# ---- block 1 ----
File: src/rtl/otter_pkg.sv
// Shared OTTER definitions: RV32I opcodes, control-unit states and the
// immediate-select encoding used by the control unit and the datapath immediate mux.
package otter_pkg;

   typedef enum logic [2:0] {
      FETCH = 3'd0,
      EXEC  = 3'd1,
      MEM   = 3'd2,
      WB    = 3'd3,
      INTR  = 3'd4
   } state_t;

   typedef enum logic [2:0] {
      IMM_I = 3'd0,
      IMM_S = 3'd1,
      IMM_B = 3'd2,
      IMM_U = 3'd3,
      IMM_J = 3'd4
   } imm_sel_t;

   localparam logic [6:0] OP_LUI    = 7'b0110111;
   localparam logic [6:0] OP_AUIPC  = 7'b0010111;
   localparam logic [6:0] OP_JAL    = 7'b1101111;
   localparam logic [6:0] OP_JALR   = 7'b1100111;
   localparam logic [6:0] OP_BRANCH = 7'b1100011;
   localparam logic [6:0] OP_LOAD   = 7'b0000011;
   localparam logic [6:0] OP_STORE  = 7'b0100011;
   localparam logic [6:0] OP_IMM    = 7'b0010011;
   localparam logic [6:0] OP_OP     = 7'b0110011;
   localparam logic [6:0] OP_SYSTEM = 7'b1110011;

   // R-type and unknown opcodes have no immediate and fall back to encoding 0
   function automatic imm_sel_t imm_sel_of(input logic [6:0] opcode);
      imm_sel_t sel;
      sel = IMM_I;
      case (opcode)
         OP_LOAD, OP_IMM, OP_JALR, OP_SYSTEM: sel = IMM_I;
         OP_STORE:                            sel = IMM_S;
         OP_BRANCH:                           sel = IMM_B;
         OP_LUI, OP_AUIPC:                    sel = IMM_U;
         OP_JAL:                              sel = IMM_J;
         default:                             sel = IMM_I;
      endcase
      return sel;
   endfunction

endpackage

File: src/rtl/otter_wait_timer.sv
// Counts consecutive cycles spent waiting on a memory acknowledge; expired
// flags the cycle on which the wait reaches TIMEOUT cycles.
module otter_wait_timer
   import otter_pkg::*;
#(
   parameter int unsigned TIMEOUT = 15
) (
   input  logic clk,
   input  logic rst_n,
   input  logic clr,
   input  logic run,
   output logic expired
);

   localparam int W = (TIMEOUT > 1) ? $clog2(TIMEOUT) : 1;

   logic [W-1:0] count;

   // count holds the completed wait cycles, so the current cycle is count+1
   assign expired = run && (count == W'(TIMEOUT - 1));

   always_ff @(posedge clk or negedge rst_n) begin
      if (!rst_n) begin
         count <= '0;
      end else if (clr) begin
         count <= '0;
      end else if (run) begin
         count <= count + W'(1);
      end
   end

endmodule

File: src/rtl/otter_cu_fsm.sv
// OTTER multicycle control unit: sequences fetch/execute/memory/writeback,
// handles interrupts, illegal opcodes and memory timeouts, and counts retirements.
module otter_cu_fsm
   import otter_pkg::*;
#(
   parameter int unsigned MEM_TIMEOUT = 15
) (
   input  logic        clk,
   input  logic        rst_n,
   input  logic [31:0] instrn,
   input  logic        imem_ack,
   input  logic        dmem_ack,
   input  logic        intr,
   input  logic        mie,
   output logic        mem_rden1,
   output logic        mem_rden2,
   output logic        mem_we2,
   output logic        pc_write,
   output logic        reg_write,
   output logic        csr_we,
   output logic [2:0]  imm_sel,
   output logic        int_taken,
   output logic        trap,
   output logic [31:0] instret
);

   state_t      state, state_nxt;
   logic [6:0]  opcode;
   logic        retire, run, clr, expired;
   logic [31:0] instret_q;
   logic        d_rden1, d_rden2, d_we2, d_pcw, d_rw, d_csr, d_int, d_trap;
   imm_sel_t    d_imm;
   logic        unused_instrn;

   assign opcode        = instrn[6:0];
   assign unused_instrn = ^instrn[31:7];

   assign run = ((state == FETCH) && !imem_ack) || ((state == MEM) && !dmem_ack);
   assign clr = (state_nxt != state) || expired;

   otter_wait_timer #(
      .TIMEOUT (MEM_TIMEOUT)
   ) u_wait_timer (
      .clk     (clk),
      .rst_n   (rst_n),
      .clr     (clr),
      .run     (run),
      .expired (expired)
   );

   always_ff @(posedge clk or negedge rst_n) begin
      if (!rst_n) begin
         state <= FETCH;
      end else begin
         state <= state_nxt;
      end
   end

   always_comb begin
      state_nxt = state;
      d_rden1   = 1'b0;
      d_rden2   = 1'b0;
      d_we2     = 1'b0;
      d_pcw     = 1'b0;
      d_rw      = 1'b0;
      d_csr     = 1'b0;
      d_int     = 1'b0;
      d_trap    = 1'b0;
      d_imm     = IMM_I;
      retire    = 1'b0;
      case (state)
         FETCH: begin
            if (imem_ack) begin
               d_rden1   = 1'b1;
               state_nxt = EXEC;
            end else if (expired) begin
               d_trap = 1'b1;
               d_pcw  = 1'b1;
            end else begin
               d_rden1 = 1'b1;
            end
         end
         EXEC: begin
            d_imm = imm_sel_of(opcode);
            case (opcode)
               OP_LOAD, OP_STORE: state_nxt = MEM;
               OP_BRANCH: begin
                  d_pcw  = 1'b1;
                  retire = 1'b1;
               end
               OP_SYSTEM: begin
                  d_pcw  = 1'b1;
                  d_rw   = 1'b1;
                  d_csr  = 1'b1;
                  retire = 1'b1;
               end
               OP_LUI, OP_AUIPC, OP_JAL, OP_JALR, OP_OP, OP_IMM: begin
                  d_pcw  = 1'b1;
                  d_rw   = 1'b1;
                  retire = 1'b1;
               end
               default: begin
                  d_trap    = 1'b1;
                  d_pcw     = 1'b1;
                  state_nxt = FETCH;
               end
            endcase
         end
         MEM: begin
            // an acknowledge on the expiry cycle completes the access normally
            if (opcode == OP_STORE) begin
               if (dmem_ack) begin
                  d_we2  = 1'b1;
                  d_pcw  = 1'b1;
                  retire = 1'b1;
               end else if (expired) begin
                  d_trap    = 1'b1;
                  d_pcw     = 1'b1;
                  state_nxt = FETCH;
               end else begin
                  d_we2 = 1'b1;
               end
            end else if (opcode == OP_LOAD) begin
               if (dmem_ack) begin
                  d_rden2   = 1'b1;
                  state_nxt = WB;
               end else if (expired) begin
                  d_trap    = 1'b1;
                  d_pcw     = 1'b1;
                  state_nxt = FETCH;
               end else begin
                  d_rden2 = 1'b1;
               end
            end else begin
               state_nxt = FETCH;
            end
         end
         WB: begin
            d_rw   = 1'b1;
            d_pcw  = 1'b1;
            retire = 1'b1;
         end
         INTR: begin
            d_int     = 1'b1;
            d_pcw     = 1'b1;
            state_nxt = FETCH;
         end
         default: state_nxt = FETCH;
      endcase
      // pending interrupts are only taken once the current instruction retires
      if (retire) begin
         state_nxt = (intr && mie) ? INTR : FETCH;
      end
   end

   always_ff @(posedge clk or negedge rst_n) begin
      if (!rst_n) begin
         instret_q <= '0;
      end else if (retire) begin
         instret_q <= instret_q + 32'd1;
      end
   end

   // outputs are forced low combinationally so reset drops requests without a clock
   assign mem_rden1 = rst_n & d_rden1;
   assign mem_rden2 = rst_n & d_rden2;
   assign mem_we2   = rst_n & d_we2;
   assign pc_write  = rst_n & d_pcw;
   assign reg_write = rst_n & d_rw;
   assign csr_we    = rst_n & d_csr;
   assign int_taken = rst_n & d_int;
   assign trap      = rst_n & d_trap;
   assign imm_sel   = rst_n ? d_imm : 3'd0;
   assign instret   = instret_q;

endmodule
File: config.mk
export PLATFORM = sky130hd
export DESIGN_NAME = otter_cu_fsm
export DESIGN_NICKNAME = d
export VERILOG_FILES = /design/src/rtl/otter_pkg.sv /design/src/rtl/otter_wait_timer.sv /design/src/rtl/otter_cu_fsm.sv
export SDC_FILE = /design/constraint.sdc
export NUM_CORES = 1
export LEC_CHECK = 0
export CORE_MARGIN = 4
export CORE_UTILIZATION = 49
export DETAILED_ROUTE_END_ITERATION = 10
export HOLD_SLACK_MARGIN = 0.05
export MAX_ROUTING_LAYER = met4
export PLACE_DENSITY = 0.86
export SLEW_MARGIN = 30
export SYNTH_ARGS = -nofsm -noshare
export SYNTH_HDL_FRONTEND = slang
export SYNTH_SLANG_ARGS = --single-unit
File: constraint.sdc
create_clock -name clk -period 3.6 [get_ports clk]
set_input_delay 0.72 -clock clk [delete_from_list [all_inputs] [get_ports clk]]
set_output_delay 0.72 -clock clk [all_outputs]
set_load 0.1 [all_outputs]
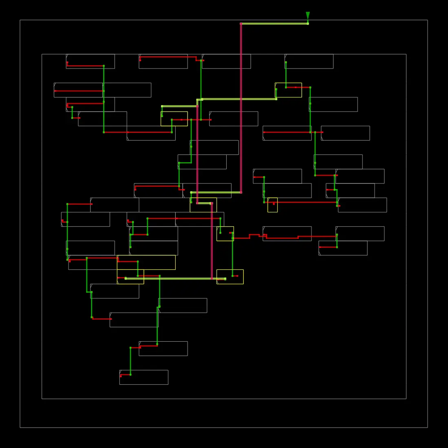
(block_1/clock_nets.png)
worst skew pair latency: 0.30 ns
Flops: 39
Clock group: 366 uW

cell usage after synthesis, types with 3 or more instances:
cell / instances
dfrtp_1: 39
xor2_1: 29
nor2_1: 23
nand2_1: 19
nor3_1: 19
nand4_1: 13
nand3_1: 12
inv_1: 7
nor4_1: 5
xnor2_1: 5
a21oi_1: 4
nand2b_1: 4
nor3b_1: 4
nor4_2: 4
clkbuf_1: 3
ha_1: 3
mux2_2: 3
nor4b_1: 3
==> run summary <==
status: finished clean
most frequent logic cell in the layout: clkdlybuf4s50_1
adder share: 1.60%
Largest register FFs: 32
Distinct cells, synth: 48
Dominant flop cell: dfrtp_1
relative slew slack: 33.2%
initial antenna violation count: 0
final-stage net count: 342
Seq pwr share: 42.0%
Comb. pwr: 316 uW
Mapped Avg Cell Area: 9.98 um2
Worst setup EP type: primary output
Largest cell class: logic gates
CP Max Fanout: 2
yosys xor share: 12.7%
Top pwr grp: registers
WS Path Type: primary input to primary output
wire length on met2: 2670 um
Flop area: 976 um2
hold slack final: 0.263 ns
Overflow after GRT: 0
post-synthesis async set-or-reset flop share: 100%
clock transition at the registers of the reported paths: 0.07 ns
vias in the first global route: 2,107
Setup Viol. Count Final: 0

# ---- block 2 ----
### src/rtl/wind_mode_scheduler.sv
// wind_mode_scheduler
//   Sequencing controller for the hazard_lights datapath. Produces a one-cycle
//   step enable every TICK_DIV clocks, a pattern phase index within the frame,
//   and a debounced wind mode that is only committed at a frame boundary.
//
//   Optional feature macro: WMS_SPEEDUP_EN
//     defined   : speed==1 moves the wrap point to TICK_DIV/2-1 (double step rate)
//     undefined : speed is ignored, wrap point is always TICK_DIV-1
//
// Ports
//   clk          in   system clock
//   reset        in   asynchronous active-low reset
//   wind[1:0]    in   raw switch: 00 calm, 01 R->L, 10 L->R, 11 illegal
//   pause        in   level, freezes stepping and candidate tracking
//   speed        in   double-rate request (WMS_SPEEDUP_EN builds only)
//   step         out  one-cycle step enable
//   mode[1:0]    out  committed wind mode
//   phase[1:0]   out  pattern index within the frame
//   frame_start  out  high with the step that returns phase to 0
//   pending      out  debounced new mode waiting for the frame end
module wind_mode_scheduler #(
    parameter int TICK_DIV     = 25_000_000,
    parameter int STABLE_TICKS = 2
) (
    input  logic       clk,
    input  logic       reset,
    input  logic [1:0] wind,
    input  logic       pause,
    input  logic       speed,
    output logic       step,
    output logic [1:0] mode,
    output logic [1:0] phase,
    output logic       frame_start,
    output logic       pending
);

    localparam int CW = $clog2(TICK_DIV);
    localparam int SW = $clog2(STABLE_TICKS + 1);
    localparam logic [CW-1:0] LAST_FULL  = CW'(TICK_DIV - 1);
    localparam logic [SW-1:0] STABLE_MAX = SW'(STABLE_TICKS);

    typedef enum logic [1:0] {
        ST_RUN  = 2'd0,
        ST_PEND = 2'd1,
        ST_HOLD = 2'd2
    } state_t;

    state_t        state_q, state_d;
    logic          resume_pend_q, resume_pend_d;  // state to return to after HOLD
    logic [CW-1:0] div_cnt_q, div_cnt_d;
    logic [1:0]    phase_q, phase_d;
    logic [1:0]    mode_q, mode_d;
    logic [1:0]    cand_q, cand_d;
    logic [SW-1:0] cand_cnt_q, cand_cnt_d;
    logic [1:0]    wind_m_q, wind_m_d;            // synchronizer first stage
    logic [1:0]    wind_s_q, wind_s_d;            // synchronized wind

    logic [CW-1:0] wrap_pt;
    logic [1:0]    last_phase;
    logic          frozen;

`ifdef WMS_SPEEDUP_EN
    localparam logic [CW-1:0] LAST_HALF = CW'(TICK_DIV / 2 - 1);
    // When speed rises with div_cnt already past the half wrap point, the
    // ">=" compare below sends the counter to 0 without producing a step.
    assign wrap_pt = speed ? LAST_HALF : LAST_FULL;
`else
    logic unused_speed;
    assign unused_speed = speed;
    assign wrap_pt      = LAST_FULL;
`endif

    always_comb begin
        state_d       = state_q;
        resume_pend_d = resume_pend_q;
        div_cnt_d     = div_cnt_q;
        phase_d       = phase_q;
        mode_d        = mode_q;
        cand_d        = cand_q;
        cand_cnt_d    = cand_cnt_q;
        wind_m_d      = wind;
        wind_s_d      = wind_m_q;

        // pause blocks a coincident step immediately, before HOLD is registered;
        // the HOLD state keeps everything frozen for the cycle pause drops.
        frozen      = (state_q == ST_HOLD) || pause;
        last_phase  = (mode_q == 2'b00) ? 2'd1 : 2'd2;
        step        = (div_cnt_q == wrap_pt) && !frozen;
        frame_start = step && (phase_q == last_phase);
        pending     = (state_q == ST_PEND) || ((state_q == ST_HOLD) && resume_pend_q);

        if (!frozen)
            div_cnt_d = (div_cnt_q >= wrap_pt) ? '0 : div_cnt_q + CW'(1);
        if (step)
            phase_d = frame_start ? 2'd0 : phase_q + 2'd1;

        case (state_q)
            ST_RUN: begin
                if (pause) begin
                    state_d       = ST_HOLD;
                    resume_pend_d = 1'b0;
                end else if ((wind_s_q == mode_q) || (wind_s_q == 2'b11)) begin
                    cand_cnt_d = '0;
                end else if (wind_s_q != cand_q) begin
                    cand_d     = wind_s_q;
                    cand_cnt_d = '0;
                end else if (step) begin
                    if (cand_cnt_q != STABLE_MAX)
                        cand_cnt_d = cand_cnt_q + SW'(1);
                    if (cand_cnt_d == STABLE_MAX)
                        state_d = ST_PEND;
                end
            end
            ST_PEND: begin
                // A wind change beats a coincident frame_start: nothing commits.
                if (pause) begin
                    state_d       = ST_HOLD;
                    resume_pend_d = 1'b1;
                end else if (wind_s_q != cand_q) begin
                    state_d    = ST_RUN;
                    cand_cnt_d = '0;
                end else if (frame_start) begin
                    mode_d     = cand_q;
                    cand_cnt_d = '0;
                    state_d    = ST_RUN;
                end
            end
            ST_HOLD: begin
                if (!pause)
                    state_d = resume_pend_q ? ST_PEND : ST_RUN;
            end
            default: state_d = ST_RUN;
        endcase
    end

    always_ff @(posedge clk or negedge reset) begin
        if (!reset) begin
            state_q       <= ST_RUN;
            resume_pend_q <= 1'b0;
            div_cnt_q     <= '0;
            phase_q       <= '0;
            mode_q        <= '0;
            cand_q        <= '0;
            cand_cnt_q    <= '0;
            wind_m_q      <= '0;
            wind_s_q      <= '0;
        end else begin
            state_q       <= state_d;
            resume_pend_q <= resume_pend_d;
            div_cnt_q     <= div_cnt_d;
            phase_q       <= phase_d;
            mode_q        <= mode_d;
            cand_q        <= cand_d;
            cand_cnt_q    <= cand_cnt_d;
            wind_m_q      <= wind_m_d;
            wind_s_q      <= wind_s_d;
        end
    end

    assign mode  = mode_q;
    assign phase = phase_q;

endmodule

### config.mk
export PLATFORM = sky130hd
export DESIGN_NAME = wind_mode_scheduler
export DESIGN_NICKNAME = d
export VERILOG_FILES = /design/src/rtl/wind_mode_scheduler.sv
export SDC_FILE = /design/constraint.sdc
export NUM_CORES = 1
export LEC_CHECK = 0
export CAP_MARGIN = 30
export CORE_UTILIZATION = 59
export CTS_BUF_LIST = sky130_fd_sc_hd__clkbuf_16
export CTS_CLUSTER_SIZE = 10
export DETAILED_ROUTE_END_ITERATION = 10
export GPL_TIMING_DRIVEN = 1
export PLACE_DENSITY = 0.76
export RECOVER_POWER = 100
export SYNTH_ARGS = -nofsm -noshare
export SYNTH_HDL_FRONTEND = slang
export SYNTH_SLANG_ARGS = --single-unit
### constraint.sdc
create_clock -name clk -period 2.8 [get_ports clk]
set_input_delay 0.84 -clock clk [delete_from_list [all_inputs] [get_ports clk]]
set_output_delay 0.84 -clock clk [all_outputs]
set_load 0.005 [all_outputs]
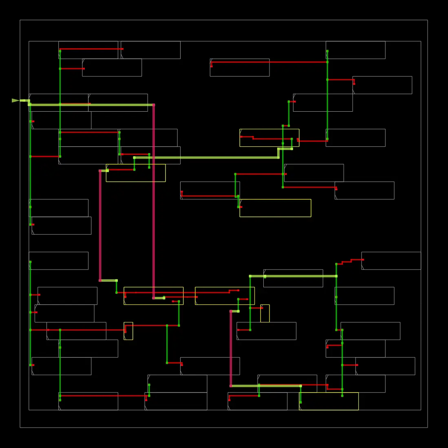
(block_2/clock_nets.png)
Clock group: 631 uW
Sink Count: 40
Clock Skew: 0.00514 ns
CTS Buf Count: 5

==> run summary <==
Routed met3 length: 189 um
Detailed Route Iter0 Violations: 182
mux frac, synth: 3.01%
cells in synth_stat.txt: 222
hold_sp: wind_m_q[0]$_DFF_PN0_
Tcrit/Tclk final: 98.5%
Power Dens Cells: 603 nW/um2
Logic pwr share: 17.5%
Die Size: 3990 um2
DP Area: 2440 um2
Routed Antenna Nets: 0
post-route cell area: 2710 um2
initial antenna violation count: 0
total design power: 1.64 mW
DPL Wire Length: 3280 um
# Post-CTS Setup Buffers: 7
worst skew pair latency: 0.28 ns
number of buffers inserted by port buffering: 11
post-synthesis async set-or-reset flop share: 100%
Top pwr grp: registers
RSZ-0062 raised after global routing: false
met2 track demand over resource: 48.5%
Final Hold Fails: 0
Syn-to-layout area delta: 23.0%
Ports: 13
clock transition at the registers of the reported paths: 0.06 ns
GR met3 Demand/Resource: 5.80%
CTS resizes: 11
HP Class: flip-flop to flip-flop
crit path from: state_q[1]$_DFFE_PN0P_
clock tree root driver cell: clkbuf_16
Seq pwr share: 44.0%
P_leak: 1.24 nW
M1 wire length: 2190 um
Worst Hold Endpoint: wind_s_q[0]$_DFF_PN0_
adder share: 1.14%
TritonRoute pass-1 iters: 4
status: finished clean
Post-Syn Nets: 230
DR DRC count: 0
flip-flops with a built-in enable: 0
DR top layer: met4
Synthesized registers: 40
hold path depth: 0
Data arrival, critical path: 1.92 ns
Synth area leader: dfrtp_1
FF-to-FF setup slack: 0.30 ns
crit-path cells: nor2b_1 > nand2_1 > o21ai_0 > dlygate4sd3_1
Post-Syn Area: 2200 um2
Finished Layout Cells: 305
wire length on met2: 2610 um
Dominant comb cell: simple AND/OR/NAND/NOR gates
fmax: 0.363 GHz
RR Startpoint: div_cnt_q[1]$_DFFE_PN0N_
critical path's largest stage delay: 0.60 ns
Slew Limit Fails: 0
Reg with most FFs: div_cnt_q
net switching power: 441 uW
simple-gate share of the synthesized area: 28.7%
vias in the first global route: 1,788
Peak VDD IR: 0.401 mV
most frequent logic cell in the layout: dfrtp_1
critical path capture point: pending
GR Util All Layers: 28.8%
buffers and inverters on the worst path: 1
r2r worst-path depth: 9
Crit. path cell count: 4
Die Y-Extent: 63.1 um
-- final cells by class --
cell class / instances / area, um2
inverters: 10 / 37.5
multi-input cells: 164 / 1170
flip-flops and latches: 40 / 1000
repair buffers: 37 / 285
clock inverters: 3 / 37.5
clock buffers: 5 / 125
fillers: 235 / 756
well taps: 46 / 57.6
-- synthesized netlist by cell type (all sizes together) (3+ instances only) --
cell type,n
a21oi,8
buf,5
clkbuf,3
dfrtp,40
inv,10
mux2,5
nand2,19
nand3,12
nand4,11
nor2,23
nor2b,3
nor3,3
nor4,6
o21ai,11
o22ai,3
or2,3
or3,5
xnor2,6
xor2,14

# ---- block 3 ----
==> src/rtl/pool_out_writer_pkg.sv <==
// Shared word/address sizes and FSM encoding for the max-pool output writer.
package pool_out_writer_pkg;

  localparam int WORD_SIZE      = 16;
  localparam int WORD_ADDR_BITS = 16;

  typedef enum logic [1:0] {
    POW_ST_IDLE  = 2'd0,
    POW_ST_RUN   = 2'd1,
    POW_ST_DRAIN = 2'd2,
    POW_ST_DONE  = 2'd3
  } powState_t;

endpackage

==> src/rtl/pool_out_fifo.sv <==
// Small synchronous skid FIFO; a push is accepted while full when a pop happens in the same cycle.
module pool_out_fifo #(
  parameter int DATA_W     = 16,
  parameter int FIFO_DEPTH = 4
) (
  input  logic              clk,
  input  logic              rst,
  input  logic              i_push,
  input  logic              i_pop,
  input  logic [DATA_W-1:0] i_data,
  output logic              o_full,
  output logic              o_empty,
  output logic [DATA_W-1:0] o_head
);

  localparam int AW = (FIFO_DEPTH > 1) ? $clog2(FIFO_DEPTH) : 1;

  logic [DATA_W-1:0] r_mem [FIFO_DEPTH];
  logic [AW-1:0]     r_wrPtr;
  logic [AW-1:0]     r_rdPtr;
  logic [AW:0]       r_count;

  // Pointers wrap naturally because the depth is a power of two.
  always_ff @(posedge clk or negedge rst) begin
    if (!rst) begin
      r_wrPtr <= '0;
      r_rdPtr <= '0;
      r_count <= '0;
    end else begin
      if (i_push) r_wrPtr <= r_wrPtr + AW'(1);
      if (i_pop)  r_rdPtr <= r_rdPtr + AW'(1);
      case ({i_push, i_pop})
        2'b10:   r_count <= r_count + (AW+1)'(1);
        2'b01:   r_count <= r_count - (AW+1)'(1);
        default: r_count <= r_count;
      endcase
    end
  end

  always_ff @(posedge clk) begin
    if (i_push) r_mem[r_wrPtr] <= i_data;
  end

  assign o_full  = (r_count == (AW+1)'(FIFO_DEPTH));
  assign o_empty = (r_count == '0);
  assign o_head  = r_mem[r_rdPtr];

endmodule

==> src/rtl/pool_out_writer.sv <==
// Writes pooled words to GBUFF_B in row-major order through a skid FIFO.
// Optional POOL_OUT_CHKSUM_EN adds o_chksum, the XOR of every word written since start.
module pool_out_writer
  import pool_out_writer_pkg::*;
#(
  parameter int DATA_W     = WORD_SIZE,
  parameter int ADDR_W     = WORD_ADDR_BITS,
  parameter int CNT_W      = 10,
  parameter int FIFO_DEPTH = 4
) (
  input  logic              clk,
  input  logic              rst,
  input  logic              i_start,
  input  logic [CNT_W-1:0]  i_out_dim,
  input  logic [CNT_W-1:0]  i_out_rows,
  input  logic [ADDR_W-1:0] i_base_addr,
  input  logic [ADDR_W-1:0] i_row_stride,
  input  logic              i_in_valid,
  input  logic [DATA_W-1:0] i_in_data,
  output logic              o_sram_req,
  input  logic              i_sram_gnt,
  output logic [ADDR_W-1:0] o_sram_addr,
  output logic [DATA_W-1:0] o_sram_di,
  output logic              o_busy,
  output logic              o_done,
`ifdef POOL_OUT_CHKSUM_EN
  output logic [DATA_W-1:0] o_chksum,
`endif
  output logic              o_err_ovf
);

  localparam int TOT_W = 2 * CNT_W;

  powState_t         r_state;
  powState_t         w_nextState;
  logic [CNT_W-1:0]  r_outDim;
  logic [CNT_W-1:0]  r_col;
  logic [ADDR_W-1:0] r_rowStride;
  logic [ADDR_W-1:0] r_rowBase;
  logic [TOT_W-1:0]  r_total;
  logic [TOT_W-1:0]  r_accepted;
  logic [TOT_W-1:0]  r_written;
  logic              r_errOvf;

  logic              w_start;
  logic              w_active;
  logic              w_push;
  logic              w_pop;
  logic              w_drop;
  logic              w_full;
  logic              w_empty;
  logic [DATA_W-1:0] w_head;

  assign w_start  = i_start && ((r_state == POW_ST_IDLE) || (r_state == POW_ST_DONE));
  assign w_active = (r_state == POW_ST_RUN) || (r_state == POW_ST_DRAIN);
  assign w_pop    = o_sram_req && i_sram_gnt;
  assign w_push   = i_in_valid && (r_state == POW_ST_RUN) && (r_accepted < r_total)
                    && (!w_full || w_pop);
  assign w_drop   = i_in_valid && w_active && !w_push;

  pool_out_fifo #(
    .DATA_W     (DATA_W),
    .FIFO_DEPTH (FIFO_DEPTH)
  ) u_fifo (
    .clk     (clk),
    .rst     (rst),
    .i_push  (w_push),
    .i_pop   (w_pop),
    .i_data  (i_in_data),
    .o_full  (w_full),
    .o_empty (w_empty),
    .o_head  (w_head)
  );

  always_ff @(posedge clk or negedge rst) begin
    if (!rst) r_state <= POW_ST_IDLE;
    else      r_state <= w_nextState;
  end

  // A zero-sized job skips straight to DONE since nothing will ever be accepted.
  always_comb begin
    w_nextState = r_state;
    case (r_state)
      POW_ST_IDLE, POW_ST_DONE: if (i_start) w_nextState = POW_ST_RUN;
      POW_ST_RUN: begin
        if (r_total == '0)                w_nextState = POW_ST_DONE;
        else if (r_accepted == r_total)   w_nextState = POW_ST_DRAIN;
      end
      POW_ST_DRAIN: if (w_empty && (r_written == r_accepted)) w_nextState = POW_ST_DONE;
      default: w_nextState = POW_ST_IDLE;
    endcase
  end

  // Row base advances by the stride at each row end, keeping multipliers out of the address path.
  always_ff @(posedge clk or negedge rst) begin
    if (!rst) begin
      r_outDim    <= '0;
      r_col       <= '0;
      r_rowStride <= '0;
      r_rowBase   <= '0;
      r_total     <= '0;
      r_accepted  <= '0;
      r_written   <= '0;
      r_errOvf    <= 1'b0;
    end else if (w_start) begin
      r_outDim    <= i_out_dim;
      r_col       <= '0;
      r_rowStride <= i_row_stride;
      r_rowBase   <= i_base_addr;
      r_total     <= TOT_W'(i_out_dim) * TOT_W'(i_out_rows);
      r_accepted  <= '0;
      r_written   <= '0;
      r_errOvf    <= 1'b0;
    end else begin
      if (w_push) r_accepted <= r_accepted + TOT_W'(1);
      if (w_pop) begin
        r_written <= r_written + TOT_W'(1);
        if (r_col == r_outDim - CNT_W'(1)) begin
          r_col     <= '0;
          r_rowBase <= r_rowBase + r_rowStride;
        end else begin
          r_col <= r_col + CNT_W'(1);
        end
      end
      if (w_drop) r_errOvf <= 1'b1;
    end
  end

`ifdef POOL_OUT_CHKSUM_EN
  logic [DATA_W-1:0] r_chksum;

  always_ff @(posedge clk or negedge rst) begin
    if (!rst)         r_chksum <= '0;
    else if (w_start) r_chksum <= '0;
    else if (w_pop)   r_chksum <= r_chksum ^ w_head;
  end

  assign o_chksum = r_chksum;
`endif

  assign o_sram_req  = w_active && !w_empty;
  assign o_sram_addr = r_rowBase + ADDR_W'(r_col);
  assign o_sram_di   = w_head;
  assign o_busy      = w_active;
  assign o_done      = (r_state == POW_ST_DONE);
  assign o_err_ovf   = r_errOvf;

endmodule

==> config.mk <==
export PLATFORM = sky130hd
export DESIGN_NAME = pool_out_writer
export DESIGN_NICKNAME = d
export VERILOG_FILES = /design/src/rtl/pool_out_writer_pkg.sv /design/src/rtl/pool_out_fifo.sv /design/src/rtl/pool_out_writer.sv
export SDC_FILE = /design/constraint.sdc
export NUM_CORES = 1
export LEC_CHECK = 0
export CORE_ASPECT_RATIO = 1.4
export CORE_MARGIN = 5
export CORE_UTILIZATION = 50
export CTS_CLUSTER_SIZE = 16
export DETAILED_ROUTE_END_ITERATION = 6
export HOLD_SLACK_MARGIN = 0.06
export PLACE_DENSITY = 0.66
export SLEW_MARGIN = 0
export SYNTH_ARGS = -nofsm -noshare
export SYNTH_HDL_FRONTEND = slang
export SYNTH_SLANG_ARGS = --single-unit
export TNS_END_PERCENT = 5
==> constraint.sdc <==
create_clock -name clk -period 6.7 [get_ports clk]
set_input_delay 1.34 -clock clk [delete_from_list [all_inputs] [get_ports clk]]
set_output_delay 1.34 -clock clk [all_outputs]
set_load 0.01 [all_outputs]
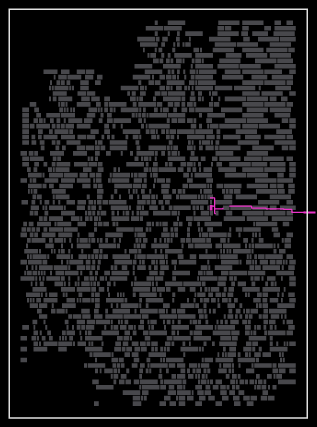
(block_3/port_trees.png)
Scale: 2 px per um.
o_busy: marked magenta, bits 1, direction output, end cells 1, buffers 1, wire 57.9 um.

==> run summary <==
Finished Layout Cells: 1,802
Synthesized registers: 186
net switching power: 1.36 mW
Main area contributors: dfrtp_1, edfxtp_1, ha_1
Post-Syn Nets: 1,603
Vias: 10,100
Post-Syn Area: 13,400 um2
post-synthesis async set-or-reset flop share: 65.6%
Reg with most FFs: u_fifo.r_mem
Worst Hold Endpoint: r_rowStride[0]$_DFFE_PN0P_
TritonCTS clock tree: done
Post-Place Cells: 1,770
buffers and inverters on the worst path: 6
Clock Skew: 0.0100 ns
TritonRoute pass-1 iters: 4
sequential power: 1.35 mW
most frequent logic cell in the layout: nand2_1
startpoint types: primary input
status: finished clean
Detailed Route Iter0 Violations: 426
first-pass GRT wire length: 51,500 um
hold_buf cts: 0
Chip Area, Yosys: 13,400 um2
Clk pwr share: 26.9%
post-route cell area: 15,500 um2
Final Hold Fails: 0
CTS Buf Count: 17
Distinct cells, synth: 71
total design power: 3.98 mW
number of buffers inserted by port buffering: 108
die width: 148 um
Logic pwr share: 39.3%
Setup Viol. Count Final: 0
top-count cell post-synth: nand2_1
final-stage net count: 1,710
Sink Count: 186
P_leak: 6.98 nW
Core ar.: 26,700 um2
clock tree root driver cell: clkbuf_16
Vias per Instance: 5.62
Crit path max-delay family: adder cells
hold path depth: 2
Slew @ Worst Pin: 1.13 ns
CP Max Fanout: 4
met2 track demand over resource: 39.2%
Clock group: 1.07 mW
GR met3 Demand/Resource: 2.78%
area share, top type: 22.8%
DR top layer: met4
hold slack final: 0.491 ns
Routed Antenna Nets: 0
detailed-route wire length: 31,100 um
Synth area leader: dfrtp_1
most used routing layer: met2
crit path from: i_out_rows[3]
FF-to-FF setup slack: 3.37 ns
Die Y-Extent: 204 um
cell families (layout without fill, tap and decap cells):
family                     after synthesis  count (layout)  synth area share [%]
DFF                                    186             186                  37.2
adders and majority gates              176             176                  20.1
muxes                                   27              27                  3.52
and+or+nand+nor                        463             463                  17.1
xor gates and xnor gates                90              90                  5.89
AOI/OAI and AO/OA                      238             238                  11.1
buffers and inverters                  174             294                  5.10
area by class of cell:
cell class	count	area [um2]
clock buffers	18	429
clock inverters	14	200
fillers	2326	11100
inverters	120	450
multi-input cells	994	7740
flip-flops and latches	186	4970
well taps	328	410
repair buffers	142	1330

# ---- block 4 ----
**config.mk**
```make
export PLATFORM = sky130hd
export DESIGN_NAME = alu_op_sequencer
export DESIGN_NICKNAME = d
export VERILOG_FILES = /design/src/rtl/alu_op_sequencer.sv
export SDC_FILE = /design/constraint.sdc
export NUM_CORES = 1
export LEC_CHECK = 0
export CAP_MARGIN = 20
export CELL_PAD_IN_SITES_DETAIL_PLACEMENT = 0
export CELL_PAD_IN_SITES_GLOBAL_PLACEMENT = 1
export CORE_ASPECT_RATIO = 0.5
export CORE_MARGIN = 4
export CORE_UTILIZATION = 30
export CTS_BUF_LIST = sky130_fd_sc_hd__clkbuf_2
export DETAILED_ROUTE_END_ITERATION = 12
export GPL_TIMING_DRIVEN = 0
export PLACE_DENSITY = 0.85
export SLEW_MARGIN = 20
export SYNTH_ARGS = -nofsm -noshare
export SYNTH_HDL_FRONTEND = slang
export SYNTH_SLANG_ARGS = --single-unit
```
**constraint.sdc**
```tcl
create_clock -name clock -period 2.6 [get_ports clock]
set_clock_uncertainty 0.15 [all_clocks]
set_input_delay 0.65 -clock clock [delete_from_list [all_inputs] [get_ports clock]]
set_output_delay 0.65 -clock clock [all_outputs]
set_load 0.05 [all_outputs]
```
**src/rtl/alu_op_sequencer.sv**
```systemverilog
// Control-step sequencer for the bus-based CPU datapath.
// Runs register preloads and fetch/execute sequences for ALU instructions.
module alu_op_sequencer #(
  parameter int DATA_W     = 32,
  parameter int NUM_REGS   = 16,
  parameter int REG_ADDR_W = 4,
  parameter int NUM_OPS    = 16,
  parameter int MUL_OP     = 11,
  parameter int DIV_OP     = 12
) (
  input  logic                  clock,
  input  logic                  clear,
  input  logic                  start,
  input  logic                  cmd,
  input  logic [3:0]            op,
  input  logic [REG_ADDR_W-1:0] ra,
  input  logic [REG_ADDR_W-1:0] rb,
  input  logic [REG_ADDR_W-1:0] rc,
  input  logic                  unary,
  input  logic [DATA_W-1:0]     data_in,
  output logic [DATA_W-1:0]     Mdatain,
  output logic                  Read,
  output logic                  MDRin,
  output logic                  MDRout,
  output logic                  PCout,
  output logic                  PCin,
  output logic                  IncPC,
  output logic                  MARin,
  output logic                  IRin,
  output logic                  Yin,
  output logic                  Zin,
  output logic                  Zlowout,
  output logic                  Zhighout,
  output logic                  LOin,
  output logic                  HIin,
  output logic [NUM_REGS-1:0]   Rin,
  output logic [NUM_REGS-1:0]   Rout,
  output logic [NUM_OPS-1:0]    alu_op,
  output logic                  busy,
  output logic                  done,
  output logic                  err
);

  typedef enum logic [3:0] {
    IDLE, LD_A, LD_B, T0, T1, T2, T3, T4, T5, T6
  } state_t;

  state_t state, state_nx;

  logic [3:0]            op_q;
  logic [REG_ADDR_W-1:0] ra_q, rb_q, rc_q;
  logic                  unary_q;
  logic [DATA_W-1:0]     data_q;
  logic                  muldiv, bad, last;

  function automatic logic [NUM_REGS-1:0] reg_hot(
    input logic [REG_ADDR_W-1:0] idx
  );
    logic [NUM_REGS-1:0] v;
    v = '0;
    for (int i = 0; i < NUM_REGS; i++)
      if (idx == REG_ADDR_W'(i)) v[i] = 1'b1;
    return v;
  endfunction

  function automatic logic [NUM_OPS-1:0] op_hot(input logic [3:0] idx);
    logic [NUM_OPS-1:0] v;
    v = '0;
    for (int i = 0; i < NUM_OPS; i++)
      if (idx == 4'(i)) v[i] = 1'b1;
    return v;
  endfunction

  function automatic logic reg_bad(input logic [REG_ADDR_W-1:0] idx);
    return 32'(idx) >= NUM_REGS;
  endfunction

  assign muldiv = (op_q == 4'(MUL_OP)) || (op_q == 4'(DIV_OP));

  // Only indices the sequence actually strobes can flag an error.
  assign bad = (state == LD_B) ? reg_bad(ra_q) :
               (32'(op_q) >= NUM_OPS) | reg_bad(rb_q) |
               (!unary_q & reg_bad(rc_q)) |
               (!muldiv & reg_bad(ra_q));

  assign last = (state == LD_B) || (state == T6) ||
                (state == T5 && !muldiv);

  always_ff @(posedge clock) begin
    if (clear) begin
      state   <= IDLE;
      op_q    <= '0;
      ra_q    <= '0;
      rb_q    <= '0;
      rc_q    <= '0;
      unary_q <= 1'b0;
      data_q  <= '0;
      done    <= 1'b0;
      err     <= 1'b0;
    end else begin
      state <= state_nx;
      done  <= last;
      err   <= last & bad;
      if (state == IDLE && start) begin
        op_q    <= op;
        ra_q    <= ra;
        rb_q    <= rb;
        rc_q    <= rc;
        unary_q <= unary;
        data_q  <= data_in;
      end
    end
  end

  always_comb begin
    state_nx = state;
    Mdatain  = '0;
    Read     = 1'b0;
    MDRin    = 1'b0;
    MDRout   = 1'b0;
    PCout    = 1'b0;
    PCin     = 1'b0;
    IncPC    = 1'b0;
    MARin    = 1'b0;
    IRin     = 1'b0;
    Yin      = 1'b0;
    Zin      = 1'b0;
    Zlowout  = 1'b0;
    Zhighout = 1'b0;
    LOin     = 1'b0;
    HIin     = 1'b0;
    Rin      = '0;
    Rout     = '0;
    alu_op   = '0;
    busy     = (state != IDLE);
    unique case (state)
      IDLE: if (start) state_nx = cmd ? T0 : LD_A;
      LD_A: begin
        Read     = 1'b1;
        MDRin    = 1'b1;
        Mdatain  = data_q;
        state_nx = LD_B;
      end
      LD_B: begin
        MDRout   = 1'b1;
        Rin      = reg_hot(ra_q);
        state_nx = IDLE;
      end
      T0: begin
        PCout    = 1'b1;
        MARin    = 1'b1;
        IncPC    = 1'b1;
        Zin      = 1'b1;
        state_nx = T1;
      end
      T1: begin
        Zlowout  = 1'b1;
        PCin     = 1'b1;
        Read     = 1'b1;
        MDRin    = 1'b1;
        Mdatain  = data_q;
        state_nx = T2;
      end
      T2: begin
        MDRout   = 1'b1;
        IRin     = 1'b1;
        state_nx = T3;
      end
      T3: begin
        Rout     = reg_hot(rb_q);
        Yin      = 1'b1;
        state_nx = T4;
      end
      T4: begin
        Rout     = reg_hot(unary_q ? rb_q : rc_q);
        alu_op   = op_hot(op_q);
        Zin      = 1'b1;
        state_nx = T5;
      end
      T5: begin
        Zlowout = 1'b1;
        if (muldiv) begin
          LOin     = 1'b1;
          state_nx = T6;
        end else begin
          Rin      = reg_hot(ra_q);
          state_nx = IDLE;
        end
      end
      T6: begin
        Zhighout = 1'b1;
        HIin     = 1'b1;
        state_nx = IDLE;
      end
      default: state_nx = IDLE;
    endcase
  end

endmodule

```
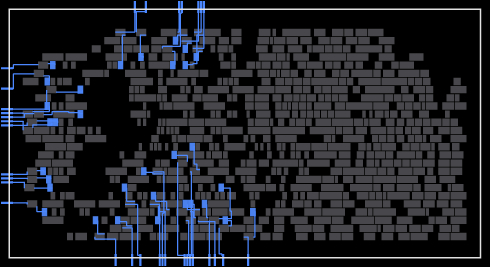
(block_4/port_trees.png)
Scale: 3 px per um.
data_in: marked blue, bits 32, direction input, end cells 32, buffers 32, wire 664 um.

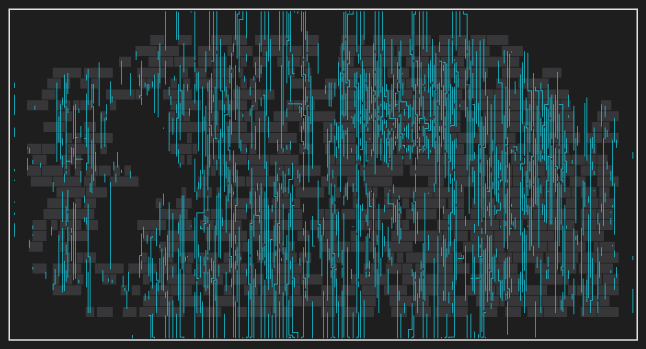
(block_4/m2.png)
Scale: 4 px per um. Cells faint in the background.
The layer holds 50% of the routed length. The layer carries 7,090 um of wire. The longest straight run is 38.6 um. 635 nets have wire on it.

==> Yosys cell counts, drive strengths merged, types with 2 or more instances <==
library cell	instances
a2111oi	2
a211oi	2
a21oi	67
and2	34
buf	19
clkbuf	36
dfxtp	54
inv	3
nand2	7
nand2b	10
nand3	55
nand3b	4
nand4	12
nor2	22
nor2b	13
nor3	16
nor4	9
o2111ai	6
o211ai	8
o21ai	50
or2	2
or3	3
or4b	5
==> state kept, by name (all words and copies together) (netlist names) <==
register and flops:
op_q 4, state 4, data_q 32, done 1, rc_q 4, ra_q 4
unary_q 1, rb_q 4
==> run summary <==
status: finished, violations left
Comb. pwr: 3.27 mW
Seq pwr share: 24.2%
Net Sw Frac: 47.6%
Peak VDD IR: 0.329 mV
Fin Setup TNS: -16.85 ns
TritonRoute pass-1 iters: 5
simple-gate share of the synthesized area: 34.8%
Clock group: 437 uW
startpoint types: flip-flop
first-pass GRT wire length: 20,700 um
Slew @ Worst Pin: 0.521 ns
Top pwr grp: combinational cells
failing checks: negative setup slack
Final Util: 64.8%
Clk pwr share: 8.9%
WL/cell: 17.5 um
Rows: 26
max cap viols: 0
Mapped Cells: 454
yosys xor share: 0.529%
Post-Syn Nets: 507
fraction of area in registers: 16.3%
Compound Share, Synth: 23.6%
Slew Limit Fails: 0
multi-input gates: 342
Largest cell class: buffers
initial antenna violation count: 0
post-route setup slack: -0.318 ns
Crit. path cell count: 5
# Post-CTS Setup Buffers: 35
DR DRC count: 0
fmax: 0.343 GHz
WS Path Type: flip-flop to primary output
detailed-route wire length: 14,100 um
number of buffers inserted by port buffering: 146
total design power: 4.88 mW
CLK BUF: 5
met1 Usage GRT: 25.7%
Setup Viol. Count Final: 85
CTS resizes: 822
Data arrival, critical path: 2.12 ns
H-tree Lvls: 2
HP Class: flip-flop to flip-flop
Non-clk bufs: 261
Crit path max-delay family: simple AND/OR/NAND/NOR gates
Detailed Route Iter0 Violations: 292
Post-Place Cells: 740
Top Layout Cells: buf_6, nand3_1, buf_4
Flop area: 1100 um2
Syn-to-layout area delta: 105%
Flops: 54
Worst setup EP type: primary output
pin count of the biggest net entering global routing: 17
crit-path cells: buf_8 > nand3b_4 > or4b_4 > a21oi_2 > buf_6
die width: 157 um
flip-flops with a built-in enable: 0
Tcrit/Tclk final: 112%
Overflow after GRT: 0
most frequent logic cell in the layout: buf_6
Ports: 150
clk tree area frac: 0.941%
hold path depth: 2
RR Startpoint: state[2]$_SDFFE_PP0P_
Sink Count: 54

# ---- block 5 ----
==> block_5/class_map.png <==
Scale: 2 px per um. Fill, decap, tap and diode cells in gray.
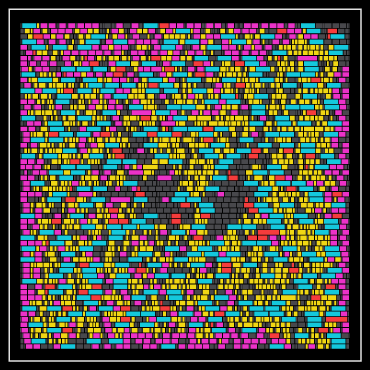
`src/rtl/noop_trap_reporter_pkg.sv`:
```
// Shared constants, state encoding and helpers for the commit-side trap reporter.
// Latency: n/a (declarations only).
// Backpressure: n/a.
package trap_pkg;

    // Architectural register width; every PC and counter uses it.
    localparam int XLEN = 64;

    // Trap codes seen by the simulation monitor.
    localparam logic [31:0] TRAP_CODE_GOOD    = 32'h0000_0000;
    localparam logic [31:0] TRAP_CODE_TIMEOUT = 32'h0000_0003;
    // Monitor's "no trap" marker; the timeout path never emits it.
    localparam logic [31:0] TRAP_CODE_NONE    = 32'hFFFF_FFFF;

    // RUN counts and watches commits; TRAPPED freezes everything until reset.
    typedef enum logic {
        RUN     = 1'b0,
        TRAPPED = 1'b1
    } trap_state_e;

    // Width of a lane index; a single-lane build still needs one bit.
    function automatic int idx_width(input int lanes);
        return (lanes > 1) ? $clog2(lanes) : 1;
    endfunction

endpackage

```
`src/rtl/noop_trap_reporter_lane_select.sv`:
```
// Picks the lowest committed trap lane and counts the valid lanes at or below it.
// Latency: purely combinational, zero cycles.
// Backpressure: none; evaluates whatever the commit stage presents.
module trap_lane_select
    import trap_pkg::*;
#(
    parameter  int COMMIT_WIDTH = 2,
    localparam int IDX_W        = idx_width(COMMIT_WIDTH),
    localparam int CNT_W        = $clog2(COMMIT_WIDTH + 1)
) (
    input  logic [COMMIT_WIDTH-1:0] i_valid,
    input  logic [COMMIT_WIDTH-1:0] i_is_trap,
    output logic                    o_trap_found,
    output logic [IDX_W-1:0]        o_trap_idx,
    output logic [CNT_W-1:0]        o_count_le_trap,
    output logic [IDX_W-1:0]        o_last_valid_idx,
    output logic                    o_any_valid
);

    logic [COMMIT_WIDTH-1:0] w_hits;
    logic [COMMIT_WIDTH-1:0] w_mask;
    logic [COMMIT_WIDTH-1:0] w_counted;

    assign w_hits      = i_valid & i_is_trap;
    assign w_counted   = i_valid & w_mask;
    assign o_any_valid = |i_valid;

    // Priority encoder: scan high to low so the lowest trap lane wins.
    always_comb begin
        o_trap_found = |w_hits;
        o_trap_idx   = '0;
        for (int i = COMMIT_WIDTH - 1; i >= 0; i--) begin
            if (w_hits[i]) begin
                o_trap_idx = IDX_W'(i);
            end
        end
    end

    // Lanes younger than the trap never retire; without a trap every lane counts.
    always_comb begin
        w_mask = '0;
        for (int i = 0; i < COMMIT_WIDTH; i++) begin
            w_mask[i] = !o_trap_found || (i <= int'(o_trap_idx));
        end
    end

    // Masked popcount, also remembering the highest counted lane for last_pc.
    always_comb begin
        o_count_le_trap  = '0;
        o_last_valid_idx = '0;
        for (int i = 0; i < COMMIT_WIDTH; i++) begin
            if (w_counted[i]) begin
                o_count_le_trap  = o_count_le_trap + CNT_W'(1);
                o_last_valid_idx = IDX_W'(i);
            end
        end
    end

endmodule

```
`src/rtl/noop_trap_reporter.sv`:
```
// Counts cycles/retired instructions, latches the first NOOP trap or a commit-stall timeout.
// Latency: one cycle from commit to registered outputs; outputs frozen once trapped.
// Backpressure: none; commit lanes are observed every cycle and never stalled.
module noop_trap_reporter
    import trap_pkg::*;
#(
    parameter int COMMIT_WIDTH = 2,
    parameter int TIMEOUT      = 5000
) (
    input  logic                         clk,
    input  logic                         reset,
    input  logic [COMMIT_WIDTH-1:0]      commit_valid,
    input  logic [COMMIT_WIDTH-1:0]      commit_is_trap,
    input  logic [COMMIT_WIDTH*XLEN-1:0] commit_pc,
    input  logic [COMMIT_WIDTH*32-1:0]   commit_code,
    output logic                         isNoopTrap,
    output logic [31:0]                  trapCode,
    output logic [XLEN-1:0]              trapPC,
    output logic [XLEN-1:0]              cycleCnt,
    output logic [XLEN-1:0]              instrCnt
);

    localparam int IDX_W  = idx_width(COMMIT_WIDTH);
    localparam int CNT_W  = $clog2(COMMIT_WIDTH + 1);
    localparam int IDLE_W = $clog2(TIMEOUT + 1);

    localparam logic [IDLE_W-1:0] IDLE_MAX  = IDLE_W'(TIMEOUT);
    // Trip one below the limit: the idle cycle that would reach TIMEOUT raises the trap.
    localparam logic [IDLE_W-1:0] IDLE_TRIP = IDLE_W'(TIMEOUT - 1);

    trap_state_e       r_state;
    logic              r_is_trap;
    logic [31:0]       r_trap_code;
    logic [XLEN-1:0]   r_trap_pc;
    logic [XLEN-1:0]   r_cycle_cnt;
    logic [XLEN-1:0]   r_instr_cnt;
    logic [IDLE_W-1:0] r_idle_cnt;
    logic [XLEN-1:0]   r_last_pc;

    logic              w_trap_found;
    logic [IDX_W-1:0]  w_trap_idx;
    logic [CNT_W-1:0]  w_count;
    logic [IDX_W-1:0]  w_last_idx;
    logic              w_any_valid;
    logic [XLEN-1:0]   w_trap_lane_pc;
    logic [31:0]       w_trap_lane_code;
    logic [XLEN-1:0]   w_last_lane_pc;
    logic [XLEN-1:0]   w_instr_inc;
    logic              w_timeout;
    logic [IDLE_W-1:0] w_idle_nxt;

    trap_lane_select #(
        .COMMIT_WIDTH (COMMIT_WIDTH)
    ) u_lane_select (
        .i_valid          (commit_valid),
        .i_is_trap        (commit_is_trap),
        .o_trap_found     (w_trap_found),
        .o_trap_idx       (w_trap_idx),
        .o_count_le_trap  (w_count),
        .o_last_valid_idx (w_last_idx),
        .o_any_valid      (w_any_valid)
    );

    assign w_trap_lane_pc   = commit_pc[int'(w_trap_idx) * XLEN +: XLEN];
    assign w_trap_lane_code = commit_code[int'(w_trap_idx) * 32 +: 32];
    assign w_last_lane_pc   = commit_pc[int'(w_last_idx) * XLEN +: XLEN];
    assign w_instr_inc      = XLEN'(w_count);

    // A stall trap only fires on a cycle with nothing committing at all.
    assign w_timeout = !w_any_valid && (r_idle_cnt == IDLE_TRIP);

    // Idle counter restarts on any commit and saturates at the limit.
    always_comb begin
        w_idle_nxt = r_idle_cnt;
        if (w_any_valid) begin
            w_idle_nxt = '0;
        end else if (r_idle_cnt != IDLE_MAX) begin
            w_idle_nxt = r_idle_cnt + IDLE_W'(1);
        end
    end

    // Run/trapped FSM: count while running, latch the first trap, then hold until reset.
    always_ff @(posedge clk) begin
        if (!reset) begin
            r_state     <= RUN;
            r_is_trap   <= 1'b0;
            r_trap_code <= '0;
            r_trap_pc   <= '0;
            r_cycle_cnt <= '0;
            r_instr_cnt <= '0;
            r_idle_cnt  <= '0;
            r_last_pc   <= '0;
        end else begin
            case (r_state)
                RUN: begin
                    r_cycle_cnt <= r_cycle_cnt + XLEN'(1);
                    r_instr_cnt <= r_instr_cnt + w_instr_inc;
                    r_idle_cnt  <= w_idle_nxt;
                    if (w_any_valid) begin
                        r_last_pc <= w_last_lane_pc;
                    end
                    if (w_trap_found) begin
                        r_trap_code <= w_trap_lane_code;
                        r_trap_pc   <= w_trap_lane_pc;
                        r_is_trap   <= 1'b1;
                        r_state     <= TRAPPED;
                    end else if (w_timeout) begin
                        r_trap_code <= TRAP_CODE_TIMEOUT;
                        r_trap_pc   <= r_last_pc;
                        r_is_trap   <= 1'b1;
                        r_state     <= TRAPPED;
                    end
                end
                TRAPPED: begin
                    r_state <= TRAPPED;
                end
            endcase
        end
    end

    assign isNoopTrap = r_is_trap;
    assign trapCode   = r_trap_code;
    assign trapPC     = r_trap_pc;
    assign cycleCnt   = r_cycle_cnt;
    assign instrCnt   = r_instr_cnt;

endmodule

```
`config.mk`:
```
export PLATFORM = sky130hd
export DESIGN_NAME = noop_trap_reporter
export DESIGN_NICKNAME = d
export VERILOG_FILES = /design/src/rtl/noop_trap_reporter_pkg.sv /design/src/rtl/noop_trap_reporter_lane_select.sv /design/src/rtl/noop_trap_reporter.sv
export SDC_FILE = /design/constraint.sdc
export NUM_CORES = 1
export LEC_CHECK = 0
export CAP_MARGIN = 30
export CORE_MARGIN = 5
export CORE_UTILIZATION = 53
export CTS_BUF_LIST = sky130_fd_sc_hd__clkbuf_8
export CTS_CLUSTER_DIAMETER = 50
export DETAILED_ROUTE_END_ITERATION = 12
export GPL_ROUTABILITY_DRIVEN = 0
export MAX_ROUTING_LAYER = met4
export PLACE_DENSITY_LB_ADDON = 0.15
export SKIP_CTS_REPAIR_TIMING = 1
export SYNTH_ARGS = -nofsm -noshare
export SYNTH_HDL_FRONTEND = slang
export SYNTH_SLANG_ARGS = --single-unit
```
`constraint.sdc`:
```
create_clock -name clk -period 6 [get_ports clk]
set_input_delay 1.2 -clock clk [delete_from_list [all_inputs] [get_ports clk]]
set_output_delay 1.2 -clock clk [all_outputs]
set_load 0.01 [all_outputs]
```
==> run summary <==
Post-Place Cells: 2,428
Top pwr grp: registers
HP Class: flip-flop to flip-flop
Core ar.: 26,900 um2
CTS Buf Count: 51
WS Path Type: primary input to flip-flop
total design power: 4.78 mW
Dominant flop cell: dfxtp_1
Top Layout Cells: clkdlybuf4s50_1, dfxtp_1, nand2_1
Die Size: 30,700 um2
post-route cell area: 20,000 um2
initial core utilization: 53.7%
first-pass GRT wire length: 75,200 um
flip-flops with a built-in enable: 0
Routed met3 length: 3770 um
WL/cell: 18.8 um
GR met3 Demand/Resource: 6.92%
H-tree Lvls: 2
Post-Place Worst Slack: 0.788 ns
wire length on met2: 22,600 um
fraction of area in registers: 30.4%
Chip Area, Yosys: 14,400 um2
DR DRC count: 0
Clock Path Buffers: 3
Die Y-Extent: 175 um
cells in synth_stat.txt: 1,779
number of buffers inserted by port buffering: 422
Largest cell class: logic gates
Gate Area: 7760 um2
Worst setup EP type: flip-flop
Fin Setup TNS: 0 ns
Routed Antenna Nets: 0
r2r endpoint: cycleCnt[58]$_SDFFE_PN0N_
startpoint types: primary input
n_diodes: 5
top-count cell post-synth: dfxtp_1
Mapped Avg Cell Area: 8.12 um2
Syn-to-layout area delta: 38.3%
Post-Syn Area: 14,400 um2
Seq/Total Area, Yosys: 42.0%
Rows: 60
post-synthesis async set-or-reset flop share: 0%
initial antenna violation count: 4
Main area contributors: dfxtp_1, nand2_1, nand3_1
CP Max Fanout: 26
Non-clk bufs: 446
Post-Syn Nets: 1,984
Tcrit/Tclk final: 78.5%
Setup Viol. Count Final: 0
area share, top type: 42.0%
Data arrival, critical path: 5.17 ns
most frequent logic cell in the layout: clkdlybuf4s50_1
status: finished clean
TritonCTS clock tree: done
worst skew pair latency: 0.56 ns
Worst Hold Endpoint: trapPC[51]$_SDFFE_PN0P_
Comb. pwr: 664 uW
Notes on block_5/class_map.png above:
registers: marked cyan, cells 303. clock drivers and dummy loads: marked red, cells 90. remaining logic cells: marked yellow, cells 1,339. remaining buffers and delay cells: marked magenta, cells 446.

critical path, cell delays in order:
cell and delay, ns:
clkdlybuf4s50_1 0.72, nand2_4 0.07, and2_4 0.21, ha_1 0.28
ha_1 0.16, inv_1 0.06, fa_1 0.41, nor3b_2 0.29
and3_1 0.28, nand3_1 0.61, or4_1 0.72, a21oi_1 0.16
sequential cells by signal, indices dropped and copies added, names as in the netlist:
signal and count:
r_idle_cnt 13, cycleCnt 64, trapPC 64, r_last_pc 64, isNoopTrap 1, trapCode 32
instrCnt 64, r_state 1

# ---- block 6 ----
==> block_6/port_trees.png <==
Scale: 1.5 px per um.
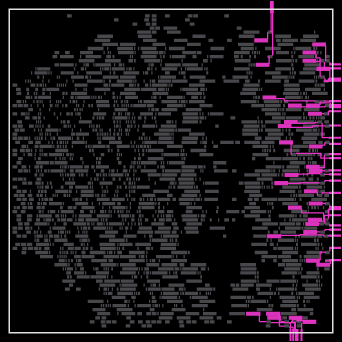
**config.mk**
```make
export PLATFORM = sky130hd
export DESIGN_NAME = prefetch_stage
export DESIGN_NICKNAME = d
export VERILOG_FILES = /design/src/rtl/prefetch_stage.sv
export SDC_FILE = /design/constraint.sdc
export NUM_CORES = 1
export LEC_CHECK = 0
export ABC_AREA = 1
export CORE_MARGIN = 1
export CORE_UTILIZATION = 38
export DETAILED_ROUTE_END_ITERATION = 8
export PLACE_DENSITY_LB_ADDON = 0.3
export SLEW_MARGIN = 25
export SYNTH_ARGS = -nofsm -noshare
export SYNTH_HDL_FRONTEND = slang
export SYNTH_SLANG_ARGS = --single-unit
```
**constraint.sdc**
```tcl
create_clock -name clk -period 12.63 [get_ports clk]
set_input_delay 2.526 -clock clk [delete_from_list [all_inputs] [get_ports clk]]
set_output_delay 2.526 -clock clk [all_outputs]
set_load 0.1 [all_outputs]
```
**src/rtl/prefetch_stage.sv**
```systemverilog
`default_nettype none
// =============================================================================
// prefetch_stage : credit-based instruction prefetcher with redirect flush
// Revision: 1.0
// =============================================================================
module prefetch_stage #(
  parameter int          QUEUE_DEPTH     = 4,
  parameter int          MAX_OUTSTANDING = 2,
  parameter logic [31:0] RESET_PC        = 32'h0000_0000,
  parameter logic [31:0] INST_NOP        = 32'h0000_0013,
  parameter logic [31:0] REGPC_NOP       = 32'hFFFF_FFFF
) (
  input  logic                                 clk,
  input  logic                                 rst_n,
  input  logic [31:0]                          wb_reg_pc,
  input  logic                                 wb_branch_hazard,
  output logic [31:0]                          id_reg_pc,
  output logic [31:0]                          id_inst,
  output logic [31:0]                          if_reg_pc,
  output logic                                 mem_start,
  input  logic                                 mem_ready,
  output logic [31:0]                          mem_addr,
  input  logic [31:0]                          mem_data,
  input  logic                                 mem_data_valid,
  input  logic                                 stall_flg,
  output logic [$clog2(QUEUE_DEPTH+1)-1:0]     queue_count,
  output logic [$clog2(MAX_OUTSTANDING+1)-1:0] outstanding
);

  localparam int CW = $clog2(QUEUE_DEPTH + 1);
  localparam int OW = $clog2(MAX_OUTSTANDING + 1);
  localparam int PW = $clog2(QUEUE_DEPTH);
  localparam int SW = CW + 1;
  localparam logic [SW-1:0] C_DEPTH_S = SW'(QUEUE_DEPTH);
  localparam logic [CW-1:0] C_DEPTH_C = CW'(QUEUE_DEPTH);
  localparam logic [OW-1:0] C_MAX_O   = OW'(MAX_OUTSTANDING);

  logic [31:0]   fetch_pc_q, fetch_pc_d;
  logic [31:0]   resp_pc_q, resp_pc_d;
  logic [31:0]   id_reg_pc_q, id_reg_pc_d;
  logic [31:0]   id_inst_q, id_inst_d;
  logic [PW-1:0] rd_ptr_q, rd_ptr_d;
  logic [PW-1:0] wr_ptr_q, wr_ptr_d;
  logic [CW-1:0] count_q, count_d;
  logic [OW-1:0] outst_q, outst_d;
  logic [OW-1:0] discard_q, discard_d;
  logic [31:0]   pc_mem_q   [QUEUE_DEPTH];
  logic [31:0]   inst_mem_q [QUEUE_DEPTH];

  logic          resp_valid, push, pop, not_empty;
  logic [SW-1:0] credit;

  // Credit counts queued entries plus responses still expected to be kept.
  always_comb begin
    not_empty  = (count_q != '0);
    resp_valid = mem_data_valid && (outst_q != '0);
    credit     = SW'(count_q) + SW'(outst_q) - SW'(discard_q);
    mem_start  = rst_n && mem_ready && (outst_q < C_MAX_O) &&
                 (wb_branch_hazard || (credit < C_DEPTH_S));
    mem_addr   = wb_branch_hazard ? wb_reg_pc : fetch_pc_q;
    push       = resp_valid && !wb_branch_hazard && (discard_q == '0);
    pop        = !stall_flg && !wb_branch_hazard && not_empty;
    if_reg_pc  = wb_branch_hazard ? wb_reg_pc :
                 (not_empty ? pc_mem_q[rd_ptr_q] : resp_pc_q);
  end

  always_comb begin
    fetch_pc_d  = fetch_pc_q;
    resp_pc_d   = resp_pc_q;
    rd_ptr_d    = rd_ptr_q;
    wr_ptr_d    = wr_ptr_q;
    count_d     = count_q;
    discard_d   = discard_q;
    outst_d     = outst_q + OW'(mem_start) - OW'(resp_valid);
    id_reg_pc_d = REGPC_NOP;
    id_inst_d   = INST_NOP;

    if (mem_start) begin
      fetch_pc_d = mem_addr + 32'd4;
    end else if (wb_branch_hazard) begin
      fetch_pc_d = wb_reg_pc;
    end

    if (wb_branch_hazard) begin
      // Everything already in flight is stale; a same-cycle response is consumed here.
      discard_d = outst_q - OW'(resp_valid);
      resp_pc_d = wb_reg_pc;
      count_d   = '0;
      rd_ptr_d  = '0;
      wr_ptr_d  = '0;
    end else begin
      if (resp_valid && (discard_q != '0)) begin
        discard_d = discard_q - OW'(1);
      end
      if (push) begin
        resp_pc_d = resp_pc_q + 32'd4;
        wr_ptr_d  = wr_ptr_q + PW'(1);
      end
      if (pop) begin
        rd_ptr_d = rd_ptr_q + PW'(1);
      end
      count_d = count_q + CW'(push) - CW'(pop);
    end

    if (pop) begin
      id_reg_pc_d = pc_mem_q[rd_ptr_q];
      id_inst_d   = inst_mem_q[rd_ptr_q];
    end
  end

  always_ff @(posedge clk or negedge rst_n) begin
    if (!rst_n) begin
      fetch_pc_q  <= RESET_PC;
      resp_pc_q   <= RESET_PC;
      rd_ptr_q    <= '0;
      wr_ptr_q    <= '0;
      count_q     <= '0;
      outst_q     <= '0;
      discard_q   <= '0;
      id_reg_pc_q <= REGPC_NOP;
      id_inst_q   <= INST_NOP;
    end else begin
      fetch_pc_q  <= fetch_pc_d;
      resp_pc_q   <= resp_pc_d;
      rd_ptr_q    <= rd_ptr_d;
      wr_ptr_q    <= wr_ptr_d;
      count_q     <= count_d;
      outst_q     <= outst_d;
      discard_q   <= discard_d;
      id_reg_pc_q <= id_reg_pc_d;
      id_inst_q   <= id_inst_d;
    end
  end

  always_ff @(posedge clk) begin
    if (push) begin
      pc_mem_q[wr_ptr_q]   <= resp_pc_q;
      inst_mem_q[wr_ptr_q] <= mem_data;
    end
  end

  // The credit rule makes a push into a full, non-draining queue unreachable.
  always_ff @(posedge clk) begin
    if (rst_n) begin
      assert (!(push && !pop && (count_q == C_DEPTH_C)));
    end
  end

  assign id_reg_pc   = id_reg_pc_q;
  assign id_inst     = id_inst_q;
  assign queue_count = count_q;
  assign outstanding = outst_q;

endmodule
`default_nettype wire

```
==> run summary <==
relative slew slack: 27.4%
Overflow after GRT: 0
Tcrit/Tclk final: 65.8%
Post-Place Worst Slack: 4.31 ns
net switching power: 1.99 mW
fraction of area in registers: 52.8%
startpoint types: primary input
Largest cell class: sequential cells
Comb. pwr: 1.78 mW
Distinct cells, synth: 47
gpl congestion: 0.898
Crit path max-delay family: buffers and inverters
top-count cell post-synth: nand2_1
status: finished clean
clock transition at the registers of the reported paths: 0.05 ns
Dominant flop cell: edfxtp_1
Routed Antenna Nets: 0
Compound Share, Synth: 9.34%
Synthesized registers: 395
Inverters, non-clock: 83
Post-Syn Area: 17,200 um2
crit path from: wb_branch_hazard
Flop area: 11,200 um2
Clock Path Buffers: 3
crit-path cells: buf_2 > buf_4 > clkinv_4 > a21oi_2 > buf_4 > clkdlybuf4s50_1
Post-Place Cells: 2,355
CP Max Fanout: 91
hold path depth: 2
Worst Hold Endpoint: fetch_pc_q[1]$_DFF_PN0_
CP max stage cell: clkdlybuf4s50_1
flip-flops with a built-in enable: 256
Flops: 395
Vias per Instance: 5.12
yosys xor share: 0.968%
wire length on met2: 21,300 um
P_leak: 8.18 nW
Top Layout Cells: nand2_1, edfxtp_1, nor2_1
die width: 215 um
post-route setup slack: 4.32 ns
Vias: 12,500
adder share: 1.18%
Detailed Route Iter0 Violations: 1,014
most used routing layer: met2
Seq pwr share: 34.8%
mux frac, synth: 0%
Peak VDD IR: 0.164 mV
CTS Buf Count: 43
TritonCTS clock tree: done
multi-input gates: 1,066
WL/cell: 18.7 um
Ports: 204
area share, top type: 44.7%
Post-Syn Nets: 1,711
Syn-to-layout area delta: 23.5%
Mapped Avg Cell Area: 10.6 um2
buffers and inverters on the worst path: 5
Mapped Cells: 1,626
## Picture notes: block_6/port_trees.png
id_inst: marked magenta, bits 32, direction output, end cells 32, buffers 32, wire 562 um.

state kept, by name, indices dropped and copies added (netlist names):
register	flops
fetch_pc_q	32
wr_ptr_q	2
resp_pc_q	32
queue_count	3
pc_mem_q	128
id_reg_pc	32
outstanding	2
inst_mem_q	128
discard_q	2
rd_ptr_q	2
id_inst	32
per-stage QoR:
| stage | util [%] | hold WS [ns] |
|---|---|---|
| after floorplan | - | 0.439 |
| after detailed placement | 44.4 | 0.469 |
| after CTS | 47.8 | 0.485 |
| after global routing | 47.8 | 0.495 |
| final | 47.8 | 0.480 |
| after global placement | 44.4 | 0.471 |

# ---- block 7 ----
--- config.mk ---
export PLATFORM = sky130hd
export DESIGN_NAME = ladybird_uart_loader
export DESIGN_NICKNAME = d
export VERILOG_FILES = /design/src/rtl/ladybird_config.sv /design/src/rtl/ladybird_loader_shifter.sv /design/src/rtl/ladybird_uart_loader.sv
export SDC_FILE = /design/constraint.sdc
export NUM_CORES = 1
export LEC_CHECK = 0
export CAP_MARGIN = 20
export CORE_MARGIN = 2
export CORE_UTILIZATION = 48
export CTS_BUF_LIST = sky130_fd_sc_hd__clkbuf_2 sky130_fd_sc_hd__clkbuf_4 sky130_fd_sc_hd__clkbuf_8
export DETAILED_ROUTE_END_ITERATION = 8
export GPL_TIMING_DRIVEN = 0
export PLACE_DENSITY = 0.79
export SLEW_MARGIN = 20
export SYNTH_ARGS = -nofsm -noshare
export SYNTH_HDL_FRONTEND = slang
export SYNTH_SLANG_ARGS = --single-unit
export TNS_END_PERCENT = 30
--- constraint.sdc ---
create_clock -name clk -period 4.7 [get_ports clk]
set_clock_uncertainty 0.15 [all_clocks]
set_input_delay 0.47 -clock clk [delete_from_list [all_inputs] [get_ports clk]]
set_output_delay 0.47 -clock clk [all_outputs]
set_load 0.03 [all_outputs]
--- src/rtl/ladybird_config.sv ---
// Shared definitions for the ladybird UART loader: opcodes, status bytes and FSM states.
package ladybird_config;

    localparam int         XLEN_DEF     = 32;
    localparam logic [7:0] OP_WRITE     = 8'h57;
    localparam logic [7:0] OP_READ      = 8'h52;
    localparam logic [7:0] ACK_BYTE_DEF = 8'h06;
    localparam logic [7:0] NAK_BYTE_DEF = 8'h15;

    typedef enum logic [3:0] {
        ST_IDLE,
        ST_ADDR,
        ST_LEN,
        ST_WDATA,
        ST_WREQ,
        ST_RREQ,
        ST_RWAIT,
        ST_RDATA,
        ST_STAT
    } loader_state_t;

    // Bus addresses are always word aligned; the host's low address bits are ignored.
    function automatic logic [31:0] word_align(input logic [31:0] a);
        return {a[31:2], 2'b00};
    endfunction

endpackage

--- src/rtl/ladybird_loader_shifter.sv ---
// Little-endian 4-byte shift register: bytes enter at the top so the first byte ends up in
// bits [7:0]; shifting also pops the low byte for transmit. count_o tracks bytes since load/clear.
module ladybird_loader_shifter
    import ladybird_config::*;
(
    input  logic                clk,
    input  logic                nrst,
    input  logic                clr,
    input  logic                load,
    input  logic [XLEN_DEF-1:0] load_word,
    input  logic                shift,
    input  logic [7:0]          shift_byte,
    output logic [XLEN_DEF-1:0] word_o,
    output logic [2:0]          count_o
);

    logic [XLEN_DEF-1:0] word_q, word_d;
    logic [2:0]          count_q, count_d;

    // Next word/count: load wins over shift, shift wins over clear.
    always_comb begin
        word_d  = word_q;
        count_d = count_q;
        if (load) begin
            word_d  = load_word;
            count_d = 3'd0;
        end else if (shift) begin
            word_d  = {shift_byte, word_q[XLEN_DEF-1:8]};
            count_d = count_q + 3'd1;
        end else if (clr) begin
            count_d = 3'd0;
        end
    end

    // State register with synchronous active-low reset.
    always_ff @(posedge clk) begin
        if (!nrst) begin
            word_q  <= '0;
            count_q <= 3'd0;
        end else begin
            word_q  <= word_d;
            count_q <= count_d;
        end
    end

    assign word_o  = word_q;
    assign count_o = count_q;

endmodule

--- src/rtl/ladybird_uart_loader.sv ---
// UART-driven bus initiator: parses OP/ADDR/LEN/DATA frames from the RX byte stream, issues
// word reads/writes on the bus, and returns read data plus an ACK/NAK status byte on TX.
module ladybird_uart_loader
    import ladybird_config::*;
#(
    parameter int         XLEN     = XLEN_DEF,
    parameter int         TIMEOUT  = 1023,
    parameter logic [7:0] ACK_BYTE = ACK_BYTE_DEF,
    parameter logic [7:0] NAK_BYTE = NAK_BYTE_DEF
) (
    input  logic            clk,
    input  logic            nrst,
    input  logic [7:0]      rx_data,
    input  logic            rx_valid,
    output logic            rx_ready,
    output logic [7:0]      tx_data,
    output logic            tx_valid,
    input  logic            tx_ready,
    output logic            bus_req,
    output logic            bus_we,
    output logic [XLEN-1:0] bus_addr,
    output logic [XLEN-1:0] bus_wdata,
    output logic [3:0]      bus_wstrb,
    input  logic            bus_gnt,
    input  logic            bus_rvalid,
    input  logic [XLEN-1:0] bus_rdata,
    output logic            core_hold,
    output logic            err
);

    localparam int TW = $clog2(TIMEOUT + 1);

    loader_state_t state_q, state_d;
    logic          is_write_q, is_write_d;
    logic          len_hi_q, len_hi_d;
    logic [15:0]   cnt_q, cnt_d;
    logic [7:0]    status_q, status_d;
    logic [TW-1:0] tmo_q, tmo_d;
    logic          core_hold_q, core_hold_d;
    logic          err_q, err_d;

    logic          rxw_clr, rxw_shift, addr_clr, addr_shift, addr_load, txw_load, txw_shift;
    logic [31:0]   rxw_word, addr_word, txw_word, addr_next;
    logic [2:0]    rxw_cnt, addr_cnt, txw_cnt;
    logic [7:0]    tx_byte;
    logic [23:0]   txw_unused;
    logic          rx_fire, tx_fire, tmo_hit;

    ladybird_loader_shifter u_rxw (
        .clk(clk), .nrst(nrst), .clr(rxw_clr), .load(1'b0), .load_word(32'h0),
        .shift(rxw_shift), .shift_byte(rx_data), .word_o(rxw_word), .count_o(rxw_cnt)
    );

    ladybird_loader_shifter u_addr (
        .clk(clk), .nrst(nrst), .clr(addr_clr), .load(addr_load), .load_word(addr_next),
        .shift(addr_shift), .shift_byte(rx_data), .word_o(addr_word), .count_o(addr_cnt)
    );

    ladybird_loader_shifter u_txw (
        .clk(clk), .nrst(nrst), .clr(1'b0), .load(txw_load), .load_word(bus_rdata),
        .shift(txw_shift), .shift_byte(8'h00), .word_o(txw_word), .count_o(txw_cnt)
    );

    assign {txw_unused, tx_byte} = txw_word;
    assign addr_next = word_align(addr_word) + 32'd4;
    assign tmo_hit   = (tmo_q == TW'(TIMEOUT - 1));

    // Handshake-facing outputs decode straight from the registered state.
    assign rx_ready  = nrst & (state_q inside {ST_IDLE, ST_ADDR, ST_LEN, ST_WDATA});
    assign tx_valid  = state_q inside {ST_RDATA, ST_STAT};
    assign tx_data   = (state_q == ST_RDATA) ? tx_byte :
                       (state_q == ST_STAT)  ? status_q : 8'h00;
    assign bus_req   = state_q inside {ST_WREQ, ST_RREQ};
    assign bus_we    = (state_q == ST_WREQ);
    assign bus_wstrb = bus_we ? 4'hF : 4'h0;
    assign bus_addr  = word_align(addr_word);
    assign bus_wdata = rxw_word;
    assign core_hold = core_hold_q;
    assign err       = err_q;
    assign rx_fire   = rx_valid & rx_ready;
    assign tx_fire   = tx_valid & tx_ready;

    // Frame parser / bus sequencer next-state logic.
    always_comb begin
        state_d     = state_q;
        is_write_d  = is_write_q;
        len_hi_d    = len_hi_q;
        cnt_d       = cnt_q;
        status_d    = status_q;
        tmo_d       = '0;
        core_hold_d = core_hold_q;
        err_d       = err_q;
        rxw_clr     = 1'b0;
        rxw_shift   = 1'b0;
        addr_clr    = 1'b0;
        addr_shift  = 1'b0;
        addr_load   = 1'b0;
        txw_load    = 1'b0;
        txw_shift   = 1'b0;
        case (state_q)
            ST_IDLE: if (rx_fire) begin
                core_hold_d = 1'b1;
                addr_clr    = 1'b1;
                if (rx_data == OP_WRITE || rx_data == OP_READ) begin
                    is_write_d = (rx_data == OP_WRITE);
                    state_d    = ST_ADDR;
                end else begin
                    status_d = NAK_BYTE;
                    state_d  = ST_STAT;
                end
            end
            ST_ADDR: if (rx_fire) begin
                addr_shift = 1'b1;
                if (addr_cnt == 3'd3) begin
                    len_hi_d = 1'b0;
                    state_d  = ST_LEN;
                end
            end
            ST_LEN: if (rx_fire) begin
                cnt_d    = {rx_data, cnt_q[15:8]};
                len_hi_d = 1'b1;
                if (len_hi_q) begin
                    if ({rx_data, cnt_q[15:8]} == 16'd0) begin
                        status_d = ACK_BYTE;
                        state_d  = ST_STAT;
                    end else if (is_write_q) begin
                        rxw_clr = 1'b1;
                        state_d = ST_WDATA;
                    end else begin
                        state_d = ST_RREQ;
                    end
                end
            end
            ST_WDATA: if (rx_fire) begin
                rxw_shift = 1'b1;
                if (rxw_cnt == 3'd3) state_d = ST_WREQ;
            end
            ST_WREQ: begin
                if (bus_gnt) begin
                    addr_load = 1'b1;
                    cnt_d     = cnt_q - 16'd1;
                    if (cnt_q == 16'd1) begin
                        status_d = ACK_BYTE;
                        state_d  = ST_STAT;
                    end else begin
                        rxw_clr = 1'b1;
                        state_d = ST_WDATA;
                    end
                end else if (tmo_hit) begin
                    err_d    = 1'b1;
                    status_d = NAK_BYTE;
                    state_d  = ST_STAT;
                end else begin
                    tmo_d = tmo_q + 1'b1;
                end
            end
            ST_RREQ: begin
                if (bus_gnt) begin
                    txw_load = bus_rvalid;
                    state_d  = bus_rvalid ? ST_RDATA : ST_RWAIT;
                end else if (tmo_hit) begin
                    err_d    = 1'b1;
                    status_d = NAK_BYTE;
                    state_d  = ST_STAT;
                end else begin
                    tmo_d = tmo_q + 1'b1;
                end
            end
            ST_RWAIT: begin
                if (bus_rvalid) begin
                    txw_load = 1'b1;
                    state_d  = ST_RDATA;
                end else if (tmo_hit) begin
                    err_d    = 1'b1;
                    status_d = NAK_BYTE;
                    state_d  = ST_STAT;
                end else begin
                    tmo_d = tmo_q + 1'b1;
                end
            end
            ST_RDATA: if (tx_fire) begin
                txw_shift = 1'b1;
                if (txw_cnt == 3'd3) begin
                    addr_load = 1'b1;
                    cnt_d     = cnt_q - 16'd1;
                    if (cnt_q == 16'd1) begin
                        status_d = ACK_BYTE;
                        state_d  = ST_STAT;
                    end else begin
                        state_d = ST_RREQ;
                    end
                end
            end
            ST_STAT: if (tx_fire) begin
                core_hold_d = 1'b0;
                state_d     = ST_IDLE;
            end
            default: state_d = ST_IDLE;
        endcase
    end

    // Control registers with synchronous active-low reset.
    always_ff @(posedge clk) begin
        if (!nrst) begin
            state_q     <= ST_IDLE;
            is_write_q  <= 1'b0;
            len_hi_q    <= 1'b0;
            cnt_q       <= 16'd0;
            status_q    <= 8'h00;
            tmo_q       <= '0;
            core_hold_q <= 1'b0;
            err_q       <= 1'b0;
        end else begin
            state_q     <= state_d;
            is_write_q  <= is_write_d;
            len_hi_q    <= len_hi_d;
            cnt_q       <= cnt_d;
            status_q    <= status_d;
            tmo_q       <= tmo_d;
            core_hold_q <= core_hold_d;
            err_q       <= err_d;
        end
    end

endmodule

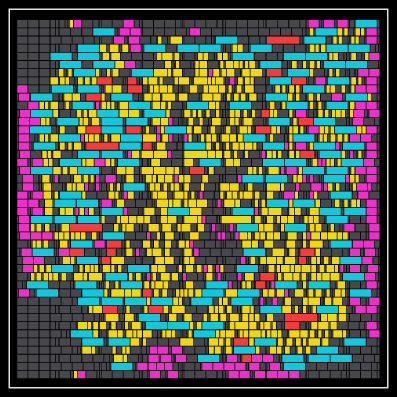
(block_7/class_map.png)
Scale: 3 px per um. Fill, decap, tap and diode cells in gray.
remaining buffers and delay cells: marked magenta, cells 191. clock drivers and dummy loads: marked red, cells 32. remaining logic cells: marked yellow, cells 677. registers: marked cyan, cells 145.

==> run summary <==
status: finished clean
Clock group: 1.13 mW
cell internal pwr: 1.90 mW
Finished Layout Cells: 1,229
Ports: 128
Overflow after GRT: 0
number of buffers inserted by port buffering: 123
Detailed Route Iter0 Violations: 791
Dominant flop cell: dfxtp_1
Ys Warns: 0
Inverters, non-clock: 17
initial core utilization: 49.0%
Main area contributors: dfxtp_1, nand2_1, a21oi_1
Gate Area: 3850 um2
top-count cell post-synth: nand2_1
GR Util All Layers: 25.8%
Clk pwr share: 45.6%
FF-to-FF setup slack: 1.89 ns
Post-Place Cells: 1,197
fmax: 0.284 GHz
Slew Limit Fails: 0
fraction of area in multi-input gates: 42.7%
adder share: 1.94%
n_diodes: 0
Power Dens Cells: 276 nW/um2
Die Y-Extent: 126 um
Mapped Cells: 889
Final Hold Fails: 0
worst skew pair latency: 0.46 ns
Logic pwr share: 4.9%
initial antenna violation count: 0
hold_buf cts: 0
Dominant comb cell: AND-OR/OR-AND gates
Top Layout Cells: nand2_1, dfxtp_1, clkdlybuf4s50_1
Synth area leader: dfxtp_1
Sink Count: 145
Data arrival, critical path: 2.90 ns
Tcrit/Tclk final: 74.9%
Synthesized registers: 145
clk tree area frac: 5.07%
net switching power: 587 uW
hold_sp: rx_data[2]
P_leak: 2.98 nW
Post-Syn Area: 7100 um2
first-pass GRT wire length: 33,300 um
Mapped Avg Cell Area: 7.99 um2
hold path depth: 3
r2r endpoint: u_addr.word_o[24]$_SDFFE_PN0P_
Top pwr grp: registers
crit path from: state_q[3]$_SDFFE_PN0P_
Taps Inserted: 184
layout cells sized above 1: 6.41%
vias in the first global route: 6,808
TritonCTS clock tree: done
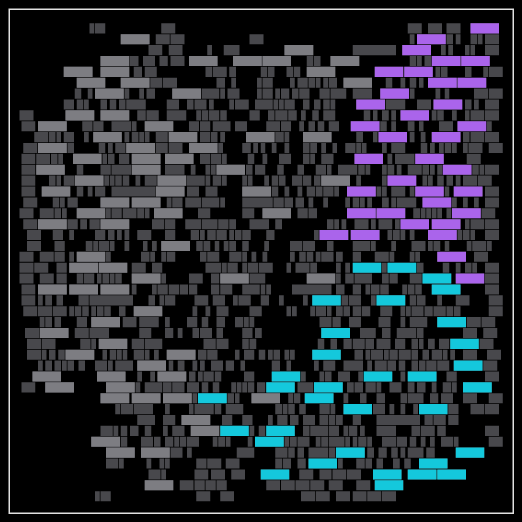
(block_7/blocks.png)
Scale: 4 px per um.
u_rxw: marked purple, flops 35. u_addr: marked cyan, flops 33.

[metal layers]
metal | share of wire (%) | vias to the layer above | global-route usage [%]
li1 | - | 3515 | -
met1 | 43 | 3362 | 33.6
met2 | 46 | 353 | 41.3
met3 | 9.2 | 37 | 6.50
met4 | 2.0 | 0 | 10.0
met5 | 0 | - | 0
[worst max-delay path, cell delays in order, from the launching register on]
cell and delay (ns):
dfxtp_1 0.41, clkbuf_1 0.37, nor4b_1 0.37, clkbuf_1 0.38
a22o_1 0.21, clkdlybuf4s50_1 0.70

# ---- block 8 ----
==> block_8/blocks.png <==
Scale: 2 px per um.
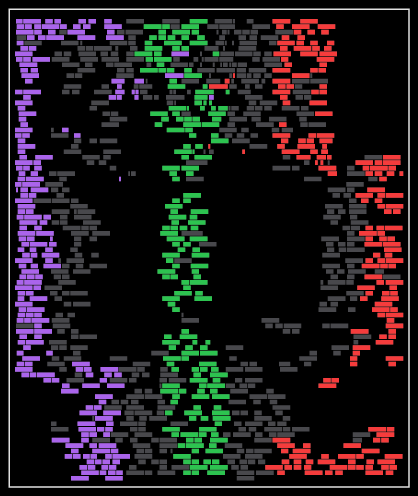
==> block_8/clock_wires.png <==
Scale: 2 px per um.
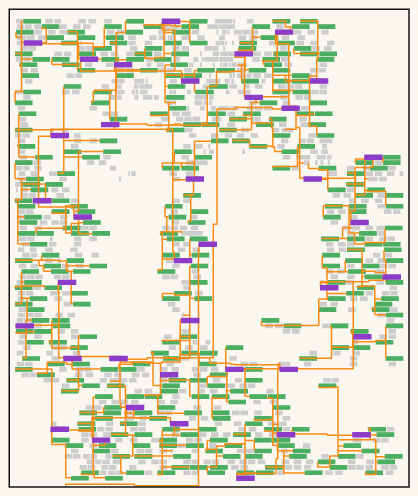
==> block_8/class_map.png <==
Scale: 1.5 px per um. Fill, decap, tap and diode cells in gray.
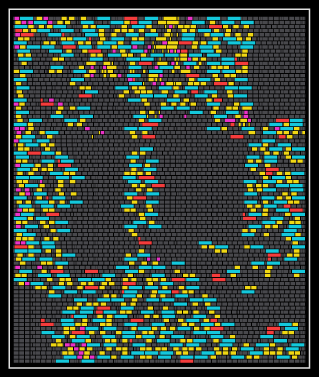
### src/rtl/core_pipe_pkg.sv
// Shared helpers for the pipeline backbone and hazard logic: occupancy sizing and popcount.
package core_pipe_pkg;

  localparam int POP_MAX = 256;

  function automatic int occ_width(input int stages);
    return $clog2(2 * stages + 1);
  endfunction

  // Callers zero-extend their valid vector to POP_MAX bits.
  function automatic int popcount(input logic [POP_MAX-1:0] v);
    int n;
    n = 0;
    for (int i = 0; i < POP_MAX; i++) begin
      n += int'(v[i]);
    end
    return n;
  endfunction

endpackage

### src/rtl/core_pipe_stage.sv
// One valid/ready register stage, 1 cycle; SKID=1 gives a registered ready backed by a skid entry,
// SKID=0 a single entry with combinational ready. Flush empties the stage and drops any arriving payload.
module core_pipe_stage #(
  parameter int WIDTH = 32,
  parameter int SKID  = 1
) (
  input  logic             clk,
  input  logic             rest,
  input  logic             flush,
  input  logic             prev_valid,
  output logic             prev_ready,
  input  logic [WIDTH-1:0] prev_data,
  output logic             next_valid,
  input  logic             next_ready,
  output logic [WIDTH-1:0] next_data,
  output logic             main_valid,
  output logic             skid_valid,
  output logic [WIDTH-1:0] main_data
);

  logic             main_vld_q, main_vld_d;
  logic [WIDTH-1:0] main_dat_q, main_dat_d;

  assign next_valid = main_vld_q & ~flush;
  assign next_data  = main_dat_q;
  assign main_valid = main_vld_q;
  assign main_data  = main_dat_q;

  if (SKID != 0) begin : g_skid
    logic             skid_vld_q, skid_vld_d;
    logic [WIDTH-1:0] skid_dat_q, skid_dat_d;
    logic             up_xfer;

    assign prev_ready = ~skid_vld_q;
    assign up_xfer    = prev_valid & ~skid_vld_q;
    assign skid_valid = skid_vld_q;

    always_comb begin
      main_vld_d = main_vld_q;
      main_dat_d = main_dat_q;
      skid_vld_d = skid_vld_q;
      skid_dat_d = skid_dat_q;
      if (!main_vld_q || next_ready) begin
        // Skid holds the older item, so it refills main first.
        if (skid_vld_q) begin
          main_vld_d = 1'b1;
          main_dat_d = skid_dat_q;
          skid_vld_d = 1'b0;
        end else begin
          main_vld_d = up_xfer;
          if (up_xfer) main_dat_d = prev_data;
        end
      end else if (up_xfer) begin
        skid_vld_d = 1'b1;
        skid_dat_d = prev_data;
      end
      if (flush) begin
        main_vld_d = 1'b0;
        skid_vld_d = 1'b0;
      end
    end

    always_ff @(posedge clk or posedge rest) begin
      if (rest) begin
        skid_vld_q <= 1'b0;
        skid_dat_q <= '0;
      end else begin
        skid_vld_q <= skid_vld_d;
        skid_dat_q <= skid_dat_d;
      end
    end
  end else begin : g_flat
    assign prev_ready = ~main_vld_q | next_ready;
    assign skid_valid = 1'b0;

    always_comb begin
      main_vld_d = main_vld_q;
      main_dat_d = main_dat_q;
      if (!main_vld_q || next_ready) begin
        main_vld_d = prev_valid;
        if (prev_valid) main_dat_d = prev_data;
      end
      if (flush) main_vld_d = 1'b0;
    end
  end

  always_ff @(posedge clk or posedge rest) begin
    if (rest) begin
      main_vld_q <= 1'b0;
      main_dat_q <= '0;
    end else begin
      main_vld_q <= main_vld_d;
      main_dat_q <= main_dat_d;
    end
  end

endmodule

### src/rtl/core_pipe_chain.sv
// STAGES-deep valid/ready backbone (latency STAGES cycles) with per-stage flush and occupancy readout;
// back-pressure ripples stage by stage (SKID=1, registered) or combinationally (SKID=0).
module core_pipe_chain
  import core_pipe_pkg::*;
#(
  parameter int STAGES = 5,
  parameter int WIDTH  = 32,
  parameter int SKID   = 1
) (
  input  logic                         clk,
  input  logic                         rest,
  input  logic                         in_valid,
  output logic                         in_ready,
  input  logic [WIDTH-1:0]             in_data,
  output logic                         out_valid,
  input  logic                         out_ready,
  output logic [WIDTH-1:0]             out_data,
  input  logic [STAGES-1:0]            flush_mask,
  output logic [STAGES-1:0]            stage_valid,
  output logic [STAGES*WIDTH-1:0]      stage_data,
  output logic [occ_width(STAGES)-1:0] occupancy
);

  localparam int OCC_W = occ_width(STAGES);

  logic [STAGES-1:0] skid_vld;

  // Per-stage link wires live in each generate block so the ready chain has no self-dependent vector.
  for (genvar g = 0; g < STAGES; g++) begin : g_st
    logic             up_vld, up_rdy, dn_vld, dn_rdy;
    logic [WIDTH-1:0] up_dat, dn_dat;

    if (g == 0) begin : g_first
      assign up_vld   = in_valid;
      assign up_dat   = in_data;
      assign in_ready = up_rdy;
    end else begin : g_mid
      assign up_vld = g_st[g-1].dn_vld;
      assign up_dat = g_st[g-1].dn_dat;
    end

    if (g == STAGES - 1) begin : g_last
      assign dn_rdy    = out_ready;
      assign out_valid = dn_vld;
      assign out_data  = dn_dat;
    end else begin : g_inner
      assign dn_rdy = g_st[g+1].up_rdy;
    end

    core_pipe_stage #(
      .WIDTH (WIDTH),
      .SKID  (SKID)
    ) u_stage (
      .clk        (clk),
      .rest       (rest),
      .flush      (flush_mask[g]),
      .prev_valid (up_vld),
      .prev_ready (up_rdy),
      .prev_data  (up_dat),
      .next_valid (dn_vld),
      .next_ready (dn_rdy),
      .next_data  (dn_dat),
      .main_valid (stage_valid[g]),
      .skid_valid (skid_vld[g]),
      .main_data  (stage_data[g*WIDTH +: WIDTH])
    );
  end

  assign occupancy = OCC_W'(popcount(POP_MAX'({skid_vld, stage_valid})));

endmodule

### config.mk
export PLATFORM = sky130hd
export DESIGN_NAME = core_pipe_chain
export DESIGN_NICKNAME = d
export VERILOG_FILES = /design/src/rtl/core_pipe_pkg.sv /design/src/rtl/core_pipe_stage.sv /design/src/rtl/core_pipe_chain.sv
export SDC_FILE = /design/constraint.sdc
export NUM_CORES = 1
export LEC_CHECK = 0
export CAP_MARGIN = 20
export CORE_ASPECT_RATIO = 1.2
export CORE_MARGIN = 2
export CORE_UTILIZATION = 35
export DETAILED_ROUTE_END_ITERATION = 10
export DONT_BUFFER_PORTS = 1
export PLACE_DENSITY = 0.62
export RECOVER_POWER = 25
export SYNTH_ARGS = -nofsm -noshare
export SYNTH_HDL_FRONTEND = slang
export SYNTH_HIERARCHICAL = 1
export SYNTH_SLANG_ARGS = --single-unit
### constraint.sdc
create_clock -name clk -period 2.9 [get_ports clk]
set_input_delay 0.29 -clock clk [delete_from_list [all_inputs] [get_ports clk]]
set_output_delay 0.29 -clock clk [all_outputs]
set_load 0.005 [all_outputs]
==> run summary <==
Die Size: 47,400 um2
initial antenna violation count: 1
Slew Limit Fails: 109
Syn-to-layout area delta: 6.19%
most used routing layer: met2
Net Sw Frac: 25.6%
Worst Hold Endpoint: g_st[4].u_stage/skid_valid$_DFFE_PP0P_
Flops: 330
fraction of area in multi-input gates: 35.1%
r2r worst-path depth: 6
max cap viols: 2
Ports: 244
Slew @ Worst Pin: 1.68 ns
Gate Area: 5960 um2
post-route setup slack: -0.654 ns
CTS Buf Count: 38
fraction of area in registers: 48.7%
Vias per Instance: 4.71
met2 track demand over resource: 22.0%
DPL Wire Length: 22,900 um
CTS resizes: 6
failing checks: max-capacitance violations, max-slew violations, negative setup slack
critical path capture point: occupancy[1]
Setup Viol. Count Final: 4
r2r endpoint: g_st[3].u_stage/g_skid.skid_dat_q[6]$_DFFE_PP0P_
TritonCTS clock tree: done
Clock Path Buffers: 3
startpoint types: flip-flop
status: finished, violations left
Sink Count: 330
## Picture notes: block_8/blocks.png
g_st[2].u_stage: marked green, cells 177, where a column down the middle. g_st[4].u_stage: marked red, cells 178. g_st[0].u_stage: marked purple, cells 209, where a column on the left.
Another 451 cells are not colored.

## Picture notes: block_8/clock_wires.png
flip-flops: marked green, count 330. clock-net drivers: marked purple, count 38. clock wires: marked orange, length 4,800 um.
Position of the flops: all over the die. There are 39 routed clock nets.

## Picture notes: block_8/class_map.png
clock drivers and dummy loads: marked red, cells 69. registers: marked cyan, cells 330. remaining logic cells: marked yellow, cells 549. remaining buffers and delay cells: marked magenta, cells 67.

==> through the flow <==
stage               TNS [ns]  std cells
floorplan            -0.0912       1094
global placement      -0.257       1514
detailed placement    -0.282       1514
CTS                    -2.10       1624
global route           -2.42       1624
finish                 -1.88       1624
==> placed cells by master (no fill, tap or decap), types with 7 or more instances in the layout <==
| cell | n |
|---|---|
| buf_4 | 23 |
| clkbuf_8 | 11 |
| dfrtp_1 | 325 |
| dlygate4sd3_1 | 41 |
| clkbuf_1 | 7 |
| mux2_2 | 480 |
| clkbuf_16 | 39 |
| inv_1 | 18 |

# ---- block 9 ----
==> block_9/clock_wires.png <==
Scale: 6 px per um.
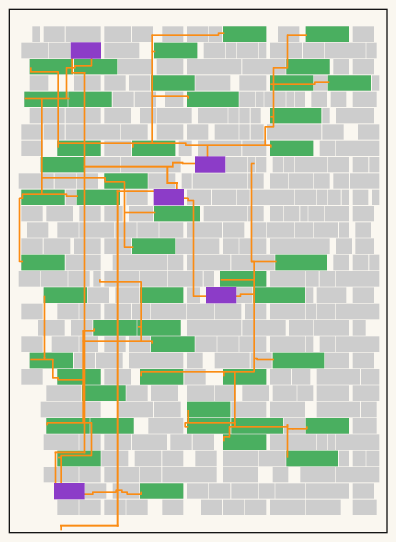
==> block_9/port_trees.png <==
Scale: 4 px per um.
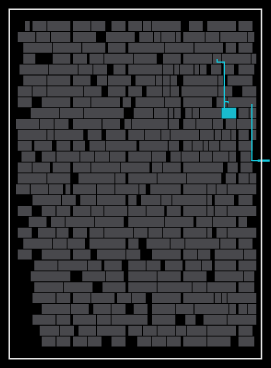
==> src/rtl/bcd_ascii_serializer_if.sv <==
// Load / byte-stream bundle between the BCD converter, this serializer and the UART TX.
// slave = serializer side, master = upstream/downstream environment side.
interface bcd_ascii_serializer_if #(
    parameter int NUM_DIGITS = 10
);
    logic                    start_i;
    logic [4*NUM_DIGITS-1:0] bcd_i;
    logic                    ready_o;
    logic                    done_o;
    logic [7:0]              tx_data_o;
    logic                    tx_valid_o;
    logic                    tx_ready_i;

    modport slave (
        input  start_i, bcd_i, tx_ready_i,
        output ready_o, done_o, tx_data_o, tx_valid_o
    );

    modport master (
        output start_i, bcd_i, tx_ready_i,
        input  ready_o, done_o, tx_data_o, tx_valid_o
    );
endinterface

==> src/rtl/bcd_ascii_serializer.sv <==
// Streams a packed BCD word as ASCII digits (optional leading-zero suppression)
// followed by optional CR/LF, one byte per valid/ready handshake.
module bcd_ascii_serializer #(
    parameter int NUM_DIGITS     = 10,
    parameter int SUPPRESS_ZEROS = 1,
    parameter int APPEND_CRLF    = 1
) (
    input  logic                  clk_i,
    input  logic                  reset_i,
    bcd_ascii_serializer_if.slave bus
);
    localparam int CW = $clog2(NUM_DIGITS + 1);

    typedef enum logic [2:0] {IDLE, SKIP, SEND, CR, LF, DONE} state_t;

    state_t                  state;
    logic [4*NUM_DIGITS-1:0] shreg;
    logic [CW-1:0]           digit_count;
    logic [3:0]              top_digit;

    assign top_digit = shreg[4*NUM_DIGITS-1 -: 4];

    always_ff @(posedge clk_i) begin
        if (reset_i) begin
            state       <= IDLE;
            shreg       <= '0;
            digit_count <= '0;
        end else begin
            case (state)
                IDLE: if (bus.start_i) begin
                    shreg       <= bus.bcd_i;
                    digit_count <= CW'(NUM_DIGITS);
                    state       <= SKIP;
                end
                // One leading zero dropped per cycle; the last digit is never dropped.
                SKIP: if (SUPPRESS_ZEROS != 0 && top_digit == 4'h0 && digit_count > CW'(1)) begin
                    shreg       <= shreg << 4;
                    digit_count <= digit_count - CW'(1);
                end else begin
                    state <= SEND;
                end
                SEND: if (bus.tx_ready_i) begin
                    if (digit_count > CW'(1)) begin
                        shreg       <= shreg << 4;
                        digit_count <= digit_count - CW'(1);
                    end else begin
                        state <= (APPEND_CRLF != 0) ? CR : DONE;
                    end
                end
                CR:      if (bus.tx_ready_i) state <= LF;
                LF:      if (bus.tx_ready_i) state <= DONE;
                DONE:    state <= IDLE;
                default: state <= IDLE;
            endcase
        end
    end

    // Outputs depend on registered state only, so backpressure never glitches them.
    always_comb begin
        bus.ready_o    = (state == IDLE);
        bus.done_o     = (state == DONE);
        bus.tx_valid_o = (state == SEND) || (state == CR) || (state == LF);
        bus.tx_data_o  = 8'h00;
        case (state)
            SEND:    bus.tx_data_o = (top_digit > 4'd9) ? 8'h3F : {4'h3, top_digit};
            CR:      bus.tx_data_o = 8'h0D;
            LF:      bus.tx_data_o = 8'h0A;
            default: bus.tx_data_o = 8'h00;
        endcase
    end
endmodule

==> src/flat_wrapper.sv <==
// flat-port wrapper written by rule: the top's interface ports become plain ports
module bcd_ascii_serializer_flat 
#(
    parameter int NUM_DIGITS     = 10,
    parameter int SUPPRESS_ZEROS = 1,
    parameter int APPEND_CRLF    = 1
)
  (clk_i, reset_i, bus_start_i, bus_bcd_i, bus_tx_ready_i, bus_ready_o, bus_done_o, bus_tx_data_o, bus_tx_valid_o);
  bcd_ascii_serializer_if #(.NUM_DIGITS(NUM_DIGITS)) bus_i ();
  input  logic clk_i;
  input  logic reset_i;
  input wire logic [$bits(bus_i.start_i)-1:0] bus_start_i;
  input wire logic [$bits(bus_i.bcd_i)-1:0] bus_bcd_i;
  input wire logic [$bits(bus_i.tx_ready_i)-1:0] bus_tx_ready_i;
  output wire logic [$bits(bus_i.ready_o)-1:0] bus_ready_o;
  output wire logic [$bits(bus_i.done_o)-1:0] bus_done_o;
  output wire logic [$bits(bus_i.tx_data_o)-1:0] bus_tx_data_o;
  output wire logic [$bits(bus_i.tx_valid_o)-1:0] bus_tx_valid_o;
  assign bus_i.start_i = bus_start_i;
  assign bus_i.bcd_i = bus_bcd_i;
  assign bus_i.tx_ready_i = bus_tx_ready_i;
  assign bus_ready_o = bus_i.ready_o;
  assign bus_done_o = bus_i.done_o;
  assign bus_tx_data_o = bus_i.tx_data_o;
  assign bus_tx_valid_o = bus_i.tx_valid_o;
  bcd_ascii_serializer #(.NUM_DIGITS(NUM_DIGITS), .SUPPRESS_ZEROS(SUPPRESS_ZEROS), .APPEND_CRLF(APPEND_CRLF)) u_core (.clk_i(clk_i), .reset_i(reset_i), .bus(bus_i));
endmodule
==> config.mk <==
export PLATFORM = sky130hd
export DESIGN_NAME = bcd_ascii_serializer_flat
export DESIGN_NICKNAME = d
export VERILOG_FILES = /design/src/rtl/bcd_ascii_serializer_if.sv /design/src/rtl/bcd_ascii_serializer.sv /design/src/flat_wrapper.sv
export SDC_FILE = /design/constraint.sdc
export NUM_CORES = 1
export LEC_CHECK = 0
export CORE_ASPECT_RATIO = 1.4
export CORE_UTILIZATION = 50
export CTS_CLUSTER_SIZE = 20
export DETAILED_ROUTE_END_ITERATION = 6
export PLACE_DENSITY = 0.79
export REMOVE_ABC_BUFFERS = 1
export SETUP_SLACK_MARGIN = 0.4
export SLEW_MARGIN = 20
export SYNTH_ARGS = -nofsm -noshare
export SYNTH_HDL_FRONTEND = slang
export SYNTH_SLANG_ARGS = --single-unit
==> constraint.sdc <==
create_clock -name clk_i -period 2 [get_ports clk_i]
set_input_delay 0.4 -clock clk_i [delete_from_list [all_inputs] [get_ports clk_i]]
set_output_delay 0.4 -clock clk_i [all_outputs]
set_load 0.05 [all_outputs]
==> run summary <==
status: finished clean
NonClk Buf Share: 28.0%
Ports: 55
hold_buf cts: 0
FF-to-FF setup slack: 0.11 ns
Tcrit/Tclk final: 94.4%
DPL Wire Length: 4150 um
TritonCTS clock tree: done
crit path from: u_core.state[1]$_SDFFE_PP0P_
Final Util: 90.1%
hold path depth: 2
Flops: 47
flip-flops with a built-in enable: 0
top cells by count, synth: dfxtp_1, a21oi_1, mux2i_1
net switching power: 4.45 mW
Finished Layout Cells: 406
Flop area: 970 um2
Crit. path cell count: 6
Dominant comb cell: AND-OR/OR-AND gates
Data arrival, critical path: 2.08 ns
Vias: 2,606
Sink Count: 47
Routed Antenna Nets: 0
Core ar.: 4920 um2
worst skew pair latency: 0.32 ns
post-synthesis async set-or-reset flop share: 0%
Post-Place Cells: 370
Non-clk bufs: 100
CTS Buf Count: 5
Dominant flop cell: dfxtp_1
CP Max Fanout: 8
Worst path most repeated cell: buf_4
critical path capture point: u_core.shreg[4]$_SDFFE_PP0P_
cells in synth_stat.txt: 259
yosys xor share: 0%
Worst Hold Endpoint: u_core.shreg[39]$_SDFFE_PP0P_
crit-path cells: buf_4 > nor2b_4 > o21a_2 > buf_4 > mux2i_1 > a211oi_2
top-count cell post-synth: dfxtp_1
CTS resizes: 69
adder share: 0.970%
n_diodes: 0
# Post-CTS Setup Buffers: 13
Ys Warns: 0
die width: 62.7 um
layout cells sized above 1: 52.3%
Top pwr grp: combinational cells
Power Dens Cells: 2170 nW/um2
Final Hold Fails: 0
fraction of area in multi-input gates: 45.9%
Main area contributors: dfxtp_1, a211oi_2, mux2i_1
Slew Limit Fails: 0
Net Sw Frac: 46.4%
Largest cell class: logic gates
Chip Area, Yosys: 2580 um2
clock transition at the registers of the reported paths: 0.09 ns
About block_9/clock_wires.png:
flip-flops: marked green, count 47. clock wires: marked orange, length 647 um. clock-net drivers: marked purple, count 5.
Position of the flops: all over the die. There are 6 routed clock nets.

About block_9/port_trees.png:
bus_ready_o: marked cyan, bits 1, direction output, end cells 1, buffers 1, wire 31.4 um.

[worst register-to-register path: stages, from the launching register on]
cell and delay, ns:
dfxtp_4 0.40, buf_4 0.15, nor2b_4 0.15, o21a_2 0.26, buf_4 0.24, mux2i_1 0.42, a211oi_2 0.14
[state kept, by name, summed over array words and instances, names as in the netlist]
register,cells
u_core.digit_count,4
u_core.state,3
u_core.shreg,40
[routing by layer]
metal,track usage (%),vias to the layer above
met5,0,-
met4,14.4,0
li1,-,1138
met3,4.06,58
met1,30.2,1269
met2,50.9,141

# ---- block 10 ----
--- src/rtl/alu_flag_psr.sv ---
// alu_flag_psr: processor status register behind the 16-bit ALU.
// Latches the ALU flags {N,Z,F,L,C}, evaluates the 4-bit branch condition
// for the branch/jump unit and keeps a small LIFO of flag sets for
// interrupt entry (push) and return (pop).
// Optional build macro ALU_FLAG_BYPASS_EN: when defined, condTrue is
// evaluated on the incoming ALU flags during a flag write, so a branch can
// directly follow a compare. The psr register timing is the same either way.
module alu_flag_psr #(
    parameter int STACK_DEPTH = 4,  // saved flag sets, power of two, >= 2
    parameter int PTR_W       = 3   // log2(STACK_DEPTH)+1
) (
    input  logic       clk,
    input  logic       reset,       // synchronous, active-low
    input  logic       flagWrite,
    input  logic       C_in,
    input  logic       L_in,
    input  logic       F_in,
    input  logic       Z_in,
    input  logic       N_in,
    input  logic [3:0] cond,
    input  logic       push,
    input  logic       pop,
    output logic       condTrue,
    output logic [4:0] psr,         // {N,Z,F,L,C}
    output logic       stackEmpty,
    output logic       stackFull,
    output logic       stackErr
);

    // Bit positions inside a flag set {N,Z,F,L,C}.
    localparam int C_B = 0;
    localparam int L_B = 1;
    localparam int F_B = 2;
    localparam int Z_B = 3;
    localparam int N_B = 4;

    // The pointer carries one extra bit so "full" (sp == STACK_DEPTH) is
    // distinguishable from "empty"; the low bits address the storage.
    localparam int               IDX_W   = PTR_W - 1;
    localparam logic [PTR_W-1:0] FULL_SP = PTR_W'(STACK_DEPTH);
    localparam logic [PTR_W-1:0] ONE_SP  = PTR_W'(1);

    logic [PTR_W-1:0] sp;
    logic [PTR_W-1:0] sp_dec;
    logic [4:0]       stack_mem [STACK_DEPTH];
    logic [4:0]       flags_in;
    logic [4:0]       eval_flags;
    logic [IDX_W-1:0] push_idx;
    logic [IDX_W-1:0] pop_idx;
    logic             do_push;
    logic             do_pop;
    logic             bad_op;

    assign flags_in   = {N_in, Z_in, F_in, L_in, C_in};
    assign stackEmpty = (sp == '0);
    assign stackFull  = (sp == FULL_SP);
    assign sp_dec     = sp - ONE_SP;
    assign push_idx   = sp[IDX_W-1:0];
    assign pop_idx    = sp_dec[IDX_W-1:0];

    // Simultaneous push and pop cancel out; only a lone request touches the stack.
    assign do_push = push & ~pop & ~stackFull;
    assign do_pop  = pop & ~push & ~stackEmpty;
    assign bad_op  = (push & ~pop & stackFull) | (pop & ~push & stackEmpty);

    // Status register, stack pointer and sticky error; reset wins over everything.
    always_ff @(posedge clk) begin
        // NOTE: registered state uses non-blocking assignments so every
        // right-hand side sees the pre-edge values (push saves the old psr).
        if (!reset) begin
            psr      <= '0;
            sp       <= '0;
            stackErr <= 1'b0;
        end else begin
            if (do_pop)
                psr <= stack_mem[pop_idx];
            else if (flagWrite)
                psr <= flags_in;

            if (do_push)
                sp <= sp + ONE_SP;
            else if (do_pop)
                sp <= sp_dec;

            if (bad_op)
                stackErr <= 1'b1;
        end
    end

    // Saved flag storage; writes the pre-update psr on interrupt entry.
    always_ff @(posedge clk) begin
        // NOTE: the storage has no reset on purpose; entries above sp are
        // never read, so clearing sp alone discards everything saved.
        if (do_push)
            stack_mem[push_idx] <= psr;
    end

    // Branch condition select, from the registered flags (or forwarded ones).
    always_comb begin
        // NOTE: every output of this block gets a default first so no
        // path through the case can infer a latch.
        eval_flags = psr;
`ifdef ALU_FLAG_BYPASS_EN
        if (flagWrite)
            eval_flags = flags_in;
`endif
        condTrue = 1'b0;
        case (cond)
            4'b0000: condTrue =  eval_flags[Z_B];                      // EQ
            4'b0001: condTrue = ~eval_flags[Z_B];                      // NE
            4'b0010: condTrue =  eval_flags[C_B];                      // CS
            4'b0011: condTrue = ~eval_flags[C_B];                      // CC
            4'b0100: condTrue =  eval_flags[L_B];                      // HI
            4'b0101: condTrue = ~eval_flags[L_B];                      // LS
            4'b0110: condTrue =  eval_flags[N_B];                      // GT
            4'b0111: condTrue = ~eval_flags[N_B];                      // LE
            4'b1000: condTrue =  eval_flags[F_B];                      // FS
            4'b1001: condTrue = ~eval_flags[F_B];                      // FC
            4'b1010: condTrue = ~eval_flags[L_B] & ~eval_flags[Z_B];   // LO
            4'b1011: condTrue =  eval_flags[L_B] |  eval_flags[Z_B];   // HS
            4'b1100: condTrue = ~eval_flags[N_B] & ~eval_flags[Z_B];   // LT
            4'b1101: condTrue =  eval_flags[N_B] |  eval_flags[Z_B];   // GE
            4'b1110: condTrue = 1'b1;                                  // UC
            default: condTrue = 1'b0;                                  // never
        endcase
    end

endmodule

--- config.mk ---
export PLATFORM = sky130hd
export DESIGN_NAME = alu_flag_psr
export DESIGN_NICKNAME = d
export VERILOG_FILES = /design/src/rtl/alu_flag_psr.sv
export SDC_FILE = /design/constraint.sdc
export NUM_CORES = 1
export LEC_CHECK = 0
export CAP_MARGIN = 20
export CORE_AREA = 2 2 64 54
export CTS_BUF_LIST = sky130_fd_sc_hd__clkbuf_2
export CTS_CLUSTER_SIZE = 8
export DETAILED_ROUTE_END_ITERATION = 7
export DIE_AREA = 0 0 66 56
export HOLD_SLACK_MARGIN = 0.1
export PLACE_DENSITY = 0.76
export SLEW_MARGIN = 0
export SYNTH_ARGS = -nofsm -noshare
export SYNTH_HDL_FRONTEND = slang
export SYNTH_SLANG_ARGS = --single-unit
--- constraint.sdc ---
create_clock -name clk -period 2 [get_ports clk]
set_input_delay 0.4 -clock clk [delete_from_list [all_inputs] [get_ports clk]]
set_output_delay 0.4 -clock clk [all_outputs]
set_load 0.01 [all_outputs]
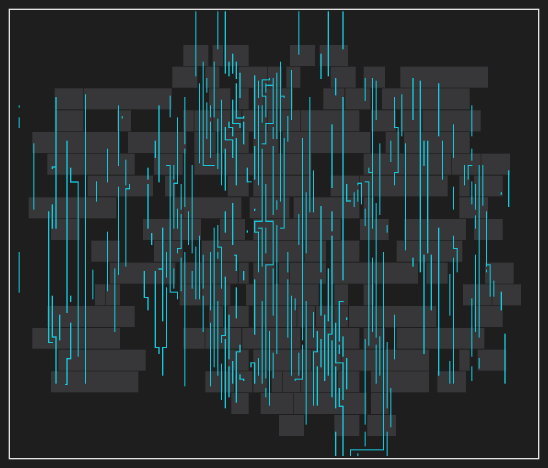
(block_10/m2.png)
Scale: 8 px per um. Cells faint in the background.
The longest straight run is 36.0 um. The layer carries 1,530 um of wire. The wires run mostly vertical. 143 nets have wire on it.

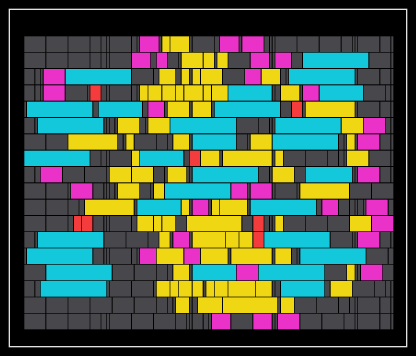
(block_10/class_map.png)
Scale: 6 px per um. Fill, decap, tap and diode cells in gray.
clock drivers and dummy loads: marked red, cells 7. remaining buffers and delay cells: marked magenta, cells 32. registers: marked cyan, cells 29. remaining logic cells: marked yellow, cells 74.

==> run summary <==
Overflow after GRT: 0
Setup Viol. Count Final: 1
Vias: 1,023
adder share: 5.13%
Worst EP required: 1.60 ns
CTS resizes: 14
hold_buf cts: 0
WS Path Type: primary input to primary output
post-route setup slack: -0.0781 ns
post-synthesis async set-or-reset flop share: 0%
r2r worst-path depth: 5
Core ar.: 3020 um2
FF-to-FF setup slack: 0.17 ns
tool warnings: 32
failing checks: negative setup slack
post-route cell area: 1810 um2
Main area contributors: edfxtp_1, dfxtp_1, mux4_2
CLK BUF: 6
multi-input gates: 67
Seq/Total Area, Yosys: 53.4%
Post-Place Cells: 175
status: finished, violations left
hold_sp: psr[0]$_SDFFE_PN0P_
Routed met3 length: 192 um
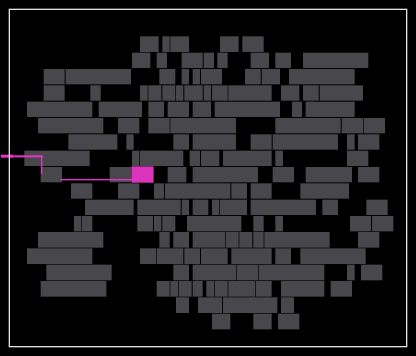
(block_10/port_trees.png)
Scale: 6 px per um.
N_in: marked magenta, bits 1, direction input, end cells 1, buffers 1, wire 20.9 um.

[critical path, cell delays in order]
cell and delay, ns:
dlygate4sd2_1 0.34, or3b_2 0.48, o2111ai_1 0.09, a21o_1 0.14
o211ai_1 0.08, buf_2 0.15
[per-layer routing]
metal  track usage [%]  up-vias
met2              31.2       27
met5                 0        -
met1              22.5      512
met3              7.29        4
met4              3.79        0
li1                  -      480
[where the power goes]
part | total, mW | switching, mW | internal [mW]
registers | 0.702 | 0.0192 | 0.682
clock network | 0.282 | 0.201 | 0.0812
logic | 0.335 | 0.160 | 0.175

# ---- block 11 ----
==> block_11/class_map.png <==
Scale: 4 px per um. Fill, decap, tap and diode cells in gray.
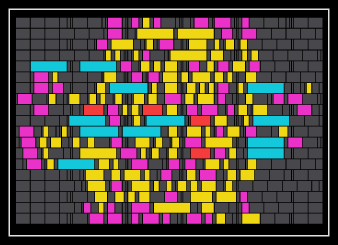
==> block_11/port_trees.png <==
Scale: 4 px per um.
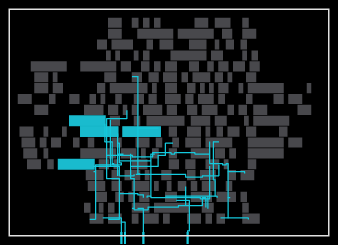
==> block_11/clock_wires.png <==
Scale: 6 px per um.
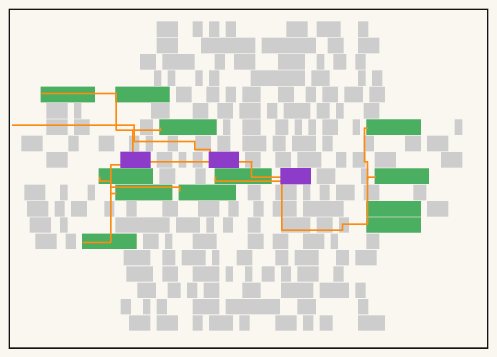
===== config.mk =====
export PLATFORM = sky130hd
export DESIGN_NAME = bcd_countdown_99
export DESIGN_NICKNAME = d
export VERILOG_FILES = /design/src/rtl/bcd_countdown_99.sv
export SDC_FILE = /design/constraint.sdc
export NUM_CORES = 1
export LEC_CHECK = 0
export CELL_PAD_IN_SITES_DETAIL_PLACEMENT = 1
export CELL_PAD_IN_SITES_GLOBAL_PLACEMENT = 2
export CORE_ASPECT_RATIO = 0.7
export CORE_MARGIN = 1
export CORE_UTILIZATION = 25
export DETAILED_ROUTE_END_ITERATION = 10
export GPL_TIMING_DRIVEN = 1
export MAX_ROUTING_LAYER = met4
export PLACE_DENSITY = 0.85
export SETUP_SLACK_MARGIN = 0.02
export SYNTH_ARGS = -nofsm -noshare
export SYNTH_HDL_FRONTEND = slang
export SYNTH_SLANG_ARGS = --single-unit

===== constraint.sdc =====
create_clock -name i_clk -period 1.8 [get_ports i_clk]
set_input_delay 0.27 -clock i_clk [delete_from_list [all_inputs] [get_ports i_clk]]
set_output_delay 0.27 -clock i_clk [all_outputs]
set_load 0.01 [all_outputs]

===== src/rtl/bcd_countdown_99.sv =====
// rtl/bcd_countdown_99.sv - two-digit BCD down counter 99..00 with load, tc and seven-segment outputs; optional BLANK_LEADING_ZERO_EN
module bcd_countdown_99 #(
  parameter logic [3:0] RESET_TENS = 4'd9,
  parameter logic [3:0] RESET_ONES = 4'd9,
  parameter bit         WRAP       = 1'b1
) (
  input  logic       i_clk,
  input  logic       i_reset,
  input  logic       i_en,
  input  logic       i_load,
  input  logic [3:0] i_load_tens,
  input  logic [3:0] i_load_ones,
  output logic [3:0] o_tens,
  output logic [3:0] o_ones,
  output logic [0:6] o_seg_tens,
  output logic [0:6] o_seg_ones,
  output logic       o_zero,
  output logic       o_tc,
  output logic       o_load_err
);

  typedef enum logic [1:0] {
    S_IDLE    = 2'd0,
    S_COUNT   = 2'd1,
    S_EXPIRED = 2'd2
  } state_t;

  state_t     r_state;
  logic [3:0] r_tens;
  logic [3:0] r_ones;
  logic       r_tc;
  logic       r_load_err;

  logic [3:0] w_ld_tens;
  logic [3:0] w_ld_ones;
  logic       w_ld_bad;
  logic       w_ld_zero;
  logic [3:0] w_dec_tens;
  logic [3:0] w_dec_ones;
  logic       w_at_zero;
  logic       w_dec_to_zero;

  // a..g patterns, segment a in bit 0
  function automatic logic [0:6] f_seg(input logic [3:0] d);
    case (d)
      4'd0:    f_seg = 7'b1111110;
      4'd1:    f_seg = 7'b0110000;
      4'd2:    f_seg = 7'b1101101;
      4'd3:    f_seg = 7'b1111001;
      4'd4:    f_seg = 7'b0110011;
      4'd5:    f_seg = 7'b1011011;
      4'd6:    f_seg = 7'b1011111;
      4'd7:    f_seg = 7'b1110000;
      4'd8:    f_seg = 7'b1111111;
      4'd9:    f_seg = 7'b1111011;
      default: f_seg = 7'b0000000;
    endcase
  endfunction

  // Out-of-range load digits are clamped to 9 so the digits never leave 0-9
  assign w_ld_tens     = (i_load_tens > 4'd9) ? 4'd9 : i_load_tens;
  assign w_ld_ones     = (i_load_ones > 4'd9) ? 4'd9 : i_load_ones;
  assign w_ld_bad      = (i_load_tens > 4'd9) || (i_load_ones > 4'd9);
  assign w_ld_zero     = (w_ld_tens == 4'd0) && (w_ld_ones == 4'd0);
  assign w_at_zero     = (r_tens == 4'd0) && (r_ones == 4'd0);
  assign w_dec_to_zero = (r_tens == 4'd0) && (r_ones == 4'd1);

  // Next value for one decrement step, with borrow and optional 00 -> 99 wrap
  always_comb begin
    w_dec_tens = r_tens;
    w_dec_ones = r_ones;
    if (r_ones != 4'd0) begin
      w_dec_ones = r_ones - 4'd1;
    end else if (r_tens != 4'd0) begin
      w_dec_ones = 4'd9;
      w_dec_tens = r_tens - 4'd1;
    end else if (WRAP) begin
      w_dec_ones = 4'd9;
      w_dec_tens = 4'd9;
    end
  end

  // Control FSM and digit registers; load beats enable, EXPIRED holds until load
  always_ff @(posedge i_clk or posedge i_reset) begin
    if (i_reset) begin
      r_state    <= S_IDLE;
      r_tens     <= RESET_TENS;
      r_ones     <= RESET_ONES;
      r_tc       <= 1'b0;
      r_load_err <= 1'b0;
    end else begin
      r_tc       <= 1'b0;
      r_load_err <= 1'b0;
      if (i_load) begin
        r_tens     <= w_ld_tens;
        r_ones     <= w_ld_ones;
        r_load_err <= w_ld_bad;
        if (!i_en)
          r_state <= S_IDLE;
        else if (!WRAP && w_ld_zero)
          r_state <= S_EXPIRED;
        else
          r_state <= S_COUNT;
      end else if (r_state == S_EXPIRED) begin
        r_state <= S_EXPIRED;
      end else if (i_en) begin
        r_tens <= w_dec_tens;
        r_ones <= w_dec_ones;
        r_tc   <= w_dec_to_zero;
        if (!WRAP && (w_dec_to_zero || w_at_zero))
          r_state <= S_EXPIRED;
        else
          r_state <= S_COUNT;
      end else begin
        r_state <= S_IDLE;
      end
    end
  end

  assign o_tens     = r_tens;
  assign o_ones     = r_ones;
  assign o_zero     = w_at_zero;
  assign o_tc       = r_tc;
  assign o_load_err = r_load_err;
  assign o_seg_ones = f_seg(r_ones);
`ifdef BLANK_LEADING_ZERO_EN
  assign o_seg_tens = (r_tens == 4'd0) ? 7'b0000000 : f_seg(r_tens);
`else
  assign o_seg_tens = f_seg(r_tens);
`endif

endmodule


==> run summary <==
status: finished, violations left
failing checks: negative setup slack
Inverters, non-clock: 13
NonClk Buf Share: 29.9%
Taps Inserted: 52
WS Path Type: flip-flop to primary output
relative slew slack: 68.0%
Rows: 19
Setup Viol. Count Final: 1
tool warnings: 38
area share, top type: 19.0%
Die Size: 4470 um2
cells in synth_stat.txt: 126
Slew @ Worst Pin: 0.479 ns
Final Hold Fails: 0
Post-Place Worst Slack: -0.249 ns
DR DRC count: 0
TritonCTS clock tree: done
pin count of the biggest net entering global routing: 14
Synth area leader: dfrtp_1
vias in the first global route: 1,228
yosys xor share: 0.833%
r2r endpoint: o_tens[1]$_DFFE_PP0P_
n_diodes: 0
Non-clk bufs: 64
post-route setup slack: -0.0154 ns
Ports: 37
worst skew pair latency: 0.24 ns
fmax: 0.551 GHz
## Picture notes: block_11/class_map.png
remaining logic cells: marked yellow, cells 108. clock drivers and dummy loads: marked red, cells 4. remaining buffers and delay cells: marked magenta, cells 64. registers: marked cyan, cells 12.

## Picture notes: block_11/port_trees.png
o_ones: marked cyan, bits 4, direction output, end cells 4, buffers 8, wire 410 um.

## Picture notes: block_11/clock_wires.png
flip-flops: marked green, count 12. clock-net drivers: marked purple, count 3. clock wires: marked orange, length 198 um.
There are 4 routed clock nets.

-- metal layers --
| metal | wire, um | global-route usage (%) |
|---|---|---|
| met3 | 129 | 3.93 |
| met4 | 14 | 1.04 |
| met1 | 1900 | 25.7 |
| met5 | 0 | - |
| met2 | 1720 | 27.4 |
-- where the power goes --
part / switching (mW) / internal [mW]
registers: 0.0289 / 0.303
logic: 0.367 / 0.364
clock network: 0.107 / 0.194
-- worst max-delay path, stage by stage, from the launching register on --
cell and delay, ns:
dfstp_2 0.56, inv_4 0.06, ha_4 0.28, a21oi_2 0.05, or2_4 0.24, buf_6 0.12


==> layout pictures side by side <==
M2 wires.
panel A
Scale: 2 px per um. Cells faint in the background.
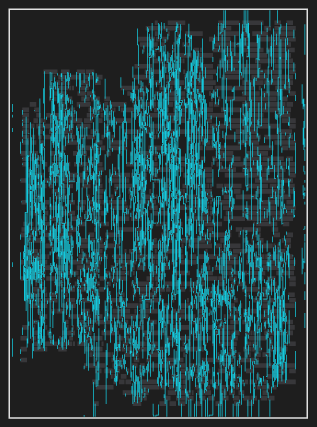
panel B
Scale: 6 px per um. Cells faint in the background.
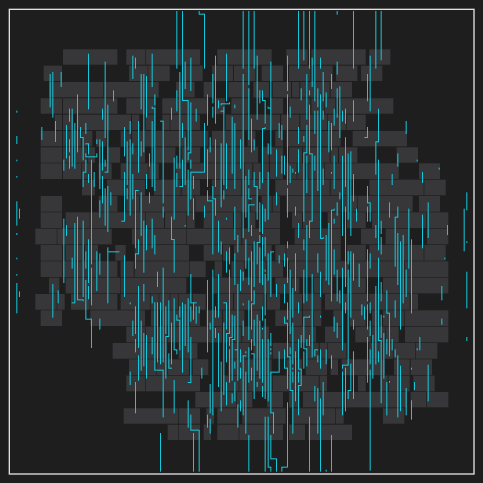
panel C
Scale: 3 px per um. Cells faint in the background.
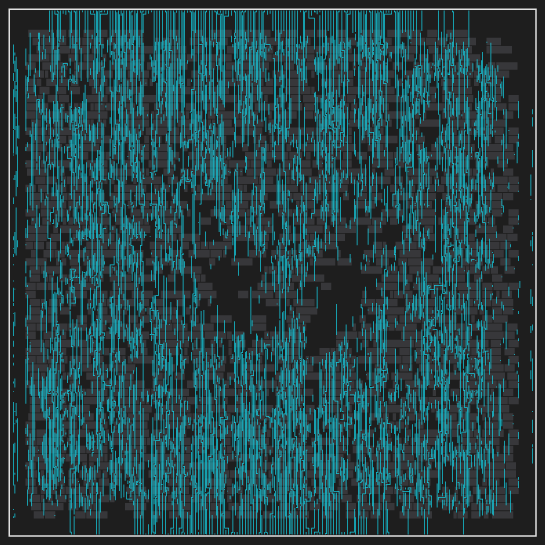
panel D
Scale: 6 px per um. Cells faint in the background.
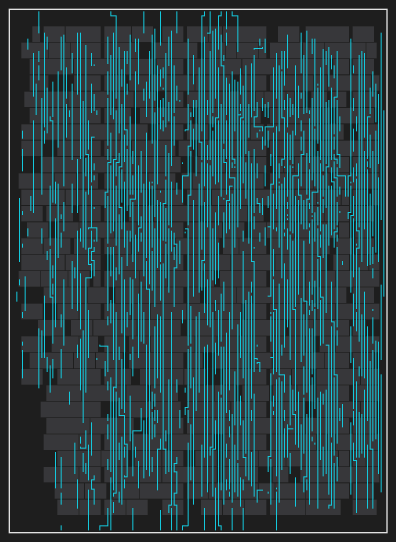
panel E
Scale: 2 px per um. Cells faint in the background.
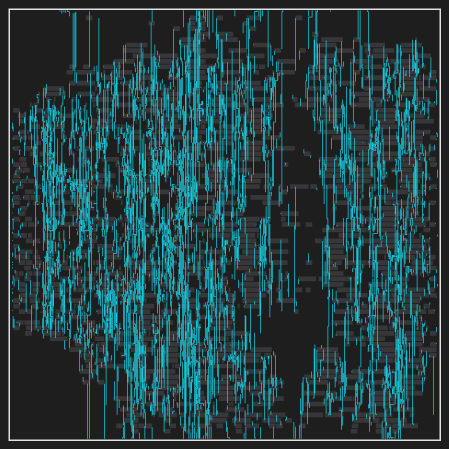
panel F
Scale: 8 px per um. Cells faint in the background.
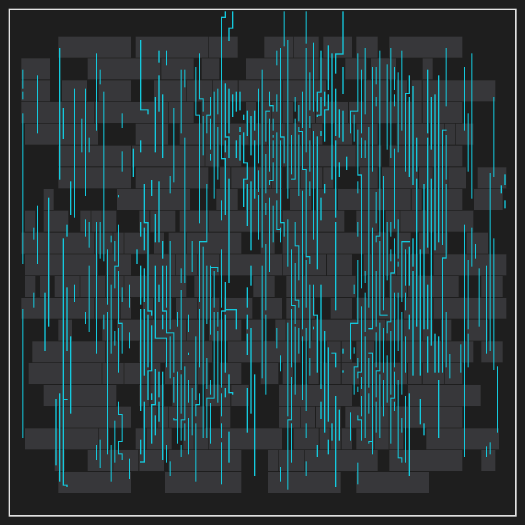
| from | picture |
|---|---|
| block 3 | panel A |
| block 9 | panel D |
| block 1 | panel B |
| block 5 | panel C |
| block 6 | panel E |
| block 2 | panel F |


==> layout pictures side by side <==
Wires at chosen ports, followed through buffers.
shot_01.png
Scale: 1.5 px per um.
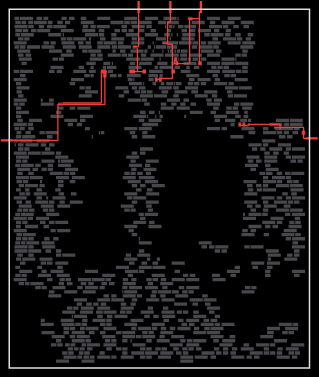
shot_02.png
Scale: 3 px per um.
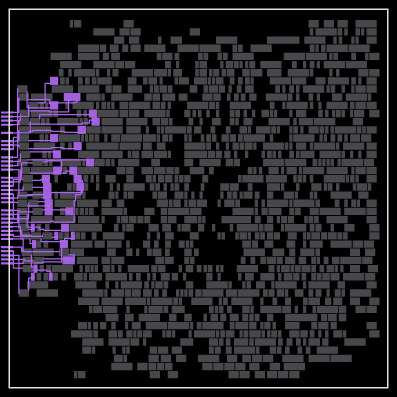
shot_03.png
Scale: 4 px per um.
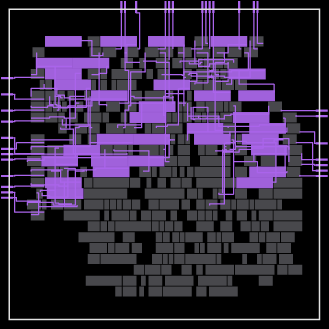
shot_04.png
Scale: 2 px per um.
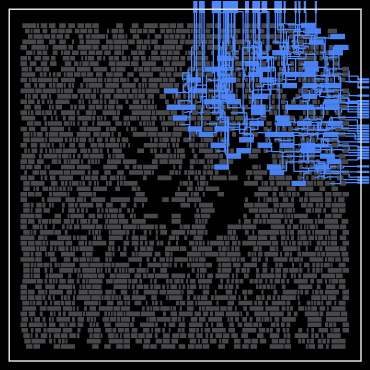
shot_05.png
Scale: 6 px per um.
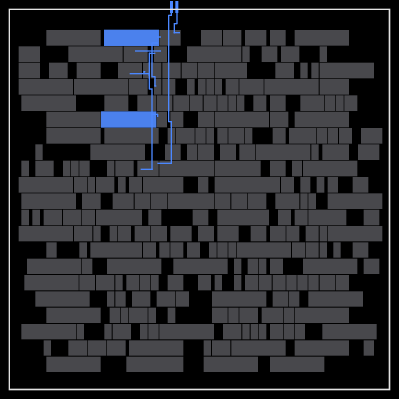
For block 5, see shot_04.png.
For block 7, see shot_02.png.
For block 8, see shot_01.png.
For block 2, see shot_05.png.
For block 1, see shot_03.png.

Key to shot_02.png:
bus_rdata: marked purple, bits 32, direction input, end cells 32, buffers 32, wire 667 um.

No activity file was given, so power comes from the tool's default toggle rates.
